######## design 1 ########
$ cat config.mk
export PLATFORM = sky130hd
export DESIGN_NAME = vxc_add_row_scheduler
export DESIGN_NICKNAME = d
export VERILOG_FILES = /design/src/rtl/vxc_add_row_scheduler.sv
export SDC_FILE = /design/constraint.sdc
export NUM_CORES = 1
export LEC_CHECK = 0
export CAP_MARGIN = 25
export CORE_MARGIN = 2
export CORE_UTILIZATION = 50
export DETAILED_ROUTE_END_ITERATION = 8
export PLACE_DENSITY = 0.94
export SYNTH_ARGS = -nofsm -noshare
export SYNTH_HDL_FRONTEND = slang
export SYNTH_SLANG_ARGS = --single-unit
$ cat constraint.sdc
create_clock -name clk -period 4.9 [get_ports clk]
set_input_delay 0.98 -clock clk [delete_from_list [all_inputs] [get_ports clk]]
set_output_delay 0.98 -clock clk [all_outputs]
set_load 0.02 [all_outputs]
$ cat src/rtl/vxc_add_row_scheduler.sv
`default_nettype none
// ============================================================================
//  Module      : vxc_add_row_scheduler
//  Description : Runs multi-row "result = second_row op (first_row x constant)"
//                jobs through the 8-lane complex multiply/add datapath.
//                It issues one operand row read per cycle, holds op/constant
//                stable for the whole job, and tracks in-flight rows with a
//                valid pipeline so that result writes come out in order.
//                It pulses done once the last row has been written.
//
//  Ports       : clk             rising-edge clock
//                reset           asynchronous active-low reset
//                start           one-cycle job request (sampled in IDLE only)
//                num_rows        rows in the job (0 is legal)
//                first_base      first operand memory start row
//                second_base     second operand memory start row
//                result_base     result memory start row
//                op_in           0 = add, 1 = subtract
//                constant_in     complex scalar (32-bit re, 32-bit im)
//                rd_en           operand read strobe (both memories)
//                rd_addr_first   first operand memory address
//                rd_addr_second  second operand memory address
//                dp_op           latched op to the datapath
//                dp_constant     latched constant to the datapath
//                wr_en           result write strobe
//                wr_addr         result memory address
//                busy            job in progress
//                done            one-cycle completion pulse
//
//  Revision    : 1.0  initial release
// ============================================================================
module vxc_add_row_scheduler #(
    parameter int ADDR_WIDTH    = 10,
    parameter int ELEMENT_WIDTH = 64,
    parameter int MEM_LATENCY   = 1,
    parameter int DP_LATENCY    = 9
) (
    input  logic                     clk,
    input  logic                     reset,
    input  logic                     start,
    input  logic [ADDR_WIDTH-1:0]    num_rows,
    input  logic [ADDR_WIDTH-1:0]    first_base,
    input  logic [ADDR_WIDTH-1:0]    second_base,
    input  logic [ADDR_WIDTH-1:0]    result_base,
    input  logic                     op_in,
    input  logic [ELEMENT_WIDTH-1:0] constant_in,
    output logic                     rd_en,
    output logic [ADDR_WIDTH-1:0]    rd_addr_first,
    output logic [ADDR_WIDTH-1:0]    rd_addr_second,
    output logic                     dp_op,
    output logic [ELEMENT_WIDTH-1:0] dp_constant,
    output logic                     wr_en,
    output logic [ADDR_WIDTH-1:0]    wr_addr,
    output logic                     busy,
    output logic                     done
);

    // Total cycles from a read strobe to the matching result write.
    localparam int                    c_PIPE_DEPTH = MEM_LATENCY + DP_LATENCY;
    localparam logic [ADDR_WIDTH-1:0] c_ADDR_ONE   = ADDR_WIDTH'(1);
    localparam logic [ADDR_WIDTH-1:0] c_ADDR_ZERO  = '0;

    typedef enum logic [1:0] {
        S_IDLE   = 2'd0,
        S_ISSUE  = 2'd1,
        S_DRAIN  = 2'd2,
        S_FINISH = 2'd3
    } state_t;

    state_t                     r_state;
    state_t                     w_state_next;

    logic [ADDR_WIDTH-1:0]      r_last_row;       // num_rows - 1 of the current job
    logic                       r_zero_job;       // current job has no rows
    logic [ADDR_WIDTH-1:0]      r_rd_cnt;         // k: row being issued
    logic [ADDR_WIDTH-1:0]      r_wr_cnt;         // j: row being written
    logic [ADDR_WIDTH-1:0]      r_rd_addr_first;
    logic [ADDR_WIDTH-1:0]      r_rd_addr_second;
    logic [ADDR_WIDTH-1:0]      r_wr_addr;
    logic                       r_dp_op;
    logic [ELEMENT_WIDTH-1:0]   r_dp_constant;
    logic [c_PIPE_DEPTH-1:0]    r_vpipe;

    logic                       w_accept;
    logic                       w_rd_en;
    logic                       w_wr_en;
    logic                       w_busy;
    logic                       w_done;
    logic                       w_last_issue;
    logic                       w_last_write;

    // ------------------------------------------------------------------
    // Job acceptance and end-of-phase detection
    // ------------------------------------------------------------------
    assign w_accept     = (r_state == S_IDLE) && start;
    assign w_wr_en      = r_vpipe[c_PIPE_DEPTH-1];
    assign w_last_issue = w_rd_en && (r_rd_cnt == r_last_row);
    assign w_last_write = w_wr_en && (r_wr_cnt == r_last_row);

    // ------------------------------------------------------------------
    // FSM: state register
    // ------------------------------------------------------------------
    always_ff @(posedge clk or negedge reset) begin
        if (!reset) begin
            r_state <= S_IDLE;
        end else begin
            r_state <= w_state_next;
        end
    end

    // ------------------------------------------------------------------
    // FSM: next state and strobes
    // ------------------------------------------------------------------
    always_comb begin
        w_state_next = r_state;
        w_rd_en      = 1'b0;
        w_busy       = 1'b1;
        w_done       = 1'b0;
        case (r_state)
            S_IDLE: begin
                w_busy = 1'b0;
                if (start) begin
                    w_state_next = (num_rows == c_ADDR_ZERO) ? S_FINISH : S_ISSUE;
                end
            end
            S_ISSUE: begin
                w_rd_en = 1'b1;
                if (r_rd_cnt == r_last_row) begin
                    w_state_next = S_DRAIN;
                end
            end
            S_DRAIN: begin
                if (w_last_write) begin
                    w_state_next = S_FINISH;
                end
            end
            S_FINISH: begin
                // An empty job spends one settling cycle here before the
                // done pulse, so it is visible as busy for two cycles.
                if (!r_zero_job) begin
                    w_done       = 1'b1;
                    w_state_next = S_IDLE;
                end
            end
            default: begin
                w_state_next = S_IDLE;
            end
        endcase
    end

    // ------------------------------------------------------------------
    // Job descriptor, counters and address generators
    // ------------------------------------------------------------------
    always_ff @(posedge clk or negedge reset) begin
        if (!reset) begin
            r_last_row       <= '0;
            r_zero_job       <= 1'b0;
            r_rd_cnt         <= '0;
            r_wr_cnt         <= '0;
            r_rd_addr_first  <= '0;
            r_rd_addr_second <= '0;
            r_wr_addr        <= '0;
            r_dp_op          <= 1'b0;
            r_dp_constant    <= '0;
        end else if (w_accept) begin
            r_last_row       <= num_rows - c_ADDR_ONE;
            r_zero_job       <= (num_rows == c_ADDR_ZERO);
            r_rd_cnt         <= '0;
            r_wr_cnt         <= '0;
            r_rd_addr_first  <= first_base;
            r_rd_addr_second <= second_base;
            r_wr_addr        <= result_base;
            r_dp_op          <= op_in;
            r_dp_constant    <= constant_in;
        end else begin
            // Counters stop on the final row so addresses keep the last
            // strobed value once the strobe drops. Wrap is modulo 2^ADDR_WIDTH.
            if (w_rd_en && !w_last_issue) begin
                r_rd_cnt         <= r_rd_cnt + c_ADDR_ONE;
                r_rd_addr_first  <= r_rd_addr_first + c_ADDR_ONE;
                r_rd_addr_second <= r_rd_addr_second + c_ADDR_ONE;
            end
            if (w_wr_en && !w_last_write) begin
                r_wr_cnt  <= r_wr_cnt + c_ADDR_ONE;
                r_wr_addr <= r_wr_addr + c_ADDR_ONE;
            end
            if (r_state == S_FINISH) begin
                r_zero_job <= 1'b0;
            end
        end
    end

    // ------------------------------------------------------------------
    // Valid pipeline: carries each read strobe to its result write
    // ------------------------------------------------------------------
    generate
        if (c_PIPE_DEPTH > 1) begin : g_vpipe_multi
            always_ff @(posedge clk or negedge reset) begin
                if (!reset) begin
                    r_vpipe <= '0;
                end else begin
                    r_vpipe <= {r_vpipe[c_PIPE_DEPTH-2:0], w_rd_en};
                end
            end
        end else begin : g_vpipe_single
            always_ff @(posedge clk or negedge reset) begin
                if (!reset) begin
                    r_vpipe <= '0;
                end else begin
                    r_vpipe <= w_rd_en;
                end
            end
        end
    endgenerate

    // ------------------------------------------------------------------
    // Outputs
    // ------------------------------------------------------------------
    assign rd_en          = w_rd_en;
    assign rd_addr_first  = r_rd_addr_first;
    assign rd_addr_second = r_rd_addr_second;
    assign dp_op          = r_dp_op;
    assign dp_constant    = r_dp_constant;
    assign wr_en          = w_wr_en;
    assign wr_addr        = r_wr_addr;
    assign busy           = w_busy;
    assign done           = w_done;

endmodule
`default_nettype wire
######## design 2 ########
## config.mk

```make
export PLATFORM = sky130hd
export DESIGN_NAME = prog_run_ctrl
export DESIGN_NICKNAME = d
export VERILOG_FILES = /design/src/rtl/prog_run_ctrl.sv
export SDC_FILE = /design/constraint.sdc
export NUM_CORES = 1
export LEC_CHECK = 0
export CAP_MARGIN = 20
export CORE_MARGIN = 3
export CORE_UTILIZATION = 50
export CTS_BUF_LIST = sky130_fd_sc_hd__clkbuf_8
export DETAILED_ROUTE_END_ITERATION = 16
export GPL_TIMING_DRIVEN = 0
export PLACE_DENSITY = 0.87
export SLEW_MARGIN = 20
export SYNTH_ARGS = -nofsm -noshare
export SYNTH_HDL_FRONTEND = slang
export SYNTH_SLANG_ARGS = --single-unit
```

## constraint.sdc

```tcl
create_clock -name Clk -period 4 [get_ports Clk]
set_input_delay 0.4 -clock Clk [delete_from_list [all_inputs] [get_ports Clk]]
set_output_delay 0.4 -clock Clk [all_outputs]
set_load 0.01 [all_outputs]
```

## src/rtl/prog_run_ctrl.sv

```systemverilog
// Run controller for the 3BC program counter: loads a program entry address,
// gates PC advance by stall/branch/halt from decode, and stops on halt or
// watchdog expiry while reporting the retired-instruction count.
module prog_run_ctrl #(
    parameter int           L        = 10,
    parameter logic [L-1:0] P0_ADDR  = L'(0),
    parameter logic [L-1:0] P1_ADDR  = L'(256),
    parameter logic [L-1:0] P2_ADDR  = L'(512),
    parameter logic [L-1:0] P3_ADDR  = L'(768),
    parameter int           CW       = 16,
    parameter int           TIMEOUT  = 4096
) (
    input  logic          Clk,
    input  logic          Reset,
    input  logic          Start,
    input  logic [1:0]    ProgSel,
    input  logic          HaltReq,
    input  logic          Stall,
    input  logic          BrTaken,
    input  logic [L-1:0]  BrTarget,
    output logic          PcReset,
    output logic          PcEn,
    output logic          PcBranchEn,
    output logic [L-1:0]  PcTarget,
    output logic          Busy,
    output logic          Done,
    output logic          TimedOut,
    output logic [CW-1:0] InstrCount
);

    typedef enum logic [1:0] {
        S_IDLE = 2'd0,
        S_LOAD = 2'd1,
        S_RUN  = 2'd2,
        S_DONE = 2'd3
    } state_t;

    localparam logic [CW-1:0] WD_LAST = CW'(TIMEOUT - 1);

    state_t        state;
    state_t        state_next;
    logic [1:0]    sel_reg;
    logic [CW-1:0] wd_cnt;
    logic          go;
    logic          halt_now;
    logic          wd_expire;
    logic [L-1:0]  entry_addr;

    assign go        = ~Stall & ~HaltReq;
    assign halt_now  = HaltReq & ~Stall;
    assign wd_expire = (wd_cnt == WD_LAST);

    // Entry address lookup for the captured program index
    always_comb begin
        entry_addr = P0_ADDR;
        case (sel_reg)
            2'd0:    entry_addr = P0_ADDR;
            2'd1:    entry_addr = P1_ADDR;
            2'd2:    entry_addr = P2_ADDR;
            default: entry_addr = P3_ADDR;
        endcase
    end

    // State register
    always_ff @(posedge Clk) begin
        if (Reset)
            state <= S_IDLE;
        else
            state <= state_next;
    end

    // Program select, instruction count, watchdog and timeout flag
    always_ff @(posedge Clk) begin
        if (Reset) begin
            sel_reg    <= '0;
            InstrCount <= '0;
            wd_cnt     <= '0;
            TimedOut   <= 1'b0;
        end else begin
            case (state)
                S_IDLE, S_DONE: begin
                    if (Start) begin
                        sel_reg    <= ProgSel;
                        InstrCount <= '0;
                        wd_cnt     <= '0;
                        TimedOut   <= 1'b0;
                    end
                end
                S_RUN: begin
                    wd_cnt <= wd_cnt + 1'b1;
                    if (go && (InstrCount != '1))
                        InstrCount <= InstrCount + 1'b1;
                    // halt outranks the watchdog when both hit in one cycle
                    if (halt_now)
                        TimedOut <= 1'b0;
                    else if (wd_expire)
                        TimedOut <= 1'b1;
                end
                default: ;
            endcase
        end
    end

    // Next-state and PC control decode
    always_comb begin
        state_next = state;
        PcReset    = 1'b0;
        PcEn       = 1'b0;
        PcBranchEn = 1'b0;
        PcTarget   = '0;
        case (state)
            S_IDLE: begin
                PcReset = 1'b1;
                if (Start)
                    state_next = S_LOAD;
            end
            S_LOAD: begin
                PcEn       = 1'b1;
                PcBranchEn = 1'b1;
                PcTarget   = entry_addr;
                state_next = S_RUN;
            end
            S_RUN: begin
                PcEn       = go;
                PcBranchEn = go & BrTaken;
                PcTarget   = BrTarget;
                if (halt_now || wd_expire)
                    state_next = S_DONE;
            end
            S_DONE: begin
                if (Start)
                    state_next = S_LOAD;
            end
            default: state_next = S_IDLE;
        endcase
    end

    assign Busy = (state == S_LOAD) || (state == S_RUN);
    assign Done = (state == S_DONE);

endmodule

```

######## design 3 ########
===== src/rtl/keypress_pkg.sv =====
// keypress_pkg: shared definitions for the keypress bank.
//   kp_state_e   per-channel FSM state (IDLE / DOWN / REPEAT)
//   MODE_*       encodings of the bank-wide mode input
//   kp_max       constant helper used to size the repeat timer
package keypress_pkg;

    typedef enum logic [1:0] {
        IDLE   = 2'd0,   // key released
        DOWN   = 2'd1,   // key held, waiting for first auto-repeat
        REPEAT = 2'd2    // key held, pulsing every REP_PER cycles
    } kp_state_e;

    localparam logic MODE_RELEASE = 1'b0;   // pulse when the key is let go
    localparam logic MODE_PRESS   = 1'b1;   // pulse on press, plus auto-repeat

    function automatic int kp_max(input int a, input int b);
        return (a > b) ? a : b;
    endfunction

endpackage


===== src/rtl/keypress_chan.sv =====
// keypress_chan: one key channel -- synchronizer, debouncer, pulse/repeat FSM.
// Ports:
//   clk, reset  clock and synchronous active-high reset
//   in          raw asynchronous key level (1 = pressed)
//   mode        MODE_RELEASE / MODE_PRESS, sampled every edge
//   out         one-cycle keypress pulse
//   held        debounced key level
module keypress_chan
    import keypress_pkg::*;
#(
    parameter int DB_CYCLES = 4,
    parameter int REP_DLY   = 0,
    parameter int REP_PER   = 8
) (
    input  logic clk,
    input  logic reset,
    input  logic in,
    input  logic mode,
    output logic out,
    output logic held
);

    if (DB_CYCLES < 1 || REP_PER < 1 || REP_DLY < 0) begin : g_bad_param
        $error("keypress_chan: DB_CYCLES and REP_PER must be >= 1, REP_DLY >= 0");
    end

    localparam int DW     = $clog2(DB_CYCLES + 1);
    localparam int RW     = $clog2(kp_max(REP_DLY, REP_PER) + 1);
    localparam bit REP_EN = (REP_DLY > 0);

    // Counters stop at these terminal values, so they never wrap.
    localparam logic [DW-1:0] DB_LAST  = DW'(DB_CYCLES - 1);
    localparam logic [RW-1:0] DLY_LAST = RW'(REP_EN ? REP_DLY - 1 : 0);
    localparam logic [RW-1:0] PER_LAST = RW'(REP_PER - 1);

    logic            s1, s2;
    logic [DW-1:0]   dbc;
    logic [RW-1:0]   rcnt;
    kp_state_e       state;
    logic            flip;

    // held toggles on the DB_CYCLES-th consecutive edge of disagreement.
    always_comb begin
        flip = (s2 != held) && (dbc == DB_LAST);
    end

    always_ff @(posedge clk) begin
        if (reset) begin
            s1    <= 1'b0;
            s2    <= 1'b0;
            held  <= 1'b0;
            dbc   <= '0;
            rcnt  <= '0;
            state <= IDLE;
            out   <= 1'b0;
        end else begin
            s1  <= in;
            s2  <= s1;
            out <= 1'b0;

            if (flip || (s2 == held)) dbc <= '0;
            else                      dbc <= dbc + 1'b1;
            if (flip) held <= ~held;

            unique case (state)
                IDLE: begin
                    // held is 0 here, so a flip is always a press.
                    if (flip) begin
                        state <= DOWN;
                        rcnt  <= '0;
                        out   <= (mode == MODE_PRESS);
                    end
                end
                DOWN: begin
                    if (flip) begin
                        state <= IDLE;
                        out   <= (mode == MODE_RELEASE);
                    end else if (mode == MODE_RELEASE) begin
                        rcnt <= '0;
                    end else if (REP_EN) begin
                        if (rcnt == DLY_LAST) begin
                            state <= REPEAT;
                            rcnt  <= '0;
                            out   <= 1'b1;
                        end else begin
                            rcnt <= rcnt + 1'b1;
                        end
                    end
                end
                REPEAT: begin
                    if (flip) begin
                        state <= IDLE;
                        out   <= (mode == MODE_RELEASE);
                    end else if (mode == MODE_RELEASE) begin
                        // Dropping to release mode restarts the whole repeat schedule.
                        state <= DOWN;
                        rcnt  <= '0;
                    end else if (rcnt == PER_LAST) begin
                        rcnt <= '0;
                        out  <= 1'b1;
                    end else begin
                        rcnt <= rcnt + 1'b1;
                    end
                end
                default: state <= IDLE;
            endcase
        end
    end

endmodule


===== src/rtl/keypress_bank.sv =====
// keypress_bank: N_KEYS independent debounced keys with press/release pulses
// and optional auto-repeat.
// Ports:
//   clk, reset  clock and synchronous active-high reset
//   in          raw key levels, one bit per key (1 = pressed)
//   mode        0 = pulse on release, 1 = pulse on press (plus auto-repeat)
//   out         one-cycle keypress pulses, one bit per key
//   held        debounced key levels
module keypress_bank
    import keypress_pkg::*;
#(
    parameter int N_KEYS    = 2,
    parameter int DB_CYCLES = 4,
    parameter int REP_DLY   = 0,
    parameter int REP_PER   = 8
) (
    input  logic              clk,
    input  logic              reset,
    input  logic [N_KEYS-1:0] in,
    input  logic              mode,
    output logic [N_KEYS-1:0] out,
    output logic [N_KEYS-1:0] held
);

    if (N_KEYS < 1) begin : g_bad_param
        $error("keypress_bank: N_KEYS must be >= 1");
    end

    for (genvar i = 0; i < N_KEYS; i++) begin : g_chan
        keypress_chan #(
            .DB_CYCLES (DB_CYCLES),
            .REP_DLY   (REP_DLY),
            .REP_PER   (REP_PER)
        ) u_chan (
            .clk   (clk),
            .reset (reset),
            .in    (in[i]),
            .mode  (mode),
            .out   (out[i]),
            .held  (held[i])
        );
    end

endmodule


===== config.mk =====
export PLATFORM = sky130hd
export DESIGN_NAME = keypress_bank
export DESIGN_NICKNAME = d
export VERILOG_FILES = /design/src/rtl/keypress_pkg.sv /design/src/rtl/keypress_chan.sv /design/src/rtl/keypress_bank.sv
export SDC_FILE = /design/constraint.sdc
export NUM_CORES = 1
export LEC_CHECK = 0
export ABC_CLOCK_PERIOD_IN_PS = 1500
export CORE_AREA = 2 2 39 41
export DETAILED_ROUTE_END_ITERATION = 8
export DIE_AREA = 0 0 41 43
export PLACE_DENSITY = 0.64
export SLEW_MARGIN = 20
export SYNTH_ARGS = -nofsm -noshare
export SYNTH_HDL_FRONTEND = slang
export SYNTH_SLANG_ARGS = --single-unit

===== constraint.sdc =====
create_clock -name clk -period 1.5 [get_ports clk]
set_clock_uncertainty 0.1 [all_clocks]
set_input_delay 0.225 -clock clk [delete_from_list [all_inputs] [get_ports clk]]
set_output_delay 0.225 -clock clk [all_outputs]
set_load 0.02 [all_outputs]

######## design 4 ########
### config.mk
export PLATFORM = sky130hd
export DESIGN_NAME = alu_datapath
export DESIGN_NICKNAME = d
export VERILOG_FILES = /design/src/rtl/alu_datapath.sv
export SDC_FILE = /design/constraint.sdc
export NUM_CORES = 1
export LEC_CHECK = 0
export ABC_AREA = 1
export ABC_CLOCK_PERIOD_IN_PS = 1750
export CAP_MARGIN = 25
export CORE_ASPECT_RATIO = 0.6
export CORE_MARGIN = 4
export CORE_UTILIZATION = 35
export CTS_BUF_LIST = sky130_fd_sc_hd__clkbuf_16
export CTS_CLUSTER_DIAMETER = 50
export DETAILED_ROUTE_END_ITERATION = 7
export PLACE_DENSITY = 0.74
export SLEW_MARGIN = 30
export SYNTH_ARGS = -nofsm -noshare
export SYNTH_HDL_FRONTEND = slang
export SYNTH_SLANG_ARGS = --single-unit
### constraint.sdc
create_clock -name clk -period 1.75 [get_ports clk]
set_clock_uncertainty 0.1 [all_clocks]
set_input_delay 0.35 -clock clk [delete_from_list [all_inputs] [get_ports clk]]
set_output_delay 0.35 -clock clk [all_outputs]
set_load 0.01 [all_outputs]
### src/rtl/alu_datapath.sv
// Register-file datapath: switch synchroniser, source mux, R1-R3, 4-function ALU,
// carry/zero flags and a saturating write counter, sequenced cycle by cycle by an external FSM.
module alu_datapath #(
    parameter int unsigned WIDTH = 4
) (
    input  logic             clk,
    input  logic             reset,
    input  logic [WIDTH-1:0] sw,
    input  logic [2:0]       wr_reg,
    input  logic [1:0]       data_path_select,
    input  logic [WIDTH-1:0] data_path_custom,
    input  logic [1:0]       alu_op_code,
    output logic [WIDTH-1:0] r1,
    output logic [WIDTH-1:0] r2,
    output logic [WIDTH-1:0] r3,
    output logic [WIDTH-1:0] alu_out,
    output logic             carry_flag,
    output logic             zero_flag,
    output logic [7:0]       write_count
);

    localparam int unsigned CNT_W   = 8;
    localparam logic [CNT_W-1:0] CNT_MAX = '1;

    logic [WIDTH-1:0] sw_meta_q, sw_meta_d;
    logic [WIDTH-1:0] sw_sync_q, sw_sync_d;
    logic [WIDTH-1:0] r1_q, r1_d;
    logic [WIDTH-1:0] r2_q, r2_d;
    logic [WIDTH-1:0] r3_q, r3_d;
    logic             carry_q, carry_d;
    logic             zero_q, zero_d;
    logic [CNT_W-1:0] write_count_q, write_count_d;

    logic [WIDTH-1:0] mux_out;
    logic [WIDTH-1:0] alu_res;
    logic             alu_carry;
    logic [WIDTH:0]   sum;

    // Source mux for R1/R2; R3 is fed only by the ALU.
    always_comb begin
        mux_out = '0;
        case (data_path_select)
            2'b00:   mux_out = '0;
            2'b01:   mux_out = sw_sync_q;
            2'b10:   mux_out = r3_q;
            default: mux_out = data_path_custom;
        endcase
    end

    // ALU with A = R1, B = R2; carry only meaningful for add.
    always_comb begin
        sum       = (WIDTH+1)'(r1_q) + (WIDTH+1)'(r2_q);
        alu_res   = '0;
        alu_carry = 1'b0;
        case (alu_op_code)
            2'b00: begin
                alu_res   = sum[WIDTH-1:0];
                alu_carry = sum[WIDTH];
            end
            2'b01:   alu_res = r1_q ^ r2_q;
            2'b10:   alu_res = r1_q | r2_q;
            default: alu_res = ~r1_q;
        endcase
    end

    // Next-state: all registers sample pre-edge values, so simultaneous writes are safe.
    always_comb begin
        sw_meta_d     = sw;
        sw_sync_d     = sw_meta_q;
        r1_d          = r1_q;
        r2_d          = r2_q;
        r3_d          = r3_q;
        carry_d       = carry_q;
        zero_d        = zero_q;
        write_count_d = write_count_q;

        if (wr_reg[0]) r1_d = mux_out;
        if (wr_reg[1]) r2_d = mux_out;
        if (wr_reg[2]) begin
            r3_d    = alu_res;
            carry_d = alu_carry;
            zero_d  = (alu_res == '0);
        end
        if ((wr_reg != 3'b000) && (write_count_q != CNT_MAX)) begin
            write_count_d = write_count_q + CNT_W'(1);
        end
    end

    always_ff @(posedge clk or negedge reset) begin
        if (!reset) begin
            sw_meta_q     <= '0;
            sw_sync_q     <= '0;
            r1_q          <= '0;
            r2_q          <= '0;
            r3_q          <= '0;
            carry_q       <= 1'b0;
            zero_q        <= 1'b1;
            write_count_q <= '0;
        end else begin
            sw_meta_q     <= sw_meta_d;
            sw_sync_q     <= sw_sync_d;
            r1_q          <= r1_d;
            r2_q          <= r2_d;
            r3_q          <= r3_d;
            carry_q       <= carry_d;
            zero_q        <= zero_d;
            write_count_q <= write_count_d;
        end
    end

    assign r1          = r1_q;
    assign r2          = r2_q;
    assign r3          = r3_q;
    assign alu_out     = alu_res;
    assign carry_flag  = carry_q;
    assign zero_flag   = zero_q;
    assign write_count = write_count_q;

endmodule
==> design_4/power_grid.png <==
Scale bar: 20 um. Pins as bars on the die edge.
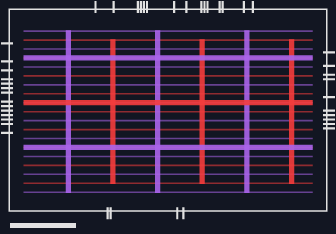
red -> VDD
purple -> VSS
met5 straps = 3
rows = 18
met4 straps = 6
largest vdd supply drop: 0.000611 V
CORE AREA: 4300 um2
die y size: 60.8 um

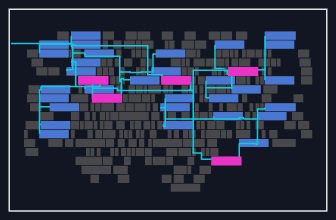
(design_4/clk_routes.png)
cyan -> clock wires  # length 385 um
magenta -> clock drivers  # count 5
blue -> flip-flops  # count 30
routed clock nets = 6
clock group share of total power: 26.9%
clk latency late pin: 0.27 ns
power in the clock group: 784 uW

==> run notes, design 4 <==
This memo summarizes the results of the implementation run.

Run status
The flow ran to the end, but the final reports show violations. The checks that failed: setup timing.

Critical path
The start-to-end type of the worst setup path is register to output pin. The cell at the slowest stage of the critical path is fa_2. On the critical path the largest part of the delay comes from adder cells. Along the critical path, the tally of buffer and inverter instances is 4.

STA lists the maximum fanout along the critical path as 2.

Finish
The number of nets in the layout is 301.

Global route
The met2 track utilization from global routing is 22.4%. The global routing met1 resource utilization is 23.8%.

Timing
Counting pins that exceed their max-slew limit in the final report gives 0. After layout, the worst setup slack is -0.505 ns. The transition time at the pin with the least slew margin is 0.279 ns. The setup violation total in the final timing report is 7.

Detailed routing
The number of antenna-violating nets in the routed design is 0. The number of detailed-route iterations in the first pass is 4.

Pwr
The power report puts the net switching power at 964 uW. The combinational power reported by the tool is 1.16 mW. Power spread over the standard cell area amounts to 1100 nW/um2. The largest power group is combinational cells.

Floorplanning
The share of the core area taken by cells at floorplan is 37.8%. The chip footprint is 5840 um2.

Clocking
TritonCTS built the clock tree.
[design 4: final timing paths]
path,end,slack [ns],cells past startpoint
setup / recovery,alu_out[1],-0.51,9
hold / removal,sw_sync_q[3],0.25,0
setup reg to reg,zero_flag,-0.32,14
hold reg to reg,sw_sync_q[3],0.25,0
max in group asynchronous,zero_flag,0.97,2
min in group asynchronous,r2[3],0.35,2
[design 4: metrics by stage]
step                      power [mW]  util (%)  hold WS [ns]
final                           2.92      61.7         0.251
after global routing            3.11      61.7         0.260
after CTS                       2.87      59.6         0.253
after detailed placement        1.98      53.5         0.239
after global placement          1.97      53.5         0.232
after floorplan                 1.45         -       -0.0456
[design 4: cell type report]
class                           count  area, um2
Fill cell                         351       1650
Multi-Input combinational cell    135        895
Sequential cell                    30        753
Timing Repair Buffer               73        682
Clock buffer                        5        125
Inverter                           29        114
Tap cell                           60       75.1
Clock inverter                      3       11.3
[design 4: kinds of logic (layout without fill, tap and decap cells)]
logic type               Yosys count  in the layout  share of synthesized area, %
XOR/XNOR                           6              6                          3.23
AND/OR/NAND/NOR                   98             98                          27.8
flip-flops                        30             30                          46.2
buffers and inverters             33            110                          7.92
adder cells (fa/ha/maj)           10             10                          8.15
AND-OR/OR-AND                     21             21                          6.69
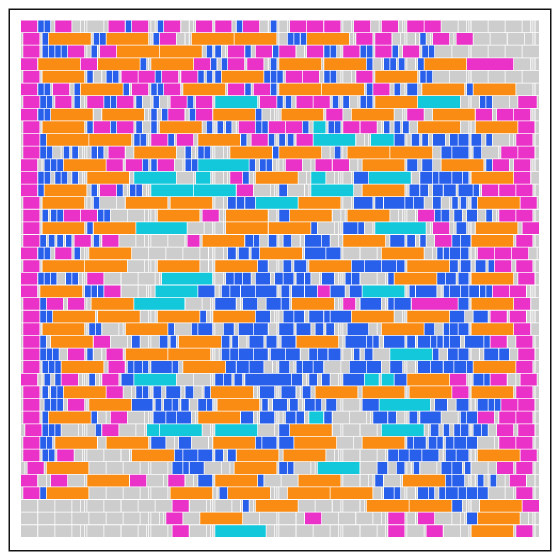
(design_1/placement_by_type.png)
Fill, decap, tap and diode cells in gray.
magenta -> remaining buffers and delay cells  # cells 212, share of their area 24%
cyan -> clock drivers and dummy loads  # cells 32, share of their area 7.8%
orange -> sequential cells  # cells 138, share of their area 38%
blue -> combinational and other logic  # cells 514, share of their area 30%
post-route cell area: 9260 um2
CORE AREA: 12500 um2

==> run notes, design 1 <==
This memo summarizes the results of the implementation run.

Pwr
The register share of total power is 32.9%. The script extracted a total leakage power of 4.06 nW. Of the total power, the clock network draws 24.3%. The cell-internal power is 3.86 mW.

Finish
The multi-input combinational cell count is 503. Leaving out buffers and inverters, the combinational logic in the layout accounts for 2690 um2. The non-filler instance count after layout is 1068. The largest contributor to cell area by class is registers. The area taken by sequential standard cells is reported as 3450 um2.

Run status
The flow ran to the end, and the final reports show no timing, DRC or antenna violations.

Detailed routing
The number of DRC violations after detailed-routing iteration 0 is 591. Across all layers, the routed design uses 5706 vias.

Place
Per the placement log, port buffering inserted 206 buffers.

Clocking
TritonCTS built the clock tree.

Synthesis
The count of warnings emitted by yosys is 0. Summing the areas of all compound-gate instances in the mapped netlist gives 9.85% of the synthesized area.

Critical path
The origin of the critical flop-to-flop path is r_rd_cnt[4]. Data on the critical path arrives at its endpoint at 1.93 ns. The endpoint kind of the worst setup timing path is an output pin. Max fanout on the critical path was recorded as 4.

Global route
The number of antenna violations at the first check in global routing is 0.

Floorplanning
The cell row count is 41.

Flow run
The report counts max-capacitance violations totalling 0.

Timing
The total negative slack is 0 ns. The final max-slew violation count is 0.

Min path
The worst hold path class is primary input to asynchronous set/reset pin.
==> design 1: layer usage <==
metal	vias up	track usage, %	wire length, um
met1	2738	31.7	6690
met2	221	37.6	7860
li1	2719	-	-
met4	0	9.76	357
met5	-	0	0
met3	28	7.58	1410
==> design 1: synthesized netlist by cell type, drive strengths merged <==
library cell,count
clkbuf,25
a21oi,15
and3,4
or4,13
buf,10
or4b,1
nand2b,1
nor2,33
mux2i,7
mux2,1
a2bb2oi,1
nor4,1
nor3,3
and4,2
nand4,11
o41ai,2
o311ai,3
or2,1
o31ai,15
o31a,1
ha,12
nand2,230
inv,11
nor3b,1
or3,26
nand3,18
nor2b,1
a32oi,1
dfrtp,138
xnor2,27
and2,1
a31oi,23
o21ai,40
nand3b,1
a21o,1
xor2,6
==> design 1: per-stage QoR <==
| step | total power [mW] | hold WS [ns] |
|---|---|---|
| floorplan | 3.50 | 0.331 |
| global route | 6.65 | 0.338 |
| CTS | 6.27 | 0.349 |
| detailed placement | 4.71 | 0.336 |
| global placement | 4.62 | 0.333 |
| finish | 6.26 | 0.347 |
==> design 1: worst max-delay path, stage by stage, from the launching register on <==
cell and delay, ns:
dfrtp_1 0.40, inv_1 0.13, ha_1 0.32, clkdlybuf4s50_1 0.67
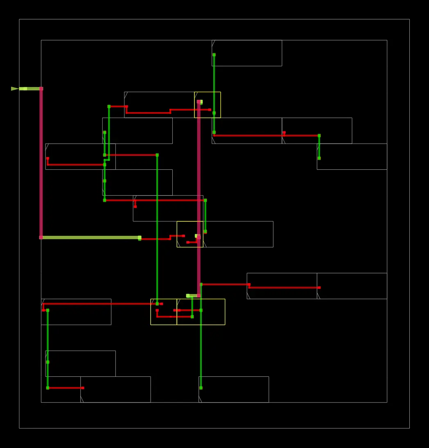
(design_3/clocks.png)
count of clock tree sinks: 16
number of buffers created by CTS: 3

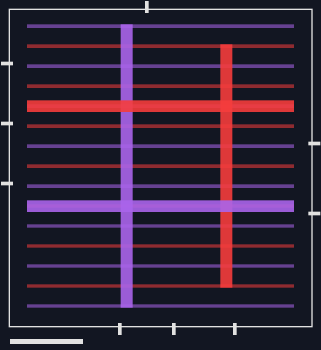
(design_3/power_grid.png)
Scale bar: 10 um. Pins as bars on the die edge.
red -> VDD
purple -> VSS
rows = 14
met5 straps = 2
Die Span X: 41 um
CORE AREA: 1380 um2
largest vdd supply drop: 0.000609 V
die y size: 43 um

==> run notes, design 3 <==
This memo summarizes the results of the implementation run.

Clocking
The report puts the hold buffer count at CTS at 0.

Synthesis
For reference, compound AND-OR and OR-AND cells occupy 3.34% of the area reported after synthesis. The number of cell instances after yosys synthesis is 61. The most used flip-flop cell is dfxtp_1.

Run status
The flow ran to the end, and the final reports show no timing, DRC or antenna violations.

Timing
The clock period minus final worst setup slack is 1.43 ns. Setup repair after global routing left no endpoint under its margin. The final critical path takes up 95.1% of the cycle.

From the final report, the count of setup violators was given as 0.

Place
The number of buffer cells added on primary ports is 8.

Detailed routing
Per the log, the first TritonRoute iteration ended with a DRC count of 5. The per-cell routed wire length is 9.86 um.

Global route
Per the GRT congestion report, total overflow comes to 0. The first global-routing pass estimated 1370 um of wire.

Finish
The register name with the most flops is g_chan.u_chan.dbc.
[design 3: power by group through the flow]
stage / clock network [mW] / registers [mW] / logic, mW
detailed placement: 0 / 0.444 / 0.0317
global placement: 0 / 0.444 / 0.0315
finish: 0.284 / 0.434 / 0.0325
floorplan: 0 / 0.443 / 0.0138
CTS: 0.294 / 0.434 / 0.0320
global route: 0.309 / 0.435 / 0.0367
[design 3: layout by cell type, fill, tap and decap left out, drive strengths merged]
cell type / count
o21ai: 2
or3: 4
nor3: 2
xnor2: 2
ha: 4
nor2: 8
clkdlybuf4s50: 4
buf: 2
clkbuf: 4
nand2: 2
dfxtp: 16
nor2b: 4
mux2i: 2
inv: 6
xor2: 2
a21oi: 2
dlygate4sd2: 4
[design 3: worst min path at each step]
stage	endpoint	slack [ns]	cells past startpoint
floorplan	g_chan[0].u_chan.s1	0.25	1
global placement	g_chan[1].u_chan.dbc[0]	0.31	1
detailed placement	g_chan[0].u_chan.dbc[0]	0.32	1
CTS	g_chan[0].u_chan.dbc[0]	0.33	1
global route	g_chan[0].u_chan.dbc[0]	0.36	1
finish	g_chan[0].u_chan.dbc[0]	0.32	1
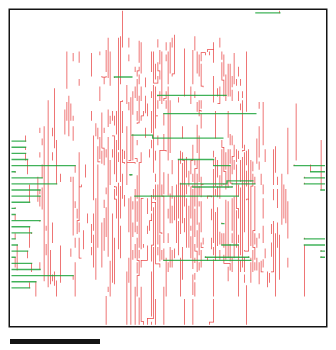
(design_2/wires.png)
Scale bar: 20 um. Two of the layers only.
red -> metal 2  # wire length 2380 um
green -> metal 3  # wire length 309 um
wirelength, routed: 4970 um
Via Count: 2024
DR WL/cell: 14.1 um

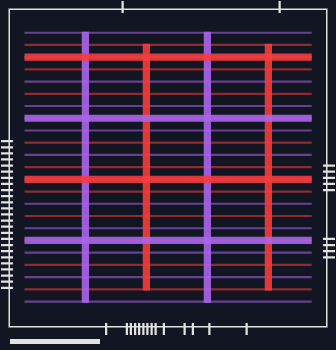
(design_2/power_grid.png)
Scale bar: 20 um. Pins as bars on the die edge.
red -> VDD
purple -> VSS
met5 straps = 4
rows = 22
signal pins = 50
met1 rails = 23
met4 straps = 4
die y size: 70.3 um
largest vdd supply drop: 0.000334 V

==> run notes, design 2 <==
This memo summarizes the results of the implementation run.

Critical path
The cell count of the worst reg-to-reg path is 7. The setup path with the least slack is of type register to output pin. Broken down by cell family, the worst path's largest delay share belongs to buffers and inverters. The slowest stage of the critical path is the clkdlybuf4s50_1 cell.

Finish
The largest contributor to cell area by class is combinational gates. The layout has 6 clock buffers. The multi-input combinational cell count is 192. The sequential standard cell area is 741 um2. The final layout report lists a filler cell count of 310. The non-clock buffer instance count of the final layout is 59. The non-filler instance count after layout is 352. The number of nets in the layout is 328.

Synthesis
The number of nets handed over by synthesis was 272. The proportion of netlist area held by the largest area contributor is 35.8%. The top logic cell family in the synthesized netlist is simple AND/OR/NAND/NOR gates. The netlist uses 52 different library cells. Per the synthesis report, the XOR/XNOR share of the synthesized area is 8.89%. Counting flops with a built-in enable in the synthesized netlist gives 0. The count of warnings emitted by yosys is 0.

Pwr
The clock share of power is 29.6%. The power in the clock group is 340 uW. The analysis attributes to net switching a power of 382 uW. Looking at the power breakdown, combinational cells take 35.2% of the total.

Detailed routing
The routed length on met2 is 2370 um. The routed wirelength on the met1 layer is recorded as 2220 um. For this run, design rule violations remaining after detail routing come to 0.

The number of antenna-violating nets in the routed design is 0.

Global route
Entering global routing, the biggest net connects 13 pins. The global-route layer with the greatest usage is met2. Routing resource usage on met3 recorded by global route was 5.18%.

The number of global-route vias before repair came to 1876.

Clocking
Looking at the clock tree report, the H-tree level count equals 2. The maximum buffer depth of the clock tree is 2. The total clock buffers created by CTS is 5.

After clock tree synthesis, the flow added hold-fix buffers numbering 0.

Timing
The final worst clock skew is 0.00409 ns. Summed over all failing endpoints, the final setup total negative slack is 0 ns.

Floorplanning
After floorplanning, the core was sized to cover 3830 um2. In this run the core area contains 22 standard-cell rows.

Run status
The run finished with clean final reports.
==> design 2: synthesized netlist by cell type (all sizes together) (4+ instances only) <==
master	instances
a211oi	4
a21oi	8
and3	13
clkbuf	8
dfxtp	37
ha	7
inv	8
nand2	14
nand3	16
nand4	7
nor2	32
nor2b	5
nor3	9
nor4	6
o211ai	4
o21ai	8
xnor2	10
xor2	11
==> design 2: worst max-delay path by stage <==
stage,cells after the start,to,from
after floorplan,7,InstrCount[7],state[0]
after global placement,6,PcTarget[1],state[0]
after detailed placement,6,PcTarget[0],state[0]
after CTS,6,PcTarget[1],state[0]
after global routing,6,PcTarget[8],state[1]
final,6,PcTarget[5],state[1]
==> design 2: per-stage QoR <==
step	total power, mW	setup slack [ns]	util, %	instance area [um2]	hold WS (ns)
global route	1.21	0.911	71.6	2740	0.540
finish	1.15	1.11	71.6	2740	0.510
detailed placement	0.816	1.40	68.5	2620	0.494
floorplan	0.666	1.88	-	2070	0.461
CTS	1.16	1.08	71.6	2740	0.516
global placement	0.810	1.45	68.5	2620	0.478

######## design 5 ########
==> design_5/wires.png <==
Scale bar: 20 um. Two of the layers only.
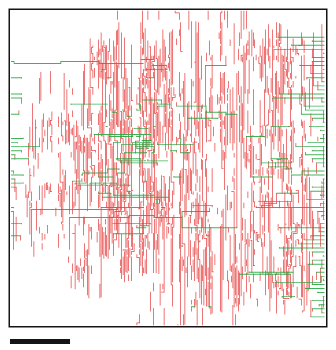

--- src/rtl/gpio_mmio_port.sv ---
// GPIO responder on the core data bus: LED output register, debounced switch
// inputs, and sticky rising-edge status with a level interrupt.
module gpio_mmio_port #(
  parameter int IN_WIDTH        = 8,
  parameter int DEBOUNCE_CYCLES = 16
) (
  input  logic                clk,
  input  logic                rst,
  input  logic                sel,
  input  logic                we,
  input  logic                re,
  input  logic [1:0]          addr,
  input  logic [31:0]         wdata,
  output logic [31:0]         rdata,
  output logic                rvalid,
  input  logic [IN_WIDTH-1:0] gpio_i,
  output logic [31:0]         gpio_o,
  output logic                irq
);

  localparam int CW = (DEBOUNCE_CYCLES > 1) ? $clog2(DEBOUNCE_CYCLES) : 1;
  localparam logic [CW-1:0] CNT_MAX = CW'(DEBOUNCE_CYCLES - 1);

  logic [IN_WIDTH-1:0] r_s1;
  logic [IN_WIDTH-1:0] r_s2;
  logic [IN_WIDTH-1:0] r_edge_en;
  logic [IN_WIDTH-1:0] r_edge_st;
  logic [31:0]         r_out;
  logic [31:0]         r_rdata;
  logic                r_rvalid;
  logic                r_irq;

  logic [IN_WIDTH-1:0] w_db;
  logic [IN_WIDTH-1:0] w_rise;
  logic [IN_WIDTH-1:0] w_clr;
  logic [IN_WIDTH-1:0] w_st_next;
  logic [31:0]         w_in32;
  logic [31:0]         w_en32;
  logic [31:0]         w_st32;
  logic [31:0]         w_rd;
  logic                w_wr;
  logic                w_rd_en;

  genvar gi;
  generate
    for (gi = 0; gi < IN_WIDTH; gi++) begin : g_bit
      logic          r_db_bit;
      logic [CW-1:0] r_cnt;

      always_ff @(posedge clk) begin
        if (rst) begin
          r_db_bit <= 1'b0;
          r_cnt    <= '0;
        end else if (r_s2[gi] == r_db_bit) begin
          r_cnt <= '0;
        end else if (r_cnt == CNT_MAX) begin
          r_db_bit <= r_s2[gi];
          r_cnt    <= '0;
        end else begin
          r_cnt <= r_cnt + 1'b1;
        end
      end

      assign w_db[gi]   = r_db_bit;
      // High on the exact edge where db is about to go 0 -> 1.
      assign w_rise[gi] = r_s2[gi] && !r_db_bit && (r_cnt == CNT_MAX);
    end
  endgenerate

  assign w_wr    = sel && we;
  assign w_rd_en = sel && re;

  always_comb begin
    w_in32 = '0;
    w_en32 = '0;
    w_st32 = '0;
    w_in32[IN_WIDTH-1:0] = w_db;
    w_en32[IN_WIDTH-1:0] = r_edge_en;
    w_st32[IN_WIDTH-1:0] = r_edge_st;
    case (addr)
      2'd0:    w_rd = r_out;
      2'd1:    w_rd = w_in32;
      2'd2:    w_rd = w_en32;
      default: w_rd = w_st32;
    endcase
  end

  // A new edge wins over a simultaneous write-1-to-clear.
  assign w_clr     = (w_wr && addr == 2'd3) ? wdata[IN_WIDTH-1:0] : '0;
  assign w_st_next = (r_edge_st & ~w_clr) | (w_rise & r_edge_en);

  always_ff @(posedge clk) begin
    if (rst) begin
      r_s1      <= '0;
      r_s2      <= '0;
      r_edge_en <= '0;
      r_edge_st <= '0;
      r_out     <= '0;
      r_rdata   <= '0;
      r_rvalid  <= 1'b0;
      r_irq     <= 1'b0;
    end else begin
      r_s1      <= gpio_i;
      r_s2      <= r_s1;
      r_edge_st <= w_st_next;
      r_irq     <= |w_st_next;
      r_rvalid  <= w_rd_en;
      if (w_rd_en) r_rdata <= w_rd;
      if (w_wr && addr == 2'd0) r_out <= wdata;
      if (w_wr && addr == 2'd2) r_edge_en <= wdata[IN_WIDTH-1:0];
    end
  end

  assign rdata  = r_rdata;
  assign rvalid = r_rvalid;
  assign gpio_o = r_out;
  assign irq    = r_irq;

endmodule

--- config.mk ---
export PLATFORM = sky130hd
export DESIGN_NAME = gpio_mmio_port
export DESIGN_NICKNAME = d
export VERILOG_FILES = /design/src/rtl/gpio_mmio_port.sv
export SDC_FILE = /design/constraint.sdc
export NUM_CORES = 1
export LEC_CHECK = 0
export CORE_UTILIZATION = 47
export CTS_BUF_LIST = sky130_fd_sc_hd__clkbuf_8
export CTS_CLUSTER_DIAMETER = 150
export DETAILED_ROUTE_END_ITERATION = 7
export GPL_ROUTABILITY_DRIVEN = 0
export PLACE_DENSITY = 0.83
export SYNTH_ARGS = -nofsm -noshare
export SYNTH_HDL_FRONTEND = slang
export SYNTH_SLANG_ARGS = --single-unit
--- constraint.sdc ---
create_clock -name clk -period 1.44 [get_ports clk]
set_clock_uncertainty 0.15 [all_clocks]
set_input_delay 0.144 -clock clk [delete_from_list [all_inputs] [get_ports clk]]
set_output_delay 0.144 -clock clk [all_outputs]
set_load 0.01 [all_outputs]
######## design 6 ########
**src/rtl/usr_pkg.sv**
```systemverilog
// Shared definitions for the universal shift register feeder: mode select codes,
// feeder FSM states and the nominal FIFO entry layout.
package usr_pkg;

   localparam int unsigned USR_WIDTH = 4;

   localparam logic [1:0] SEL_HOLD  = 2'b00;
   localparam logic [1:0] SEL_LEFT  = 2'b01;
   localparam logic [1:0] SEL_RIGHT = 2'b10;
   localparam logic [1:0] SEL_CLEAR = 2'b11;

   typedef enum logic [1:0] {
      IDLE  = 2'b00,
      SHIFT = 2'b01,
      CLEAR = 2'b10
   } usr_state_e;

   typedef struct packed {
      logic                 clear;
      logic                 dir;
      logic [USR_WIDTH-1:0] data;
   } usr_entry_t;

endpackage

```
**src/rtl/usr_feed_fifo.sv**
```systemverilog
// Synchronous FIFO holding queued feeder entries; head entry is visible on o_rdata
// whenever the FIFO is non-empty.
module usr_feed_fifo #(
   parameter int unsigned ENTRY_W = 6,
   parameter int unsigned DEPTH   = 4
) (
   input  logic                       clk,
   input  logic                       reset,
   input  logic                       i_push,
   input  logic                       i_pop,
   input  logic [ENTRY_W-1:0]         i_wdata,
   output logic [ENTRY_W-1:0]         o_rdata,
   output logic                       o_full,
   output logic                       o_empty,
   output logic [$clog2(DEPTH+1)-1:0] o_count
);

   localparam int unsigned PtrW = $clog2(DEPTH);
   localparam int unsigned CntW = $clog2(DEPTH + 1);

   logic [ENTRY_W-1:0] r_mem [DEPTH];
   logic [PtrW-1:0]    r_wr_ptr;
   logic [PtrW-1:0]    r_rd_ptr;
   logic [CntW-1:0]    r_count;
   logic               w_push;
   logic               w_pop;

   assign o_full  = (r_count == CntW'(DEPTH));
   assign o_empty = (r_count == '0);
   assign o_count = r_count;
   assign o_rdata = r_mem[r_rd_ptr];

   assign w_push = i_push && !o_full;
   assign w_pop  = i_pop && !o_empty;

   always_ff @(posedge clk) begin
      if (w_push) begin
         r_mem[r_wr_ptr] <= i_wdata;
      end
   end

   // Pointers wrap naturally because DEPTH is a power of two.
   always_ff @(posedge clk) begin
      if (reset) begin
         r_wr_ptr <= '0;
         r_rd_ptr <= '0;
         r_count  <= '0;
      end else begin
         if (w_push) begin
            r_wr_ptr <= r_wr_ptr + PtrW'(1);
         end
         if (w_pop) begin
            r_rd_ptr <= r_rd_ptr + PtrW'(1);
         end
         case ({w_push, w_pop})
            2'b10:   r_count <= r_count + CntW'(1);
            2'b01:   r_count <= r_count - CntW'(1);
            default: r_count <= r_count;
         endcase
      end
   end

endmodule

```
**src/rtl/usr_serial_feeder.sv**
```systemverilog
// Serializes queued words onto the universal shift register's serial input while
// driving its mode select, so the register holds each word after WIDTH shifts.
module usr_serial_feeder
   import usr_pkg::*;
#(
   parameter int unsigned WIDTH = USR_WIDTH,
   parameter int unsigned DEPTH = 4
) (
   input  logic                       clk,
   input  logic                       reset,
   input  logic                       i_in_valid,
   output logic                       o_in_ready,
   input  logic [WIDTH-1:0]           i_in_data,
   input  logic                       i_in_dir,
   input  logic                       i_in_clear,
   output logic [1:0]                 o_sel_out,
   output logic                       o_serial_out,
   output logic                       o_word_done,
   output logic                       o_busy,
   output logic [$clog2(DEPTH+1)-1:0] o_fifo_count
);

   localparam int unsigned CntW   = $clog2(WIDTH);
   localparam int unsigned EntryW = WIDTH + 2;

   typedef struct packed {
      logic             clear;
      logic             dir;
      logic [WIDTH-1:0] data;
   } entry_t;

   usr_state_e       r_state, w_state_nxt;
   logic [1:0]       r_sel, w_sel_nxt;
   logic             r_ser, w_ser_nxt;
   logic             r_dir, w_dir_nxt;
   logic [WIDTH-1:0] r_work, w_work_nxt;
   logic [CntW-1:0]  r_cnt, w_cnt_nxt;

   entry_t           w_wentry;
   entry_t           w_head;
   logic             w_full;
   logic             w_empty;
   logic             w_push;
   logic             w_last;
   logic             w_pop;

   assign w_wentry = '{clear: i_in_clear, dir: i_in_dir, data: i_in_data};
   assign w_push   = i_in_valid && !w_full;

   usr_feed_fifo #(
      .ENTRY_W (EntryW),
      .DEPTH   (DEPTH)
   ) u_fifo (
      .clk     (clk),
      .reset   (reset),
      .i_push  (w_push),
      .i_pop   (w_pop),
      .i_wdata (w_wentry),
      .o_rdata (w_head),
      .o_full  (w_full),
      .o_empty (w_empty),
      .o_count (o_fifo_count)
   );

   // Pop on the final cycle of a command too, so consecutive words run without a hold gap.
   assign w_last = (r_state == CLEAR) || ((r_state == SHIFT) && (r_cnt == '0));
   assign w_pop  = ((r_state == IDLE) || w_last) && !w_empty;

   always_ff @(posedge clk) begin
      if (reset) begin
         r_state <= IDLE;
         r_sel   <= SEL_HOLD;
         r_ser   <= 1'b0;
         r_dir   <= 1'b0;
         r_work  <= '0;
         r_cnt   <= '0;
      end else begin
         r_state <= w_state_nxt;
         r_sel   <= w_sel_nxt;
         r_ser   <= w_ser_nxt;
         r_dir   <= w_dir_nxt;
         r_work  <= w_work_nxt;
         r_cnt   <= w_cnt_nxt;
      end
   end

   always_comb begin
      w_state_nxt = r_state;
      w_sel_nxt   = r_sel;
      w_ser_nxt   = r_ser;
      w_dir_nxt   = r_dir;
      w_work_nxt  = r_work;
      w_cnt_nxt   = r_cnt;
      if (w_pop) begin
         w_dir_nxt  = w_head.dir;
         w_work_nxt = w_head.data;
         w_cnt_nxt  = CntW'(WIDTH - 1);
         if (w_head.clear) begin
            w_state_nxt = CLEAR;
            w_sel_nxt   = SEL_CLEAR;
            w_ser_nxt   = 1'b0;
         end else begin
            w_state_nxt = SHIFT;
            w_sel_nxt   = w_head.dir ? SEL_RIGHT : SEL_LEFT;
            w_ser_nxt   = w_head.dir ? w_head.data[0] : w_head.data[WIDTH-1];
         end
      end else if (w_last) begin
         w_state_nxt = IDLE;
         w_sel_nxt   = SEL_HOLD;
         w_ser_nxt   = 1'b0;
         w_cnt_nxt   = '0;
      end else if (r_state == SHIFT) begin
         w_cnt_nxt = r_cnt - CntW'(1);
         // The working register shifts toward the outgoing end; the next bit sits beside it.
         if (r_dir) begin
            w_work_nxt = r_work >> 1;
            w_ser_nxt  = r_work[1];
         end else begin
            w_work_nxt = r_work << 1;
            w_ser_nxt  = r_work[WIDTH-2];
         end
      end
   end

   assign o_in_ready   = !w_full;
   assign o_sel_out    = r_sel;
   assign o_serial_out = r_ser;
   assign o_word_done  = w_last;
   assign o_busy       = (r_state != IDLE);

endmodule

```
**config.mk**
```make
export PLATFORM = sky130hd
export DESIGN_NAME = usr_serial_feeder
export DESIGN_NICKNAME = d
export VERILOG_FILES = /design/src/rtl/usr_pkg.sv /design/src/rtl/usr_feed_fifo.sv /design/src/rtl/usr_serial_feeder.sv
export SDC_FILE = /design/constraint.sdc
export NUM_CORES = 1
export LEC_CHECK = 0
export ABC_AREA = 1
export CAP_MARGIN = 20
export CORE_ASPECT_RATIO = 1.75
export CORE_MARGIN = 2
export CORE_UTILIZATION = 40
export DETAILED_ROUTE_END_ITERATION = 10
export SYNTH_ARGS = -nofsm -noshare
export SYNTH_HDL_FRONTEND = slang
export SYNTH_HIERARCHICAL = 1
export SYNTH_SLANG_ARGS = --single-unit
```
**constraint.sdc**
```tcl
create_clock -name clk -period 1.9 [get_ports clk]
set_input_delay 0.38 -clock clk [delete_from_list [all_inputs] [get_ports clk]]
set_output_delay 0.38 -clock clk [all_outputs]
set_load 0.02 [all_outputs]
```

==> gallery <==
The clock network.
panel A
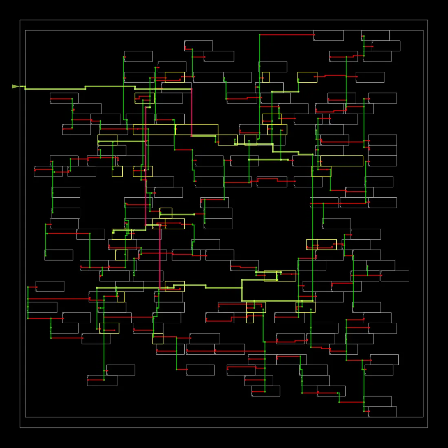
panel B
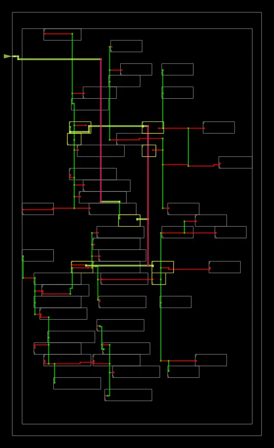
Panel B comes from design 6.
Panel A comes from design 5.
- most clock buffers: panel A

==> design_6/wires.png <==
Scale bar: 20 um. Two of the layers only.
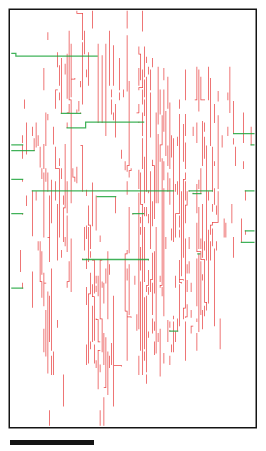
red -> metal 2  # wire length 2280 um
green -> metal 3  # wire length 138 um
wirelength, routed: 3990 um
Via Count: 1615
DR WL/cell: 12.1 um
total routing usage reported by global routing: 15.0%

==> run notes, design 6 <==
This memo summarizes the results of the implementation run.

Finish
Per the layout report, the design carries 39 non-clock inverters. In the layout the commonest cells are nand2_1 (37), nor2_1 (34), inv_1 (29), edfxtp_1 (24). The top logic cell by instance count in the layout is nand2_1.

Clocking
The post-cts hold-fix buffer tally is 0. Once the clock tree was built, the setup fixing pass inserted 0 buffers. The total clock buffers created by CTS is 5. The number of gates given a new drive strength after cts is 2.

Critical path
The cell count of the worst reg-to-reg path is 15. The origin of the critical flop-to-flop path is r_cnt[0]. STA classifies the critical path endpoint as a register.

Detailed routing
The top routing layer in use is met4.

Timing
The headroom to the max-slew limit is 77.5%. The number of hold violations in the final report is 0.

Floorplanning
The floorplan has 34 rows. The die span in y is 99.0 um.

Run status
The flow ran to the end, and the final reports show no timing, DRC or antenna violations.

Global route
On met2, the global router reports a usage of 28.3%.

Synthesis
The number of cell instances after yosys synthesis is 233. By area the synthesized netlist is led by edfxtp_1 (35%), dfxtp_1 (20%), nand2_1 (6.9%).

Min path
The number of cells on the worst hold path is 2.
-- design 6: kinds of logic after synthesis --
logic type                 after synthesis  synth area share, %
AOI/OAI and AO/OA                       42                 10.9
xor gates and xnor gates                 1                0.424
adders and majority gates                7                 4.61
buffers and inverters                   42                 7.76
DFF                                     45                 55.3
and+or+nand+nor                         96                 21.0
-- design 6: synthesized netlist by cell type (all sizes together) --
master	number
a21oi	14
buf	3
dfxtp	21
edfxtp	24
fa	1
ha	6
inv	39
nand2	44
nand3	9
nand4	2
nor2	38
nor3	1
nor3b	1
o21ai	22
o22ai	6
or2	1
xor2	1
-- design 6: worst min-delay path, cell delays in order (launching register included) --
cell     delay [ns]
dfxtp_1        0.32
nand2_1        0.06
a21oi_1        0.05
-- design 6: report_power, final --
group	switching [mW]	internal, mW
combinational	1.16	0.845
clock	0.358	0.273
sequential	0.149	1.26
-- design 6: state kept, by name (all words and copies together), names as in the netlist, named ones only --
signal and flops:
u_fifo/r_rd_ptr 2, o_serial_out 1, r_work 4, o_sel_out 2
r_dir 1, r_cnt 2, u_fifo/r_wr_ptr 2, u_fifo/r_mem 24
u_fifo/o_count 3, r_state 2
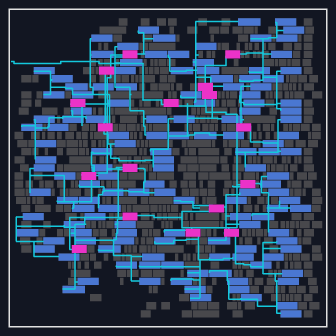
(design_5/clk_routes.png)
cyan -> clock wires  # length 1500 um
blue -> flip-flops  # count 138
magenta -> clock drivers  # count 17
routed clock nets = 18
clock group share of total power: 42.2%
clk latency late pin: 0.44 ns
power in the clock group: 3.23 mW

Notes on design_5/wires.png above:
red -> metal 2  # wire length 7070 um
green -> metal 3  # wire length 1040 um
total routing usage reported by global routing: 25.9%
DR WL/cell: 16.3 um
Via Count: 4678
wirelength, routed: 14100 um

==> run notes, design 5 <==
This memo summarizes the results of the implementation run.

Finish
In the final layout, the share of cells above drive strength 1 is 22.2%. The non-filler instance count after layout is 865. The area taken by multi-input combinational cells is reported as 2390 um2.

Detailed routing
In the routed design, unresolved DRC markers number 0.

Run status
The run finished, with violations left. The checks that failed: setup timing.

Critical path
The origin of the critical flop-to-flop path is g_bit[4].r_cnt[1]. The worst setup path is launched from a primary input. In this run the worst path has a maximum fanout of 7.

Place
At the placement stage, the worst setup path has a slack of -0.521 ns.

Synthesis
Of the total synthesized cell area, the portion taken by AND, OR, NAND and NOR gates is 19.7%. For reference, the top cells by area after synthesis are dfxtp_1 (54%), nand2_1 (7.8%), a21oi_1 (5.6%). The most used flip-flop cell after synthesis is dfxtp_1. Per the Yosys statistics, synthesis produced 556 cells.

Global route
After global routing, the most crowded layer is met2.

Timing
Setup slack on the critical path of the routed design comes to -0.0903 ns. The clock period minus final worst setup slack is 1.53 ns. The share of the clock period used by the worst path after layout is 106%. Endpoints with negative setup slack in the final report add up to 4.

Floorplanning
The chip footprint is 11200 um2.

Clocking
In this run, CTS created clock tree buffers numbering 17.

Pwr
The worst IR drop on VDD is 0.000888 V. The internal power of the cells totals 5.85 mW.
-- design 5: flip-flops by register name, indices dropped and copies added (netlist names) --
name	cells
g_bit.r_cnt	32
irq	1
r_s1	8
rvalid	1
r_s2	8
gpio_o	32
r_edge_st	8
r_edge_en	8
g_bit.r_db_bit	8
rdata	32
-- design 5: cell usage in the layout (no fill, tap or decap), types with 9 or more instances in the layout --
cell | Yosys | final
buf_4 | 2 | 54
inv_1 | 24 | 24
nor2_1 | 65 | 63
nand2_1 | 106 | 106
nor2b_1 | 16 | 16
clkdlybuf4s50_1 | 0 | 44
dlygate4sd2_1 | 0 | 61
a21oi_1 | 57 | 56
ha_4 | 0 | 9
a22oi_1 | 24 | 24
dfxtp_2 | 0 | 21
clkbuf_8 | 0 | 17
dfxtp_1 | 138 | 117
-- design 5: final cells by class --
type,instances,area share (%)
clock inverter,14,2.32
tap,136,2.31
multi-input combinational,365,32.4
clock buffer,17,3.17
inverter,24,1.22
sequential,138,37.8
timing repair buffer,171,20.8
-- design 5: critical path, stage by stage --
cell	delay, ns
clkdlybuf4s50_1	0.52
and4_1	0.23
buf_4	0.16
nand2_1	0.10
a32oi_2	0.20
and4_1	0.26
a21oi_2	0.06

######## design 7 ########
==> design_7/clocks.png <==
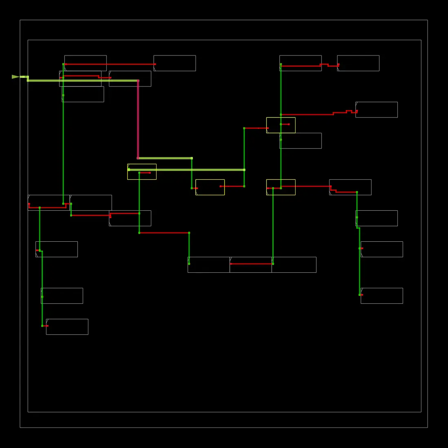

[src/rtl/vend_pkg.sv]
// Shared types and constants for the coin vending controller:
// FSM state encoding, coin encodings, default pricing and the
// coin-to-credit conversion helper.
package vend_pkg;

    // Width of every credit/change quantity (credit ceiling is at most 15).
    localparam int unsigned CREDIT_W = 32'd4;

    // Default configuration of the controller.
    localparam int unsigned DEFAULT_PRICE      = 32'd5;
    localparam int unsigned DEFAULT_MAX_CREDIT = 32'd8;
    localparam int unsigned DEFAULT_ITEM_HOLD  = 32'd4;

    // Coin acceptor encodings.
    localparam logic [1:0] COIN_NONE = 2'b00;
    localparam logic [1:0] COIN_ONE  = 2'b01;
    localparam logic [1:0] COIN_TWO  = 2'b10;
    localparam logic [1:0] COIN_FOUR = 2'b11;

    // Controller states. REFUND is only reachable when cancel support is built.
    typedef enum logic [2:0] {
        ST_IDLE   = 3'd0,
        ST_ACCUM  = 3'd1,
        ST_VEND   = 3'd2,
        ST_CHANGE = 3'd3,
        ST_REFUND = 3'd4
    } vend_state_e;

    // Credit value of one coin in farthing units; the invalid code is worth 0.
    function automatic logic [CREDIT_W-1:0] coin_units(input logic [1:0] coin);
        logic [CREDIT_W-1:0] units;
        case (coin)
            COIN_ONE:  units = 4'd1;
            COIN_TWO:  units = 4'd2;
            COIN_FOUR: units = 4'd4;
            default:   units = 4'd0;
        endcase
        return units;
    endfunction

endpackage

[src/rtl/change_unit.sv]
// Change/refund down-counter with a valid/ready handshake towards the
// change dispenser. Loaded with a unit count, it offers one farthing per
// cycle until every unit has been taken. The offer never drops until the
// current unit is accepted.
module change_unit
    import vend_pkg::*;
(
    input  logic                clk_i,
    input  logic                reset_i,
    input  logic                load_i,
    input  logic [CREDIT_W-1:0] count_i,
    input  logic                ready_i,
    output logic                valid_o,
    output logic [CREDIT_W-1:0] remaining_o,
    output logic                done_o
);

    logic [CREDIT_W-1:0] remaining_r;
    logic [CREDIT_W-1:0] remaining_d;
    logic                valid_r;
    logic                valid_d;
    logic                handshake_s;

    // A unit leaves only when it is offered and the dispenser takes it.
    assign handshake_s = valid_r & ready_i;

    // done flags the edge on which the final unit is handed over, so the
    // parent can leave its change state on that same edge.
    assign done_o      = handshake_s & (remaining_r == 4'd1);
    assign valid_o     = valid_r;
    assign remaining_o = remaining_r;

    // Next count and offer flag: load wins, otherwise count down per handshake.
    always_comb begin
        remaining_d = remaining_r;
        valid_d     = valid_r;
        if (load_i) begin
            remaining_d = count_i;
            valid_d     = (count_i != 4'd0);
        end else if (handshake_s) begin
            remaining_d = remaining_r - 4'd1;
            valid_d     = (remaining_r != 4'd1);
        end else begin
            remaining_d = remaining_r;
            valid_d     = valid_r;
        end
    end

    // Counter and offer registers with synchronous reset.
    always_ff @(posedge clk_i) begin
        if (reset_i) begin
            remaining_r <= 4'd0;
            valid_r     <= 1'b0;
        end else begin
            remaining_r <= remaining_d;
            valid_r     <= valid_d;
        end
    end

endmodule

[src/rtl/vend_controller.sv]
// Coin vending sequencing controller. Accumulates coin credit, runs the
// item-release phase once the price is reached, then returns any excess
// one farthing at a time through change_unit.
// Optional feature: define VEND_CANCEL_EN to enable cancel/refund; without
// it the cancel input is ignored and credit persists until a vend completes.
module vend_controller
    import vend_pkg::*;
#(
    parameter int unsigned PRICE      = DEFAULT_PRICE,
    parameter int unsigned MAX_CREDIT = DEFAULT_MAX_CREDIT,
    parameter int unsigned ITEM_HOLD  = DEFAULT_ITEM_HOLD
) (
    input  logic                clk_i,
    input  logic                reset_i,
    input  logic                coin_valid_i,
    input  logic [1:0]          coin_value_i,
    input  logic                cancel_i,
    input  logic                change_ready_i,
    output logic                coin_accept_o,
    output logic                coin_reject_o,
    output logic [CREDIT_W-1:0] credit_o,
    output logic                item_out_o,
    output logic                change_valid_o,
    output logic [CREDIT_W-1:0] change_bits_o,
    output logic                busy_o
);

    // Hold counter counts ITEM_HOLD-1 down to 0; keep at least one bit.
    localparam int unsigned HOLD_W = (ITEM_HOLD > 32'd1) ? $clog2(ITEM_HOLD) : 32'd1;

    vend_state_e         state_r;
    vend_state_e         state_d;
    logic [CREDIT_W-1:0] credit_r;
    logic [CREDIT_W-1:0] credit_d;
    logic [CREDIT_W-1:0] change_bits_r;
    logic [CREDIT_W-1:0] change_bits_d;
    logic [HOLD_W-1:0]   hold_r;
    logic [HOLD_W-1:0]   hold_d;
    logic                item_r;
    logic                item_d;
    logic                accept_r;
    logic                accept_d;
    logic                reject_r;
    logic                reject_d;
    logic                busy_r;
    logic                busy_d;

    logic                load_s;
    logic [CREDIT_W-1:0] load_count_s;
    logic                change_valid_s;
    logic [CREDIT_W-1:0] remaining_s;
    logic                done_s;
    logic                handshake_s;
    logic [CREDIT_W-1:0] coin_units_s;
    logic [CREDIT_W:0]   coin_sum_s;
    logic                cancel_hit_s;

`ifdef VEND_CANCEL_EN
    // Cancel only matters while credit is being accumulated.
    assign cancel_hit_s = cancel_i & (state_r == ST_ACCUM);
`else
    // Cancel is deliberately ignored in this build.
    logic unused_cancel_s;
    assign unused_cancel_s = cancel_i;
    assign cancel_hit_s    = 1'b0;
`endif

    assign coin_units_s = coin_units(coin_value_i);
    assign coin_sum_s   = {1'b0, credit_r} + {1'b0, coin_units_s};
    assign handshake_s  = change_valid_s & change_ready_i;

    change_unit u_change (
        .clk_i       (clk_i),
        .reset_i     (reset_i),
        .load_i      (load_s),
        .count_i     (load_count_s),
        .ready_i     (change_ready_i),
        .valid_o     (change_valid_s),
        .remaining_o (remaining_s),
        .done_o      (done_s)
    );

    // Next-state and next-output decode for the vend sequence.
    always_comb begin
        state_d       = state_r;
        credit_d      = credit_r;
        change_bits_d = change_bits_r;
        hold_d        = hold_r;
        item_d        = 1'b0;
        accept_d      = 1'b0;
        reject_d      = 1'b0;
        load_s        = 1'b0;
        load_count_s  = 4'd0;
        case (state_r)
            ST_IDLE, ST_ACCUM: begin
                if (cancel_hit_s) begin
                    // Cancel beats a simultaneous coin; refund everything held.
                    state_d       = ST_REFUND;
                    change_bits_d = credit_r;
                    load_s        = 1'b1;
                    load_count_s  = credit_r;
                    reject_d      = coin_valid_i;
                end else if (coin_valid_i) begin
                    if ((coin_units_s == 4'd0) || (coin_sum_s > 5'(MAX_CREDIT))) begin
                        reject_d = 1'b1;
                    end else begin
                        accept_d = 1'b1;
                        credit_d = coin_sum_s[CREDIT_W-1:0];
                        if (coin_sum_s >= 5'(PRICE)) begin
                            state_d       = ST_VEND;
                            change_bits_d = coin_sum_s[CREDIT_W-1:0] - 4'(PRICE);
                            item_d        = 1'b1;
                            hold_d        = HOLD_W'(ITEM_HOLD - 32'd1);
                        end else begin
                            state_d = ST_ACCUM;
                        end
                    end
                end else begin
                    state_d = state_r;
                end
            end
            ST_VEND: begin
                reject_d = coin_valid_i;
                if (hold_r == '0) begin
                    // Item window over: return excess or finish the transaction.
                    if (change_bits_r != 4'd0) begin
                        state_d      = ST_CHANGE;
                        credit_d     = change_bits_r;
                        load_s       = 1'b1;
                        load_count_s = change_bits_r;
                    end else begin
                        state_d  = ST_IDLE;
                        credit_d = 4'd0;
                    end
                end else begin
                    item_d = 1'b1;
                    hold_d = hold_r - HOLD_W'(1);
                end
            end
            ST_CHANGE: begin
                reject_d = coin_valid_i;
                if (done_s) begin
                    state_d       = ST_IDLE;
                    credit_d      = 4'd0;
                    change_bits_d = 4'd0;
                end else if (handshake_s) begin
                    credit_d = remaining_s - 4'd1;
                end else begin
                    credit_d = credit_r;
                end
            end
`ifdef VEND_CANCEL_EN
            ST_REFUND: begin
                reject_d = coin_valid_i;
                if (done_s) begin
                    state_d       = ST_IDLE;
                    credit_d      = 4'd0;
                    change_bits_d = 4'd0;
                end else if (handshake_s) begin
                    credit_d = remaining_s - 4'd1;
                end else begin
                    credit_d = credit_r;
                end
            end
`endif
            default: begin
                // Unreachable encoding: drop everything and restart clean.
                state_d       = ST_IDLE;
                credit_d      = 4'd0;
                change_bits_d = 4'd0;
                hold_d        = '0;
            end
        endcase
        busy_d = (state_d == ST_VEND) || (state_d == ST_CHANGE) || (state_d == ST_REFUND);
    end

    // State and registered outputs, all cleared by the synchronous reset.
    always_ff @(posedge clk_i) begin
        if (reset_i) begin
            state_r       <= ST_IDLE;
            credit_r      <= 4'd0;
            change_bits_r <= 4'd0;
            hold_r        <= '0;
            item_r        <= 1'b0;
            accept_r      <= 1'b0;
            reject_r      <= 1'b0;
            busy_r        <= 1'b0;
        end else begin
            state_r       <= state_d;
            credit_r      <= credit_d;
            change_bits_r <= change_bits_d;
            hold_r        <= hold_d;
            item_r        <= item_d;
            accept_r      <= accept_d;
            reject_r      <= reject_d;
            busy_r        <= busy_d;
        end
    end

    assign coin_accept_o  = accept_r;
    assign coin_reject_o  = reject_r;
    assign credit_o       = credit_r;
    assign item_out_o     = item_r;
    assign change_valid_o = change_valid_s;
    assign change_bits_o  = change_bits_r;
    assign busy_o         = busy_r;

endmodule

[config.mk]
export PLATFORM = sky130hd
export DESIGN_NAME = vend_controller
export DESIGN_NICKNAME = d
export VERILOG_FILES = /design/src/rtl/vend_pkg.sv /design/src/rtl/change_unit.sv /design/src/rtl/vend_controller.sv
export SDC_FILE = /design/constraint.sdc
export NUM_CORES = 1
export LEC_CHECK = 0
export CAP_MARGIN = 10
export CELL_PAD_IN_SITES_DETAIL_PLACEMENT = 0
export CELL_PAD_IN_SITES_GLOBAL_PLACEMENT = 2
export CORE_MARGIN = 1
export CORE_UTILIZATION = 31
export CTS_BUF_LIST = sky130_fd_sc_hd__clkbuf_2 sky130_fd_sc_hd__clkbuf_4 sky130_fd_sc_hd__clkbuf_8
export DETAILED_ROUTE_END_ITERATION = 10
export GPL_ROUTABILITY_DRIVEN = 1
export MAX_ROUTING_LAYER = met4
export PLACE_DENSITY_LB_ADDON = 0.05
export RECOVER_POWER = 25
export SETUP_SLACK_MARGIN = 0.2
export SYNTH_ARGS = -nofsm -noshare
export SYNTH_HDL_FRONTEND = slang
export SYNTH_SLANG_ARGS = --single-unit
[constraint.sdc]
create_clock -name clk_i -period 3 [get_ports clk_i]
set_clock_uncertainty 0.2 [all_clocks]
set_input_delay 0.45 -clock clk_i [delete_from_list [all_inputs] [get_ports clk_i]]
set_output_delay 0.45 -clock clk_i [all_outputs]
set_load 0.02 [all_outputs]
######## design 8 ########
===== src/rtl/fetch_mmu.sv =====
// fetch_mmu: instruction fetch MMU with alignment/range checks, a software-loaded
// fully associative TLB, and a registered, optionally byte-swapped cache return.
module fetch_mmu #(
   parameter int INSTRUCTIONSIZE = 128,
   parameter int PADDR_WIDTH     = 56,
   parameter int PAGE_BITS       = 12,
   parameter int TLB_ENTRIES     = 4,
   parameter bit SWAP_BYTES      = 1'b1
) (
   input  logic                                                     clk,
   input  logic                                                     rst,
   input  logic [63:0]                                              address,
   input  logic                                                     doFetch,
   output logic [INSTRUCTIONSIZE-1:0]                               instruction,
   output logic                                                     doneFetch,
   output logic                                                     fault,
   output logic [1:0]                                               faultCause,
   input  logic                                                     translateEnable,
   input  logic                                                     tlbWrite,
   input  logic [(TLB_ENTRIES > 1 ? $clog2(TLB_ENTRIES) : 1)-1:0]   tlbIndex,
   input  logic [63-PAGE_BITS:0]                                    tlbVpn,
   input  logic [PADDR_WIDTH-PAGE_BITS-1:0]                         tlbPpn,
   input  logic                                                     tlbFlush,
   output logic [PADDR_WIDTH-1:0]                                   cacheAddress,
   output logic                                                     cacheFetch,
   input  logic [INSTRUCTIONSIZE-1:0]                               cacheData,
   input  logic                                                     cacheDone
);
   localparam int NB = INSTRUCTIONSIZE / 8;
   localparam logic [63:0] ALIGN_MASK = 64'(NB - 1);
   typedef enum logic [1:0] {IDLE, LOOKUP, CACHE, DONE} state_t;
   state_t                           state_q, state_d;
   logic [63:0]                      addr_q, addr_d;
   logic                             xlate_q, xlate_d;
   logic [INSTRUCTIONSIZE-1:0]       instr_q, instr_d;
   logic                             fault_q, fault_d;
   logic [1:0]                       cause_q, cause_d;
   logic [PADDR_WIDTH-1:0]           caddr_q, caddr_d;
   logic [TLB_ENTRIES-1:0]           valid_q, valid_d;
   logic [63-PAGE_BITS:0]            tlb_vpn_q [TLB_ENTRIES];
   logic [PADDR_WIDTH-PAGE_BITS-1:0] tlb_ppn_q [TLB_ENTRIES];
   logic                             wr_ok, hit;
   logic [PADDR_WIDTH-PAGE_BITS-1:0] hit_ppn;
   logic [PADDR_WIDTH-1:0]           phys;
   logic [1:0]                       lk_cause;
   logic [INSTRUCTIONSIZE-1:0]       swapped, captured;
   for (genvar b = 0; b < NB; b++) begin : g_swap
      assign swapped[8*b +: 8] = cacheData[INSTRUCTIONSIZE-8-8*b +: 8];
   end
   assign captured = SWAP_BYTES ? swapped : cacheData;
   assign wr_ok    = tlbWrite && (32'(tlbIndex) < TLB_ENTRIES);
   // A flush and a write in the same cycle leave the written entry valid.
   assign valid_d  = (tlbFlush ? '0 : valid_q) | (wr_ok ? TLB_ENTRIES'(1) << tlbIndex : '0);
   // Scanning downward lets the lowest matching index win.
   always_comb begin
      hit     = 1'b0;
      hit_ppn = '0;
      for (int i = TLB_ENTRIES - 1; i >= 0; i--)
         if (valid_q[i] && tlb_vpn_q[i] == addr_q[63:PAGE_BITS]) begin
            hit     = 1'b1;
            hit_ppn = tlb_ppn_q[i];
         end
   end
   assign phys     = xlate_q ? {hit_ppn, addr_q[PAGE_BITS-1:0]} : addr_q[PADDR_WIDTH-1:0];
   assign lk_cause = (addr_q & ALIGN_MASK) != 64'd0             ? 2'd1 :
                     (!xlate_q && (addr_q >> PADDR_WIDTH) != 0) ? 2'd2 :
                     (xlate_q && !hit)                          ? 2'd3 : 2'd0;
   always_comb begin
      state_d = state_q;
      addr_d  = addr_q;
      xlate_d = xlate_q;
      instr_d = instr_q;
      fault_d = fault_q;
      cause_d = cause_q;
      caddr_d = caddr_q;
      case (state_q)
         IDLE: if (doFetch) begin
            addr_d  = address;
            xlate_d = translateEnable;
            state_d = LOOKUP;
         end
         LOOKUP: begin
            fault_d = lk_cause != 2'd0;
            cause_d = lk_cause;
            caddr_d = lk_cause != 2'd0 ? caddr_q : phys;
            state_d = lk_cause != 2'd0 ? DONE : CACHE;
         end
         CACHE: if (cacheDone) begin
            instr_d = captured;
            state_d = DONE;
         end
         DONE: state_d = IDLE;
      endcase
   end
   always_ff @(posedge clk or posedge rst) begin
      if (rst) begin
         state_q <= IDLE;
         addr_q  <= '0;
         xlate_q <= 1'b0;
         instr_q <= '0;
         fault_q <= 1'b0;
         cause_q <= 2'd0;
         caddr_q <= '0;
         valid_q <= '0;
      end else begin
         state_q <= state_d;
         addr_q  <= addr_d;
         xlate_q <= xlate_d;
         instr_q <= instr_d;
         fault_q <= fault_d;
         cause_q <= cause_d;
         caddr_q <= caddr_d;
         valid_q <= valid_d;
      end
   end
   always_ff @(posedge clk) begin
      if (wr_ok) begin
         tlb_vpn_q[tlbIndex] <= tlbVpn;
         tlb_ppn_q[tlbIndex] <= tlbPpn;
      end
   end
   assign instruction  = instr_q;
   assign doneFetch    = state_q == DONE;
   assign fault        = fault_q;
   assign faultCause   = cause_q;
   assign cacheFetch   = state_q == CACHE;
   assign cacheAddress = caddr_q;
endmodule


===== config.mk =====
export PLATFORM = sky130hd
export DESIGN_NAME = fetch_mmu
export DESIGN_NICKNAME = d
export VERILOG_FILES = /design/src/rtl/fetch_mmu.sv
export SDC_FILE = /design/constraint.sdc
export NUM_CORES = 1
export LEC_CHECK = 0
export CAP_MARGIN = 30
export CORE_ASPECT_RATIO = 0.5
export CORE_MARGIN = 10
export CORE_UTILIZATION = 53
export CTS_CLUSTER_SIZE = 28
export DETAILED_ROUTE_END_ITERATION = 8
export PLACE_DENSITY = 0.82
export SLEW_MARGIN = 20
export SYNTH_ARGS = -nofsm -noshare
export SYNTH_HDL_FRONTEND = slang
export SYNTH_SLANG_ARGS = --single-unit

===== constraint.sdc =====
create_clock -name clk -period 10.5 [get_ports clk]
set_input_delay 2.1 -clock clk [delete_from_list [all_inputs] [get_ports clk]]
set_output_delay 2.1 -clock clk [all_outputs]
set_load 0.005 [all_outputs]

######## design 9 ########
===== config.mk =====
export PLATFORM = sky130hd
export DESIGN_NAME = mem_arbiter
export DESIGN_NICKNAME = d
export VERILOG_FILES = /design/src/rtl/mem_arbiter.sv
export SDC_FILE = /design/constraint.sdc
export NUM_CORES = 1
export LEC_CHECK = 0
export CORE_UTILIZATION = 32
export DETAILED_ROUTE_END_ITERATION = 7
export PLACE_DENSITY = 0.73
export SKIP_LAST_GASP = 1
export SYNTH_ARGS = -nofsm -noshare
export SYNTH_HDL_FRONTEND = slang
export SYNTH_SLANG_ARGS = --single-unit
export TNS_END_PERCENT = 5

===== constraint.sdc =====
create_clock -name clk -period 8.2 [get_ports clk]
set_input_delay 2.05 -clock clk [delete_from_list [all_inputs] [get_ports clk]]
set_output_delay 2.05 -clock clk [all_outputs]
set_load 0.005 [all_outputs]

===== src/rtl/mem_arbiter.sv =====
// mem_arbiter: arbitrates one variable-latency unified memory between fetch and data stages
// Ports: clk/rst (async, active high); if_* fetch requester (req, addr, flush -> rdata, valid, stall_F_o);
// d_* data requester (req, we, addr, wdata, be -> rdata, valid, stall_M_o);
// mem_* memory side (req, we, addr, wdata, be -> rdata, ack).
module mem_arbiter #(
    parameter int DATA_WIDTH   = 32,
    parameter int ADDR_WIDTH   = 32,
    parameter int STARVE_LIMIT = 4
) (
    input  logic                    clk,
    input  logic                    rst,
    input  logic                    if_req_i,
    input  logic [ADDR_WIDTH-1:0]   if_addr_i,
    input  logic                    if_flush_i,
    output logic [DATA_WIDTH-1:0]   if_rdata_o,
    output logic                    if_valid_o,
    output logic                    stall_F_o,
    input  logic                    d_req_i,
    input  logic                    d_we_i,
    input  logic [ADDR_WIDTH-1:0]   d_addr_i,
    input  logic [DATA_WIDTH-1:0]   d_wdata_i,
    input  logic [DATA_WIDTH/8-1:0] d_be_i,
    output logic [DATA_WIDTH-1:0]   d_rdata_o,
    output logic                    d_valid_o,
    output logic                    stall_M_o,
    output logic                    mem_req_o,
    output logic                    mem_we_o,
    output logic [ADDR_WIDTH-1:0]   mem_addr_o,
    output logic [DATA_WIDTH-1:0]   mem_wdata_o,
    output logic [DATA_WIDTH/8-1:0] mem_be_o,
    input  logic [DATA_WIDTH-1:0]   mem_rdata_i,
    input  logic                    mem_ack_i
);
    localparam logic [3:0] LIM = 4'(STARVE_LIMIT);
    typedef enum logic [1:0] {IDLE, IF_BUSY, D_BUSY, DONE} state_t;
    state_t state, state_nx;
    logic [3:0] cnt;
    logic disc, done_f, grant_f, grant_d, kill;
    logic t_we;
    logic [ADDR_WIDTH-1:0] t_addr;
    logic [DATA_WIDTH-1:0] t_wdata;
    logic [DATA_WIDTH/8-1:0] t_be;
    always_comb begin
        grant_f = state == IDLE && if_req_i && !if_flush_i && (!d_req_i || cnt == LIM);
        grant_d = state == IDLE && d_req_i && !grant_f;
        // a flush landing in the ack cycle still abandons the fetch
        kill = disc | if_flush_i;
        state_nx = state;
        case (state)
            IDLE:    state_nx = grant_f ? IF_BUSY : grant_d ? D_BUSY : IDLE;
            IF_BUSY: state_nx = mem_ack_i ? (kill ? IDLE : DONE) : IF_BUSY;
            D_BUSY:  state_nx = mem_ack_i ? DONE : D_BUSY;
            default: state_nx = IDLE;
        endcase
    end
    always_ff @(posedge clk or posedge rst)
        if (rst) state <= IDLE;
        else state <= state_nx;
    always_ff @(posedge clk or posedge rst)
        if (rst) begin
            cnt        <= '0;
            disc       <= 1'b0;
            done_f     <= 1'b0;
            t_we       <= 1'b0;
            t_addr     <= '0;
            t_wdata    <= '0;
            t_be       <= '0;
            if_rdata_o <= '0;
            d_rdata_o  <= '0;
        end else begin
            if (grant_f || grant_d) begin
                t_addr  <= grant_f ? if_addr_i : d_addr_i;
                t_we    <= grant_d & d_we_i;
                t_wdata <= d_wdata_i;
                t_be    <= grant_f ? '1 : d_be_i;
                done_f  <= grant_f;
            end
            if (grant_f) cnt <= '0;
            else if (grant_d && if_req_i && cnt != LIM) cnt <= cnt + 4'd1;
            if (state == IF_BUSY) disc <= mem_ack_i ? 1'b0 : kill;
            if (state == IF_BUSY && mem_ack_i && !kill) if_rdata_o <= mem_rdata_i;
            if (state == D_BUSY && mem_ack_i && !t_we) d_rdata_o <= mem_rdata_i;
        end
    assign mem_req_o   = state == IF_BUSY || state == D_BUSY;
    assign mem_we_o    = t_we;
    assign mem_addr_o  = t_addr;
    assign mem_wdata_o = t_wdata;
    assign mem_be_o    = t_be;
    assign if_valid_o  = state == DONE && done_f;
    assign d_valid_o   = state == DONE && !done_f;
    assign stall_F_o   = if_req_i & ~if_valid_o;
    assign stall_M_o   = d_req_i & ~d_valid_o;
endmodule


######## design 10 ########
`src/rtl/serial_subtractor.sv`:
```
// Bit-serial unsigned subtractor: one full-subtractor cell and a registered borrow.
// Handles one bit per clock, LSB first, and uses a start/busy/done handshake.
module serial_subtractor #(
  parameter int unsigned WIDTH = 8
) (
  input  logic             i_clock,
  input  logic             i_reset,
  input  logic             i_start,
  input  logic [WIDTH-1:0] i_minuend,
  input  logic [WIDTH-1:0] i_subtrahend,
  output logic             o_busy,
  output logic             o_done,
  output logic [WIDTH-1:0] o_difference,
  output logic             o_borrow
);

  localparam int unsigned CW = $clog2(WIDTH) + 1;

  typedef enum logic [1:0] {IDLE, RUN, DONE} state_t;

  state_t           state, state_next;
  logic [WIDTH-1:0] a_sh, b_sh, res;
  logic [CW-1:0]    count;
  logic             bin;
  logic             a_bit, b_bit, d, bout, last, accept;
  logic [WIDTH:0]   res_ext;

  always_comb begin
    a_bit   = a_sh[0];
    b_bit   = b_sh[0];
    d       = a_bit ^ b_bit ^ bin;
    bout    = (~a_bit & b_bit) | (~(a_bit ^ b_bit) & bin);
    last    = (count == CW'(WIDTH - 1));
    accept  = i_start && (state != RUN);
    // The new bit enters at the MSB; the extra bit keeps this legal when WIDTH is 1.
    res_ext = {d, res};
  end

  always_comb begin
    state_next = state;
    case (state)
      IDLE:    if (i_start) state_next = RUN;
      RUN:     if (last)    state_next = DONE;
      DONE:    state_next = i_start ? RUN : IDLE;
      default: state_next = IDLE;
    endcase
  end

  always_ff @(posedge i_clock or posedge i_reset) begin
    if (i_reset) state <= IDLE;
    else         state <= state_next;
  end

  always_ff @(posedge i_clock or posedge i_reset) begin
    if (i_reset) begin
      a_sh         <= '0;
      b_sh         <= '0;
      res          <= '0;
      bin          <= 1'b0;
      count        <= '0;
      o_difference <= '0;
      o_borrow     <= 1'b0;
    end else if (accept) begin
      a_sh  <= i_minuend;
      b_sh  <= i_subtrahend;
      res   <= '0;
      bin   <= 1'b0;
      count <= '0;
    end else if (state == RUN) begin
      a_sh  <= a_sh >> 1;
      b_sh  <= b_sh >> 1;
      res   <= res_ext[WIDTH:1];
      bin   <= bout;
      count <= count + CW'(1);
      if (last) begin
        o_difference <= res_ext[WIDTH:1];
        o_borrow     <= bout;
      end
    end
  end

  assign o_busy = (state == RUN);
  assign o_done = (state == DONE);

endmodule

```
`config.mk`:
```
export PLATFORM = sky130hd
export DESIGN_NAME = serial_subtractor
export DESIGN_NICKNAME = d
export VERILOG_FILES = /design/src/rtl/serial_subtractor.sv
export SDC_FILE = /design/constraint.sdc
export NUM_CORES = 1
export LEC_CHECK = 0
export CAP_MARGIN = 0
export CELL_PAD_IN_SITES_DETAIL_PLACEMENT = 0
export CELL_PAD_IN_SITES_GLOBAL_PLACEMENT = 2
export CORE_ASPECT_RATIO = 1.5
export CORE_MARGIN = 2
export CORE_UTILIZATION = 30
export CTS_CLUSTER_SIZE = 12
export DETAILED_ROUTE_END_ITERATION = 12
export PLACE_DENSITY = 0.84
export SKIP_CTS_REPAIR_TIMING = 1
export SLEW_MARGIN = 20
export SYNTH_ARGS = -nofsm -noshare
export SYNTH_HDL_FRONTEND = slang
export SYNTH_SLANG_ARGS = --single-unit
```
`constraint.sdc`:
```
create_clock -name i_clock -period 1.4 [get_ports i_clock]
set_input_delay 0.42 -clock i_clock [delete_from_list [all_inputs] [get_ports i_clock]]
set_output_delay 0.42 -clock i_clock [all_outputs]
set_load 0.005 [all_outputs]
```
==> design_9/clk_routes.png <==
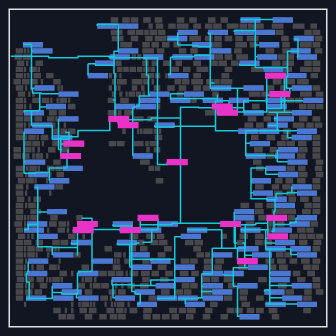
blue -> flip-flops  # count 141
cyan -> clock wires  # length 1900 um
magenta -> clock drivers  # count 17
flops lie = all over the die
final clock skew: 0.0108 ns
clock group share of total power: 22.6%

==> run notes, design 9 <==
This memo summarizes the results of the implementation run.

Run status
The flow ran to the end, but the final reports show violations. The checks that failed: DRC.

Global route
The met2 track utilization from global routing is 29.2%.

Synthesis
When the netlist entered floorplanning its net count stood at 593. The synthesized area divided by synthesized cell count is 13.4 um2. For this run, asynchronously set or reset flops after synthesis account for 100%.

Timing
Setup repair after global routing left no endpoint under its margin. The headroom to the max-slew limit is 24.8%.

Pwr
The cell-internal power is 2.48 mW.

Critical path
The critical path is of the primary input to output pin type.

Min path
Looking at the hold checks, the worst path lands on done_f.

Finish
The final antenna diode count is 0.

Detailed routing
Per the detail_route report, DRC violations left total 21.

Floorplanning
The chip footprint is 19300 um2. In this run the core area contains 49 standard-cell rows.
==> design 9: placed cells by master, fill, tap and decap left out, types with 3 or more instances in the layout <==
cell type        netlist  final
dfrtp_1              141    141
inv_6                  0      7
mux2_4                26     26
a222oi_1              32     32
nor2b_1                3      3
clkinv_4               0      3
mux2_2                70     70
nand3b_1               3      3
a21oi_1                8      7
clkdlybuf4s50_1        0    276
ha_1                   7      7
buf_4                  0      5
o22a_1                 4      4
o21ai_0                4      4
clkbuf_16              0     17
nand3_1                4      4
inv_1                103    102
==> design 9: metrics by stage <==
step	util (%)	hold slack, ns	std cells
global route	52.3	0.512	967
finish	52.3	0.496	967
floorplan	-	0.465	447
CTS	52.3	0.501	967
detailed placement	49.0	0.487	935
global placement	49.0	0.486	935
==> design 9: area by class of cell <==
type / instances / area (um2)
flip-flops and latches: 141 / 3530
clock buffers: 17 / 425
inverters: 103 / 392
fillers: 1636 / 8690
clock inverters: 15 / 174
multi-input cells: 181 / 1910
well taps: 229 / 287
repair buffers: 281 / 2800
==> design 9: critical path: cells and delay by family <==
kind / cells / cell delay [ns]
AND/OR/NAND/NOR: 1 / 0.19
buffers and inverters: 2 / 1.20
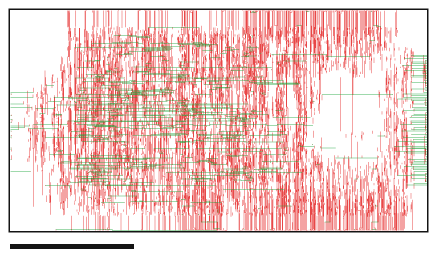
(design_8/wires.png)
Scale bar: 100 um. Two of the layers only.
red -> metal 2  # wire length 41.0 mm
green -> metal 3  # wire length 7170 um
wirelength, routed: 80600 um
Via Count: 17006

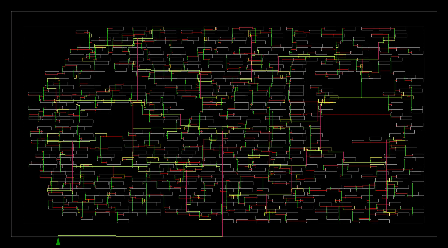
(design_8/clocks.png)
power in the clock group: 2.06 mW
final clock skew: 0.0354 ns
sequential cells: 642
Clock Buffer Count: 62
number of buffers created by CTS: 54

==> run notes, design 8 <==
This memo summarizes the results of the implementation run.

Floorplanning
In this run the horizontal extent of the chip is 336 um. According to the floorplan report, the total die area is 60000 um2.

Synthesis
The fraction of synthesis flops using an asynchronous set or reset pin is 40.2%. For this run, the register share of the synthesized area comes to 67.8%. The summed instance area of the synthesized netlist is 26500 um2.

The area fraction of the largest cell type after synthesis is 43.4%. The synthesis log from Yosys contains 0 warnings. The cell taking the most area after synthesis is edfxtp_1.

Finish
The area growth from synthesis to layout is 27.3%. Once layout is complete, the utilization of the core stands at 69.0%. Excluding fillers, the count of instances in the completed layout stands at 2859.

Critical path
All stages included, the depth of the critical timing path comes to 8. The startpoint type of the worst setup path is a register. Per the timing report, the most critical flop-to-flop path finishes at cacheAddress[44].

For reference, the critical path cell chain is xor2_1, nor4_1, nand4_1, nor4_1, a211o_4, nor3_2, or3_4, mux2_2. The launch point of the worst register-to-register path is recorded as addr_q[63].

Global route
The global-route layer with the greatest usage is met2. The total grt overflow is 0. Summed over all routing layers, the global router reports a total usage of 25.8%.

Global routing used 33.0% of the available met1 tracks.

Run status
The flow ran to the end, and the final reports show no timing, DRC or antenna violations.

Pwr
The analysis attributes to cell leakage a power of 12.7 nW.

Min path
The number of cells on the worst hold path is 1.

Place
The number of buffer cells added on primary ports is 485.

Timing
The final critical path takes up 41.4% of the cycle.

Clocking
The number of gates given a new drive strength after cts is 0.

Flow run
Across all stage logs, warnings added up to 36.
==> design 8: layout make-up <==
| type | instances | area (um2) | share of cell area [%] |
|---|---|---|---|
| antenna | 8 | 20.0 | 0.0593 |
| clock buffer | 62 | 1420 | 4.21 |
| tap | 649 | 812 | 2.40 |
| clock inverter | 38 | 352 | 1.04 |
| sequential | 642 | 18000 | 53.3 |
| inverter | 38 | 150 | 0.444 |
| timing repair buffer | 503 | 5030 | 14.9 |
| multi-input combinational | 919 | 8010 | 23.7 |
==> design 8: sequential cells by signal, summed over array words and instances, names as in the netlist <==
| register | flops |
|---|---|
| tlb_vpn_q | 208 |
| tlb_ppn_q | 176 |
| instruction | 128 |
| addr_q | 64 |
| cacheAddress | 56 |
| valid_q | 4 |
| faultCause | 2 |
| state_q | 2 |
| fault | 1 |
| xlate_q | 1 |
==> design 8: power by group <==
part           internal [mW]  leakage (nW)  switching, mW  total (mW)
sequential              3.22          6.69          0.620        3.84
combinational           1.52          5.14           1.24        2.76
clock                   1.12         0.855          0.935        2.06
total                   5.87          12.7           2.79        8.66
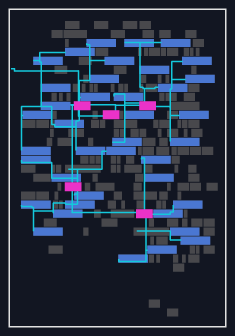
(design_10/clk_routes.png)
blue -> flip-flops  # count 39
magenta -> clock drivers  # count 5
cyan -> clock wires  # length 485 um
routed clock nets = 6
power in the clock group: 1.10 mW
clk latency late pin: 0.29 ns

==> run notes, design 10 <==
This memo summarizes the results of the implementation run.

Run status
The run finished, with violations left. The final reports fail on setup timing.

Flow run
The number of warnings reported in the stage logs is 28. The number of max-cap violations is 0.

Detailed routing
The per-cell routed wire length is 12.4 um. Signal routing reaches up to met4. The final routed DRC violation total is 0.

Timing
The final worst clock skew is 0.00718 ns. The setup violation total in the final timing report is 8. The headroom to the max-slew limit is 74.1%. The worst setup margin is -0.0428 ns.

The total negative slack is -0.296 ns. The smallest hold slack is 0.475 ns. Dividing the final minimum period by the clock period gives 103%. The fmax is 693 MHz.

The smallest clock period supported by the final layout is computed as 1.44 ns.

Finish
Per the cell usage report, the commonest logic cells after layout are dfrtp_1 (39), nand2_1 (31), o21ai_0 (26), mux2i_1 (18), clkdlybuf4s50_1 (18). Across the whole layout, storage elements make up 41.3% of the cell area. The proportion of final cell area spent on non-clock buffers is 20.8%. Per the layout report, the design carries 46 non-clock buffers.

Critical path
The origin of the worst setup path is count[0].

Global route
The maximum number of pins on one net before global-route repair is 40. The global routing met1 resource utilization is 14.5%. The total grt overflow is 0.

Pwr
Per the summary, power density relative to cell area is 2020 nW/um2. The worst IR drop on VDD is 0.00100 V.

Synthesis
In the synthesis report, Yosys lists the chip area as 1680 um2. The instance count of the mapped netlist is 153. At floorplan, the net count of the design was reported as 174.

Place
The pre-CTS setup slack is -0.184 ns.
## design 10: kinds of logic (layout without fill, tap and decap cells)
logic type	Yosys count	in the layout	share of synthesized area (%)
flops	39	39	58.1
buf+inv	15	60	3.95
compound gates	26	26	7.74
fa+ha+maj	2	2	1.94
simple gates	44	44	11.5
mux	27	27	16.8
## design 10: cells in the mapped netlist (2+ instances only)
library cell / n
dfrtp_1: 39
nand2_1: 32
o21ai_0: 26
mux2i_1: 18
mux2_2: 9
inv_1: 6
nand3_1: 5
clkbuf_1: 4
buf_1: 2
buf_2: 2
nor2_1: 2
## design 10: flip-flops by register name, indices dropped and copies added (netlist names)
signal,flops
a_sh,8
b_sh,8
o_difference,8
res,7
count,4
state,2
bin,1
o_borrow,1
## design 10: worst register-to-register path: stages, from the launching register on
cell and delay (ns):
dfrtp_1 0.37, ha_2 0.19, nand2_2 0.08, nor3_4 0.20
buf_12 0.16, mux2_2 0.33
## design 10: power groups by stage
stage	sequential [mW]	clock, mW	combinational, mW
final	1.90	1.10	1.77
after global routing	1.97	1.18	2.02
after CTS	1.90	1.14	1.56
after detailed placement	1.92	0	1.55
after global placement	1.92	0	1.53
after floorplan	1.87	0	0.910
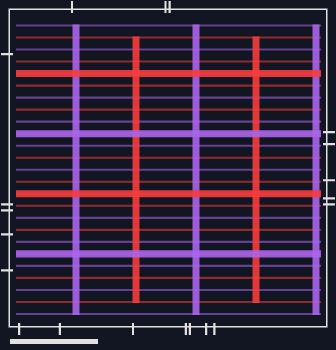
(design_7/power_grid.png)
Scale bar: 20 um. Pins as bars on the die edge.
purple -> VSS
red -> VDD
rows = 24
met5 straps = 4
signal pins = 20
CORE AREA: 4500 um2
Die Span X: 71.5 um
largest vdd supply drop: 0.000199 V

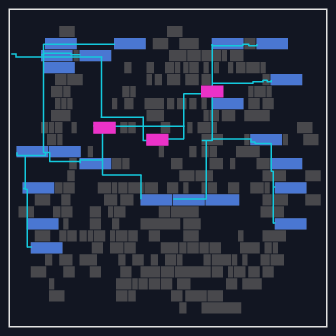
(design_7/clk_routes.png)
magenta -> clock drivers  # count 3
blue -> flip-flops  # count 22
cyan -> clock wires  # length 318 um
routed clock nets = 4
clock group share of total power: 30.5%
power in the clock group: 216 uW
clk latency late pin: 0.26 ns

Notes on design_7/clocks.png above:
number of buffers created by CTS: 3
sequential cells: 22

==> run notes, design 7 <==
This memo summarizes the results of the implementation run.

Run status
The flow ran to the end, and the final reports show no timing, DRC or antenna violations.

Synthesis
The number of enable flip-flop cells is 0. Counting every net in the synthesized netlist gives 193. After synthesis, flip-flops and latches occupy 29.4% of the total area.

Per the post-synthesis report, the number of cells in the design is 176. The summed instance area of the synthesized netlist is 1500 um2. After synthesis, the most frequently instantiated cells are dfxtp_1 (22), nor2_1 (17), inv_1 (13). Among all cell types in the netlist, the one instantiated most often is dfxtp_1. The proportion of netlist area held by the largest area contributor is 29.4%.

Floorplanning
The I/O pin count is 20.

Critical path
The OpenROAD report gives the critical path a required time of 2.96 ns. STA classifies the critical path endpoint as a register.

Finish
The top cell type in the final layout, fill and taps aside, is buf_4. The number of nets in the layout is 236. The final antenna diode count is 0.

Clocking
The number of gates given a new drive strength after cts is 13. The post-cts hold-fix buffer tally is 0. Clock tree synthesis found a total of 22 sinks.

The maximum buffer depth of the clock tree is 2.

Pwr
Sequential cells account for 45.3% of the total power. The switching power is 198 uW.

Detailed routing
In the final routed layout, each cell accounts on average for 15.1 um. The detailed-route wire length is 4070 um. The first detailed-routing pass ran for 4 iterations.
design 7: worst max-delay path, stage by stage:
cell      delay, ns
buf_6          0.09
nor2b_4        0.12
ha_4           0.15
fa_2           0.35
a21o_1         0.20
a2111o_1       0.40
buf_4          0.16
a211o_2        0.30
nand3_4        0.13
mux2_4         0.30
design 7: flip-flops by register name, summed over array words and instances, names as in the netlist:
name	count
change_bits_o	4
credit_o	4
u_change.remaining_o	4
state_r	3
hold_r	2
busy_o	1
coin_accept_o	1
coin_reject_o	1
item_out_o	1
u_change.valid_o	1
design 7: layout make-up:
type | count | area share [%]
Tap cell | 52 | 3.29
Inverter | 13 | 2.47
Sequential cell | 22 | 22.4
Multi-Input combinational cell | 135 | 50.5
Timing Repair Buffer | 44 | 18.6
Clock buffer | 4 | 2.79
design 7: through the flow:
stage	cells	worst slack, ns	area, um2
detailed placement	265	-0.415	1890
finish	270	0.307	1980
CTS	270	0.198	1980
floorplan	176	0.120	1500
global placement	265	-0.362	1890
global route	270	0.242	1980
design 7: routing by layer:
layer	global-route usage [%]	share of wire [%]	up-vias
met1	23.7	49	699
met3	3.38	4.1	2
met2	29.1	46	35
met5	-	0	-
met4	1.96	0.32	0
li1	-	-	724


==> gallery <==
Metal layers overlaid.
(a)
Scale bar: 10 um. Two of the layers only.
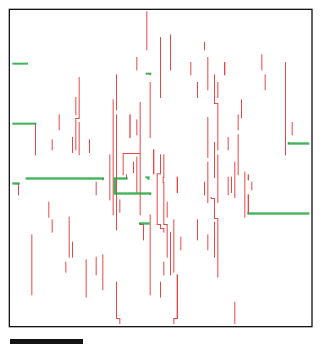
(b)
Scale bar: 20 um. Two of the layers only.
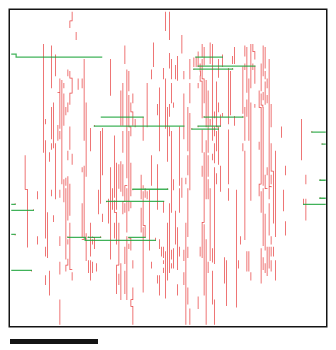
(c)
Scale bar: 20 um. Two of the layers only.
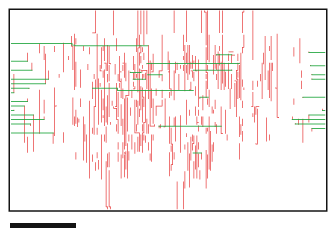
(d)
Scale bar: 20 um. Two of the layers only.
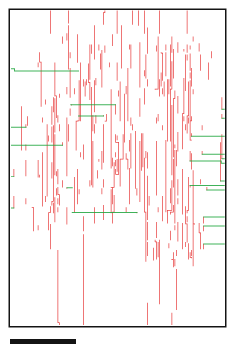
(e)
Scale bar: 20 um. Two of the layers only.
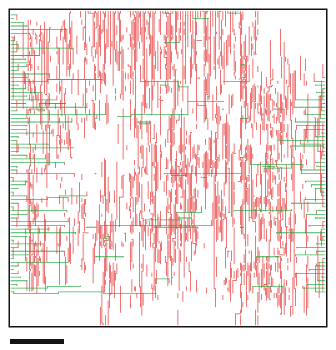
(f)
Scale bar: 50 um. Two of the layers only.
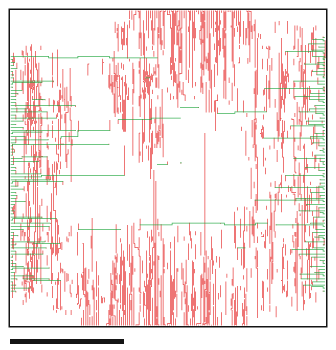
(a) -> design 3
(e) -> design 1
(b) -> design 7
(f) -> design 9
(c) -> design 4
(d) -> design 10

Key to (d):
green -> metal 3  # wire length 149 um
red -> metal 2  # wire length 1650 um


==> notes/layouts.md <==
Pictures saved along the way, in no particular order.

PDN straps and rails.
image #1
Scale bar: 100 um. Pins as bars on the die edge.
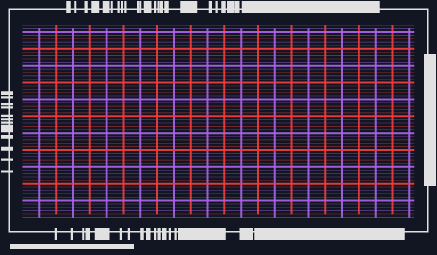
image #2
Scale bar: 20 um. Pins as bars on the die edge.
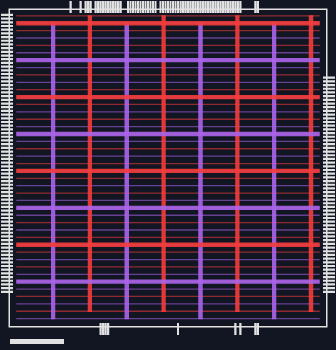
image #3
Scale bar: 20 um. Pins as bars on the die edge.
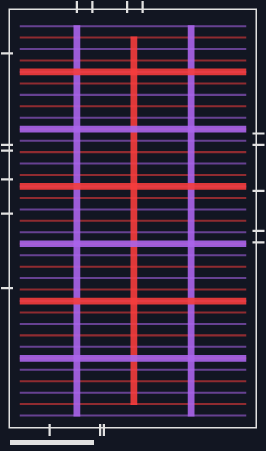
image #4
Scale bar: 20 um. Pins as bars on the die edge.
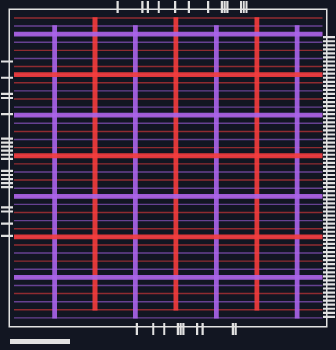
image #5
Scale bar: 20 um. Pins as bars on the die edge.
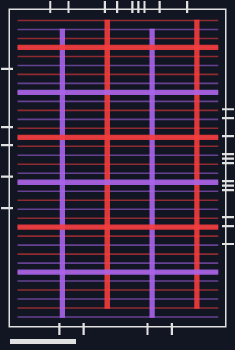
image #6
Scale bar: 50 um. Pins as bars on the die edge.
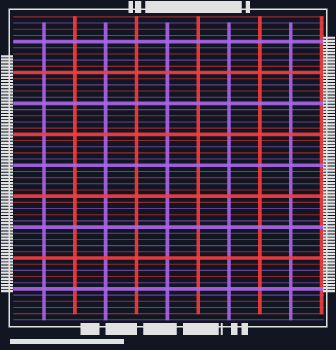
Of these, most pins: image #1
Of these, fewest pins: image #3
For design 6, see image #3.
For design 5, see image #4.
For design 8, see image #1.
For design 9, see image #6.
For design 1, see image #2.
For design 10, see image #5.

Power figures rest on the tool's default switching activity, not on a simulated workload.
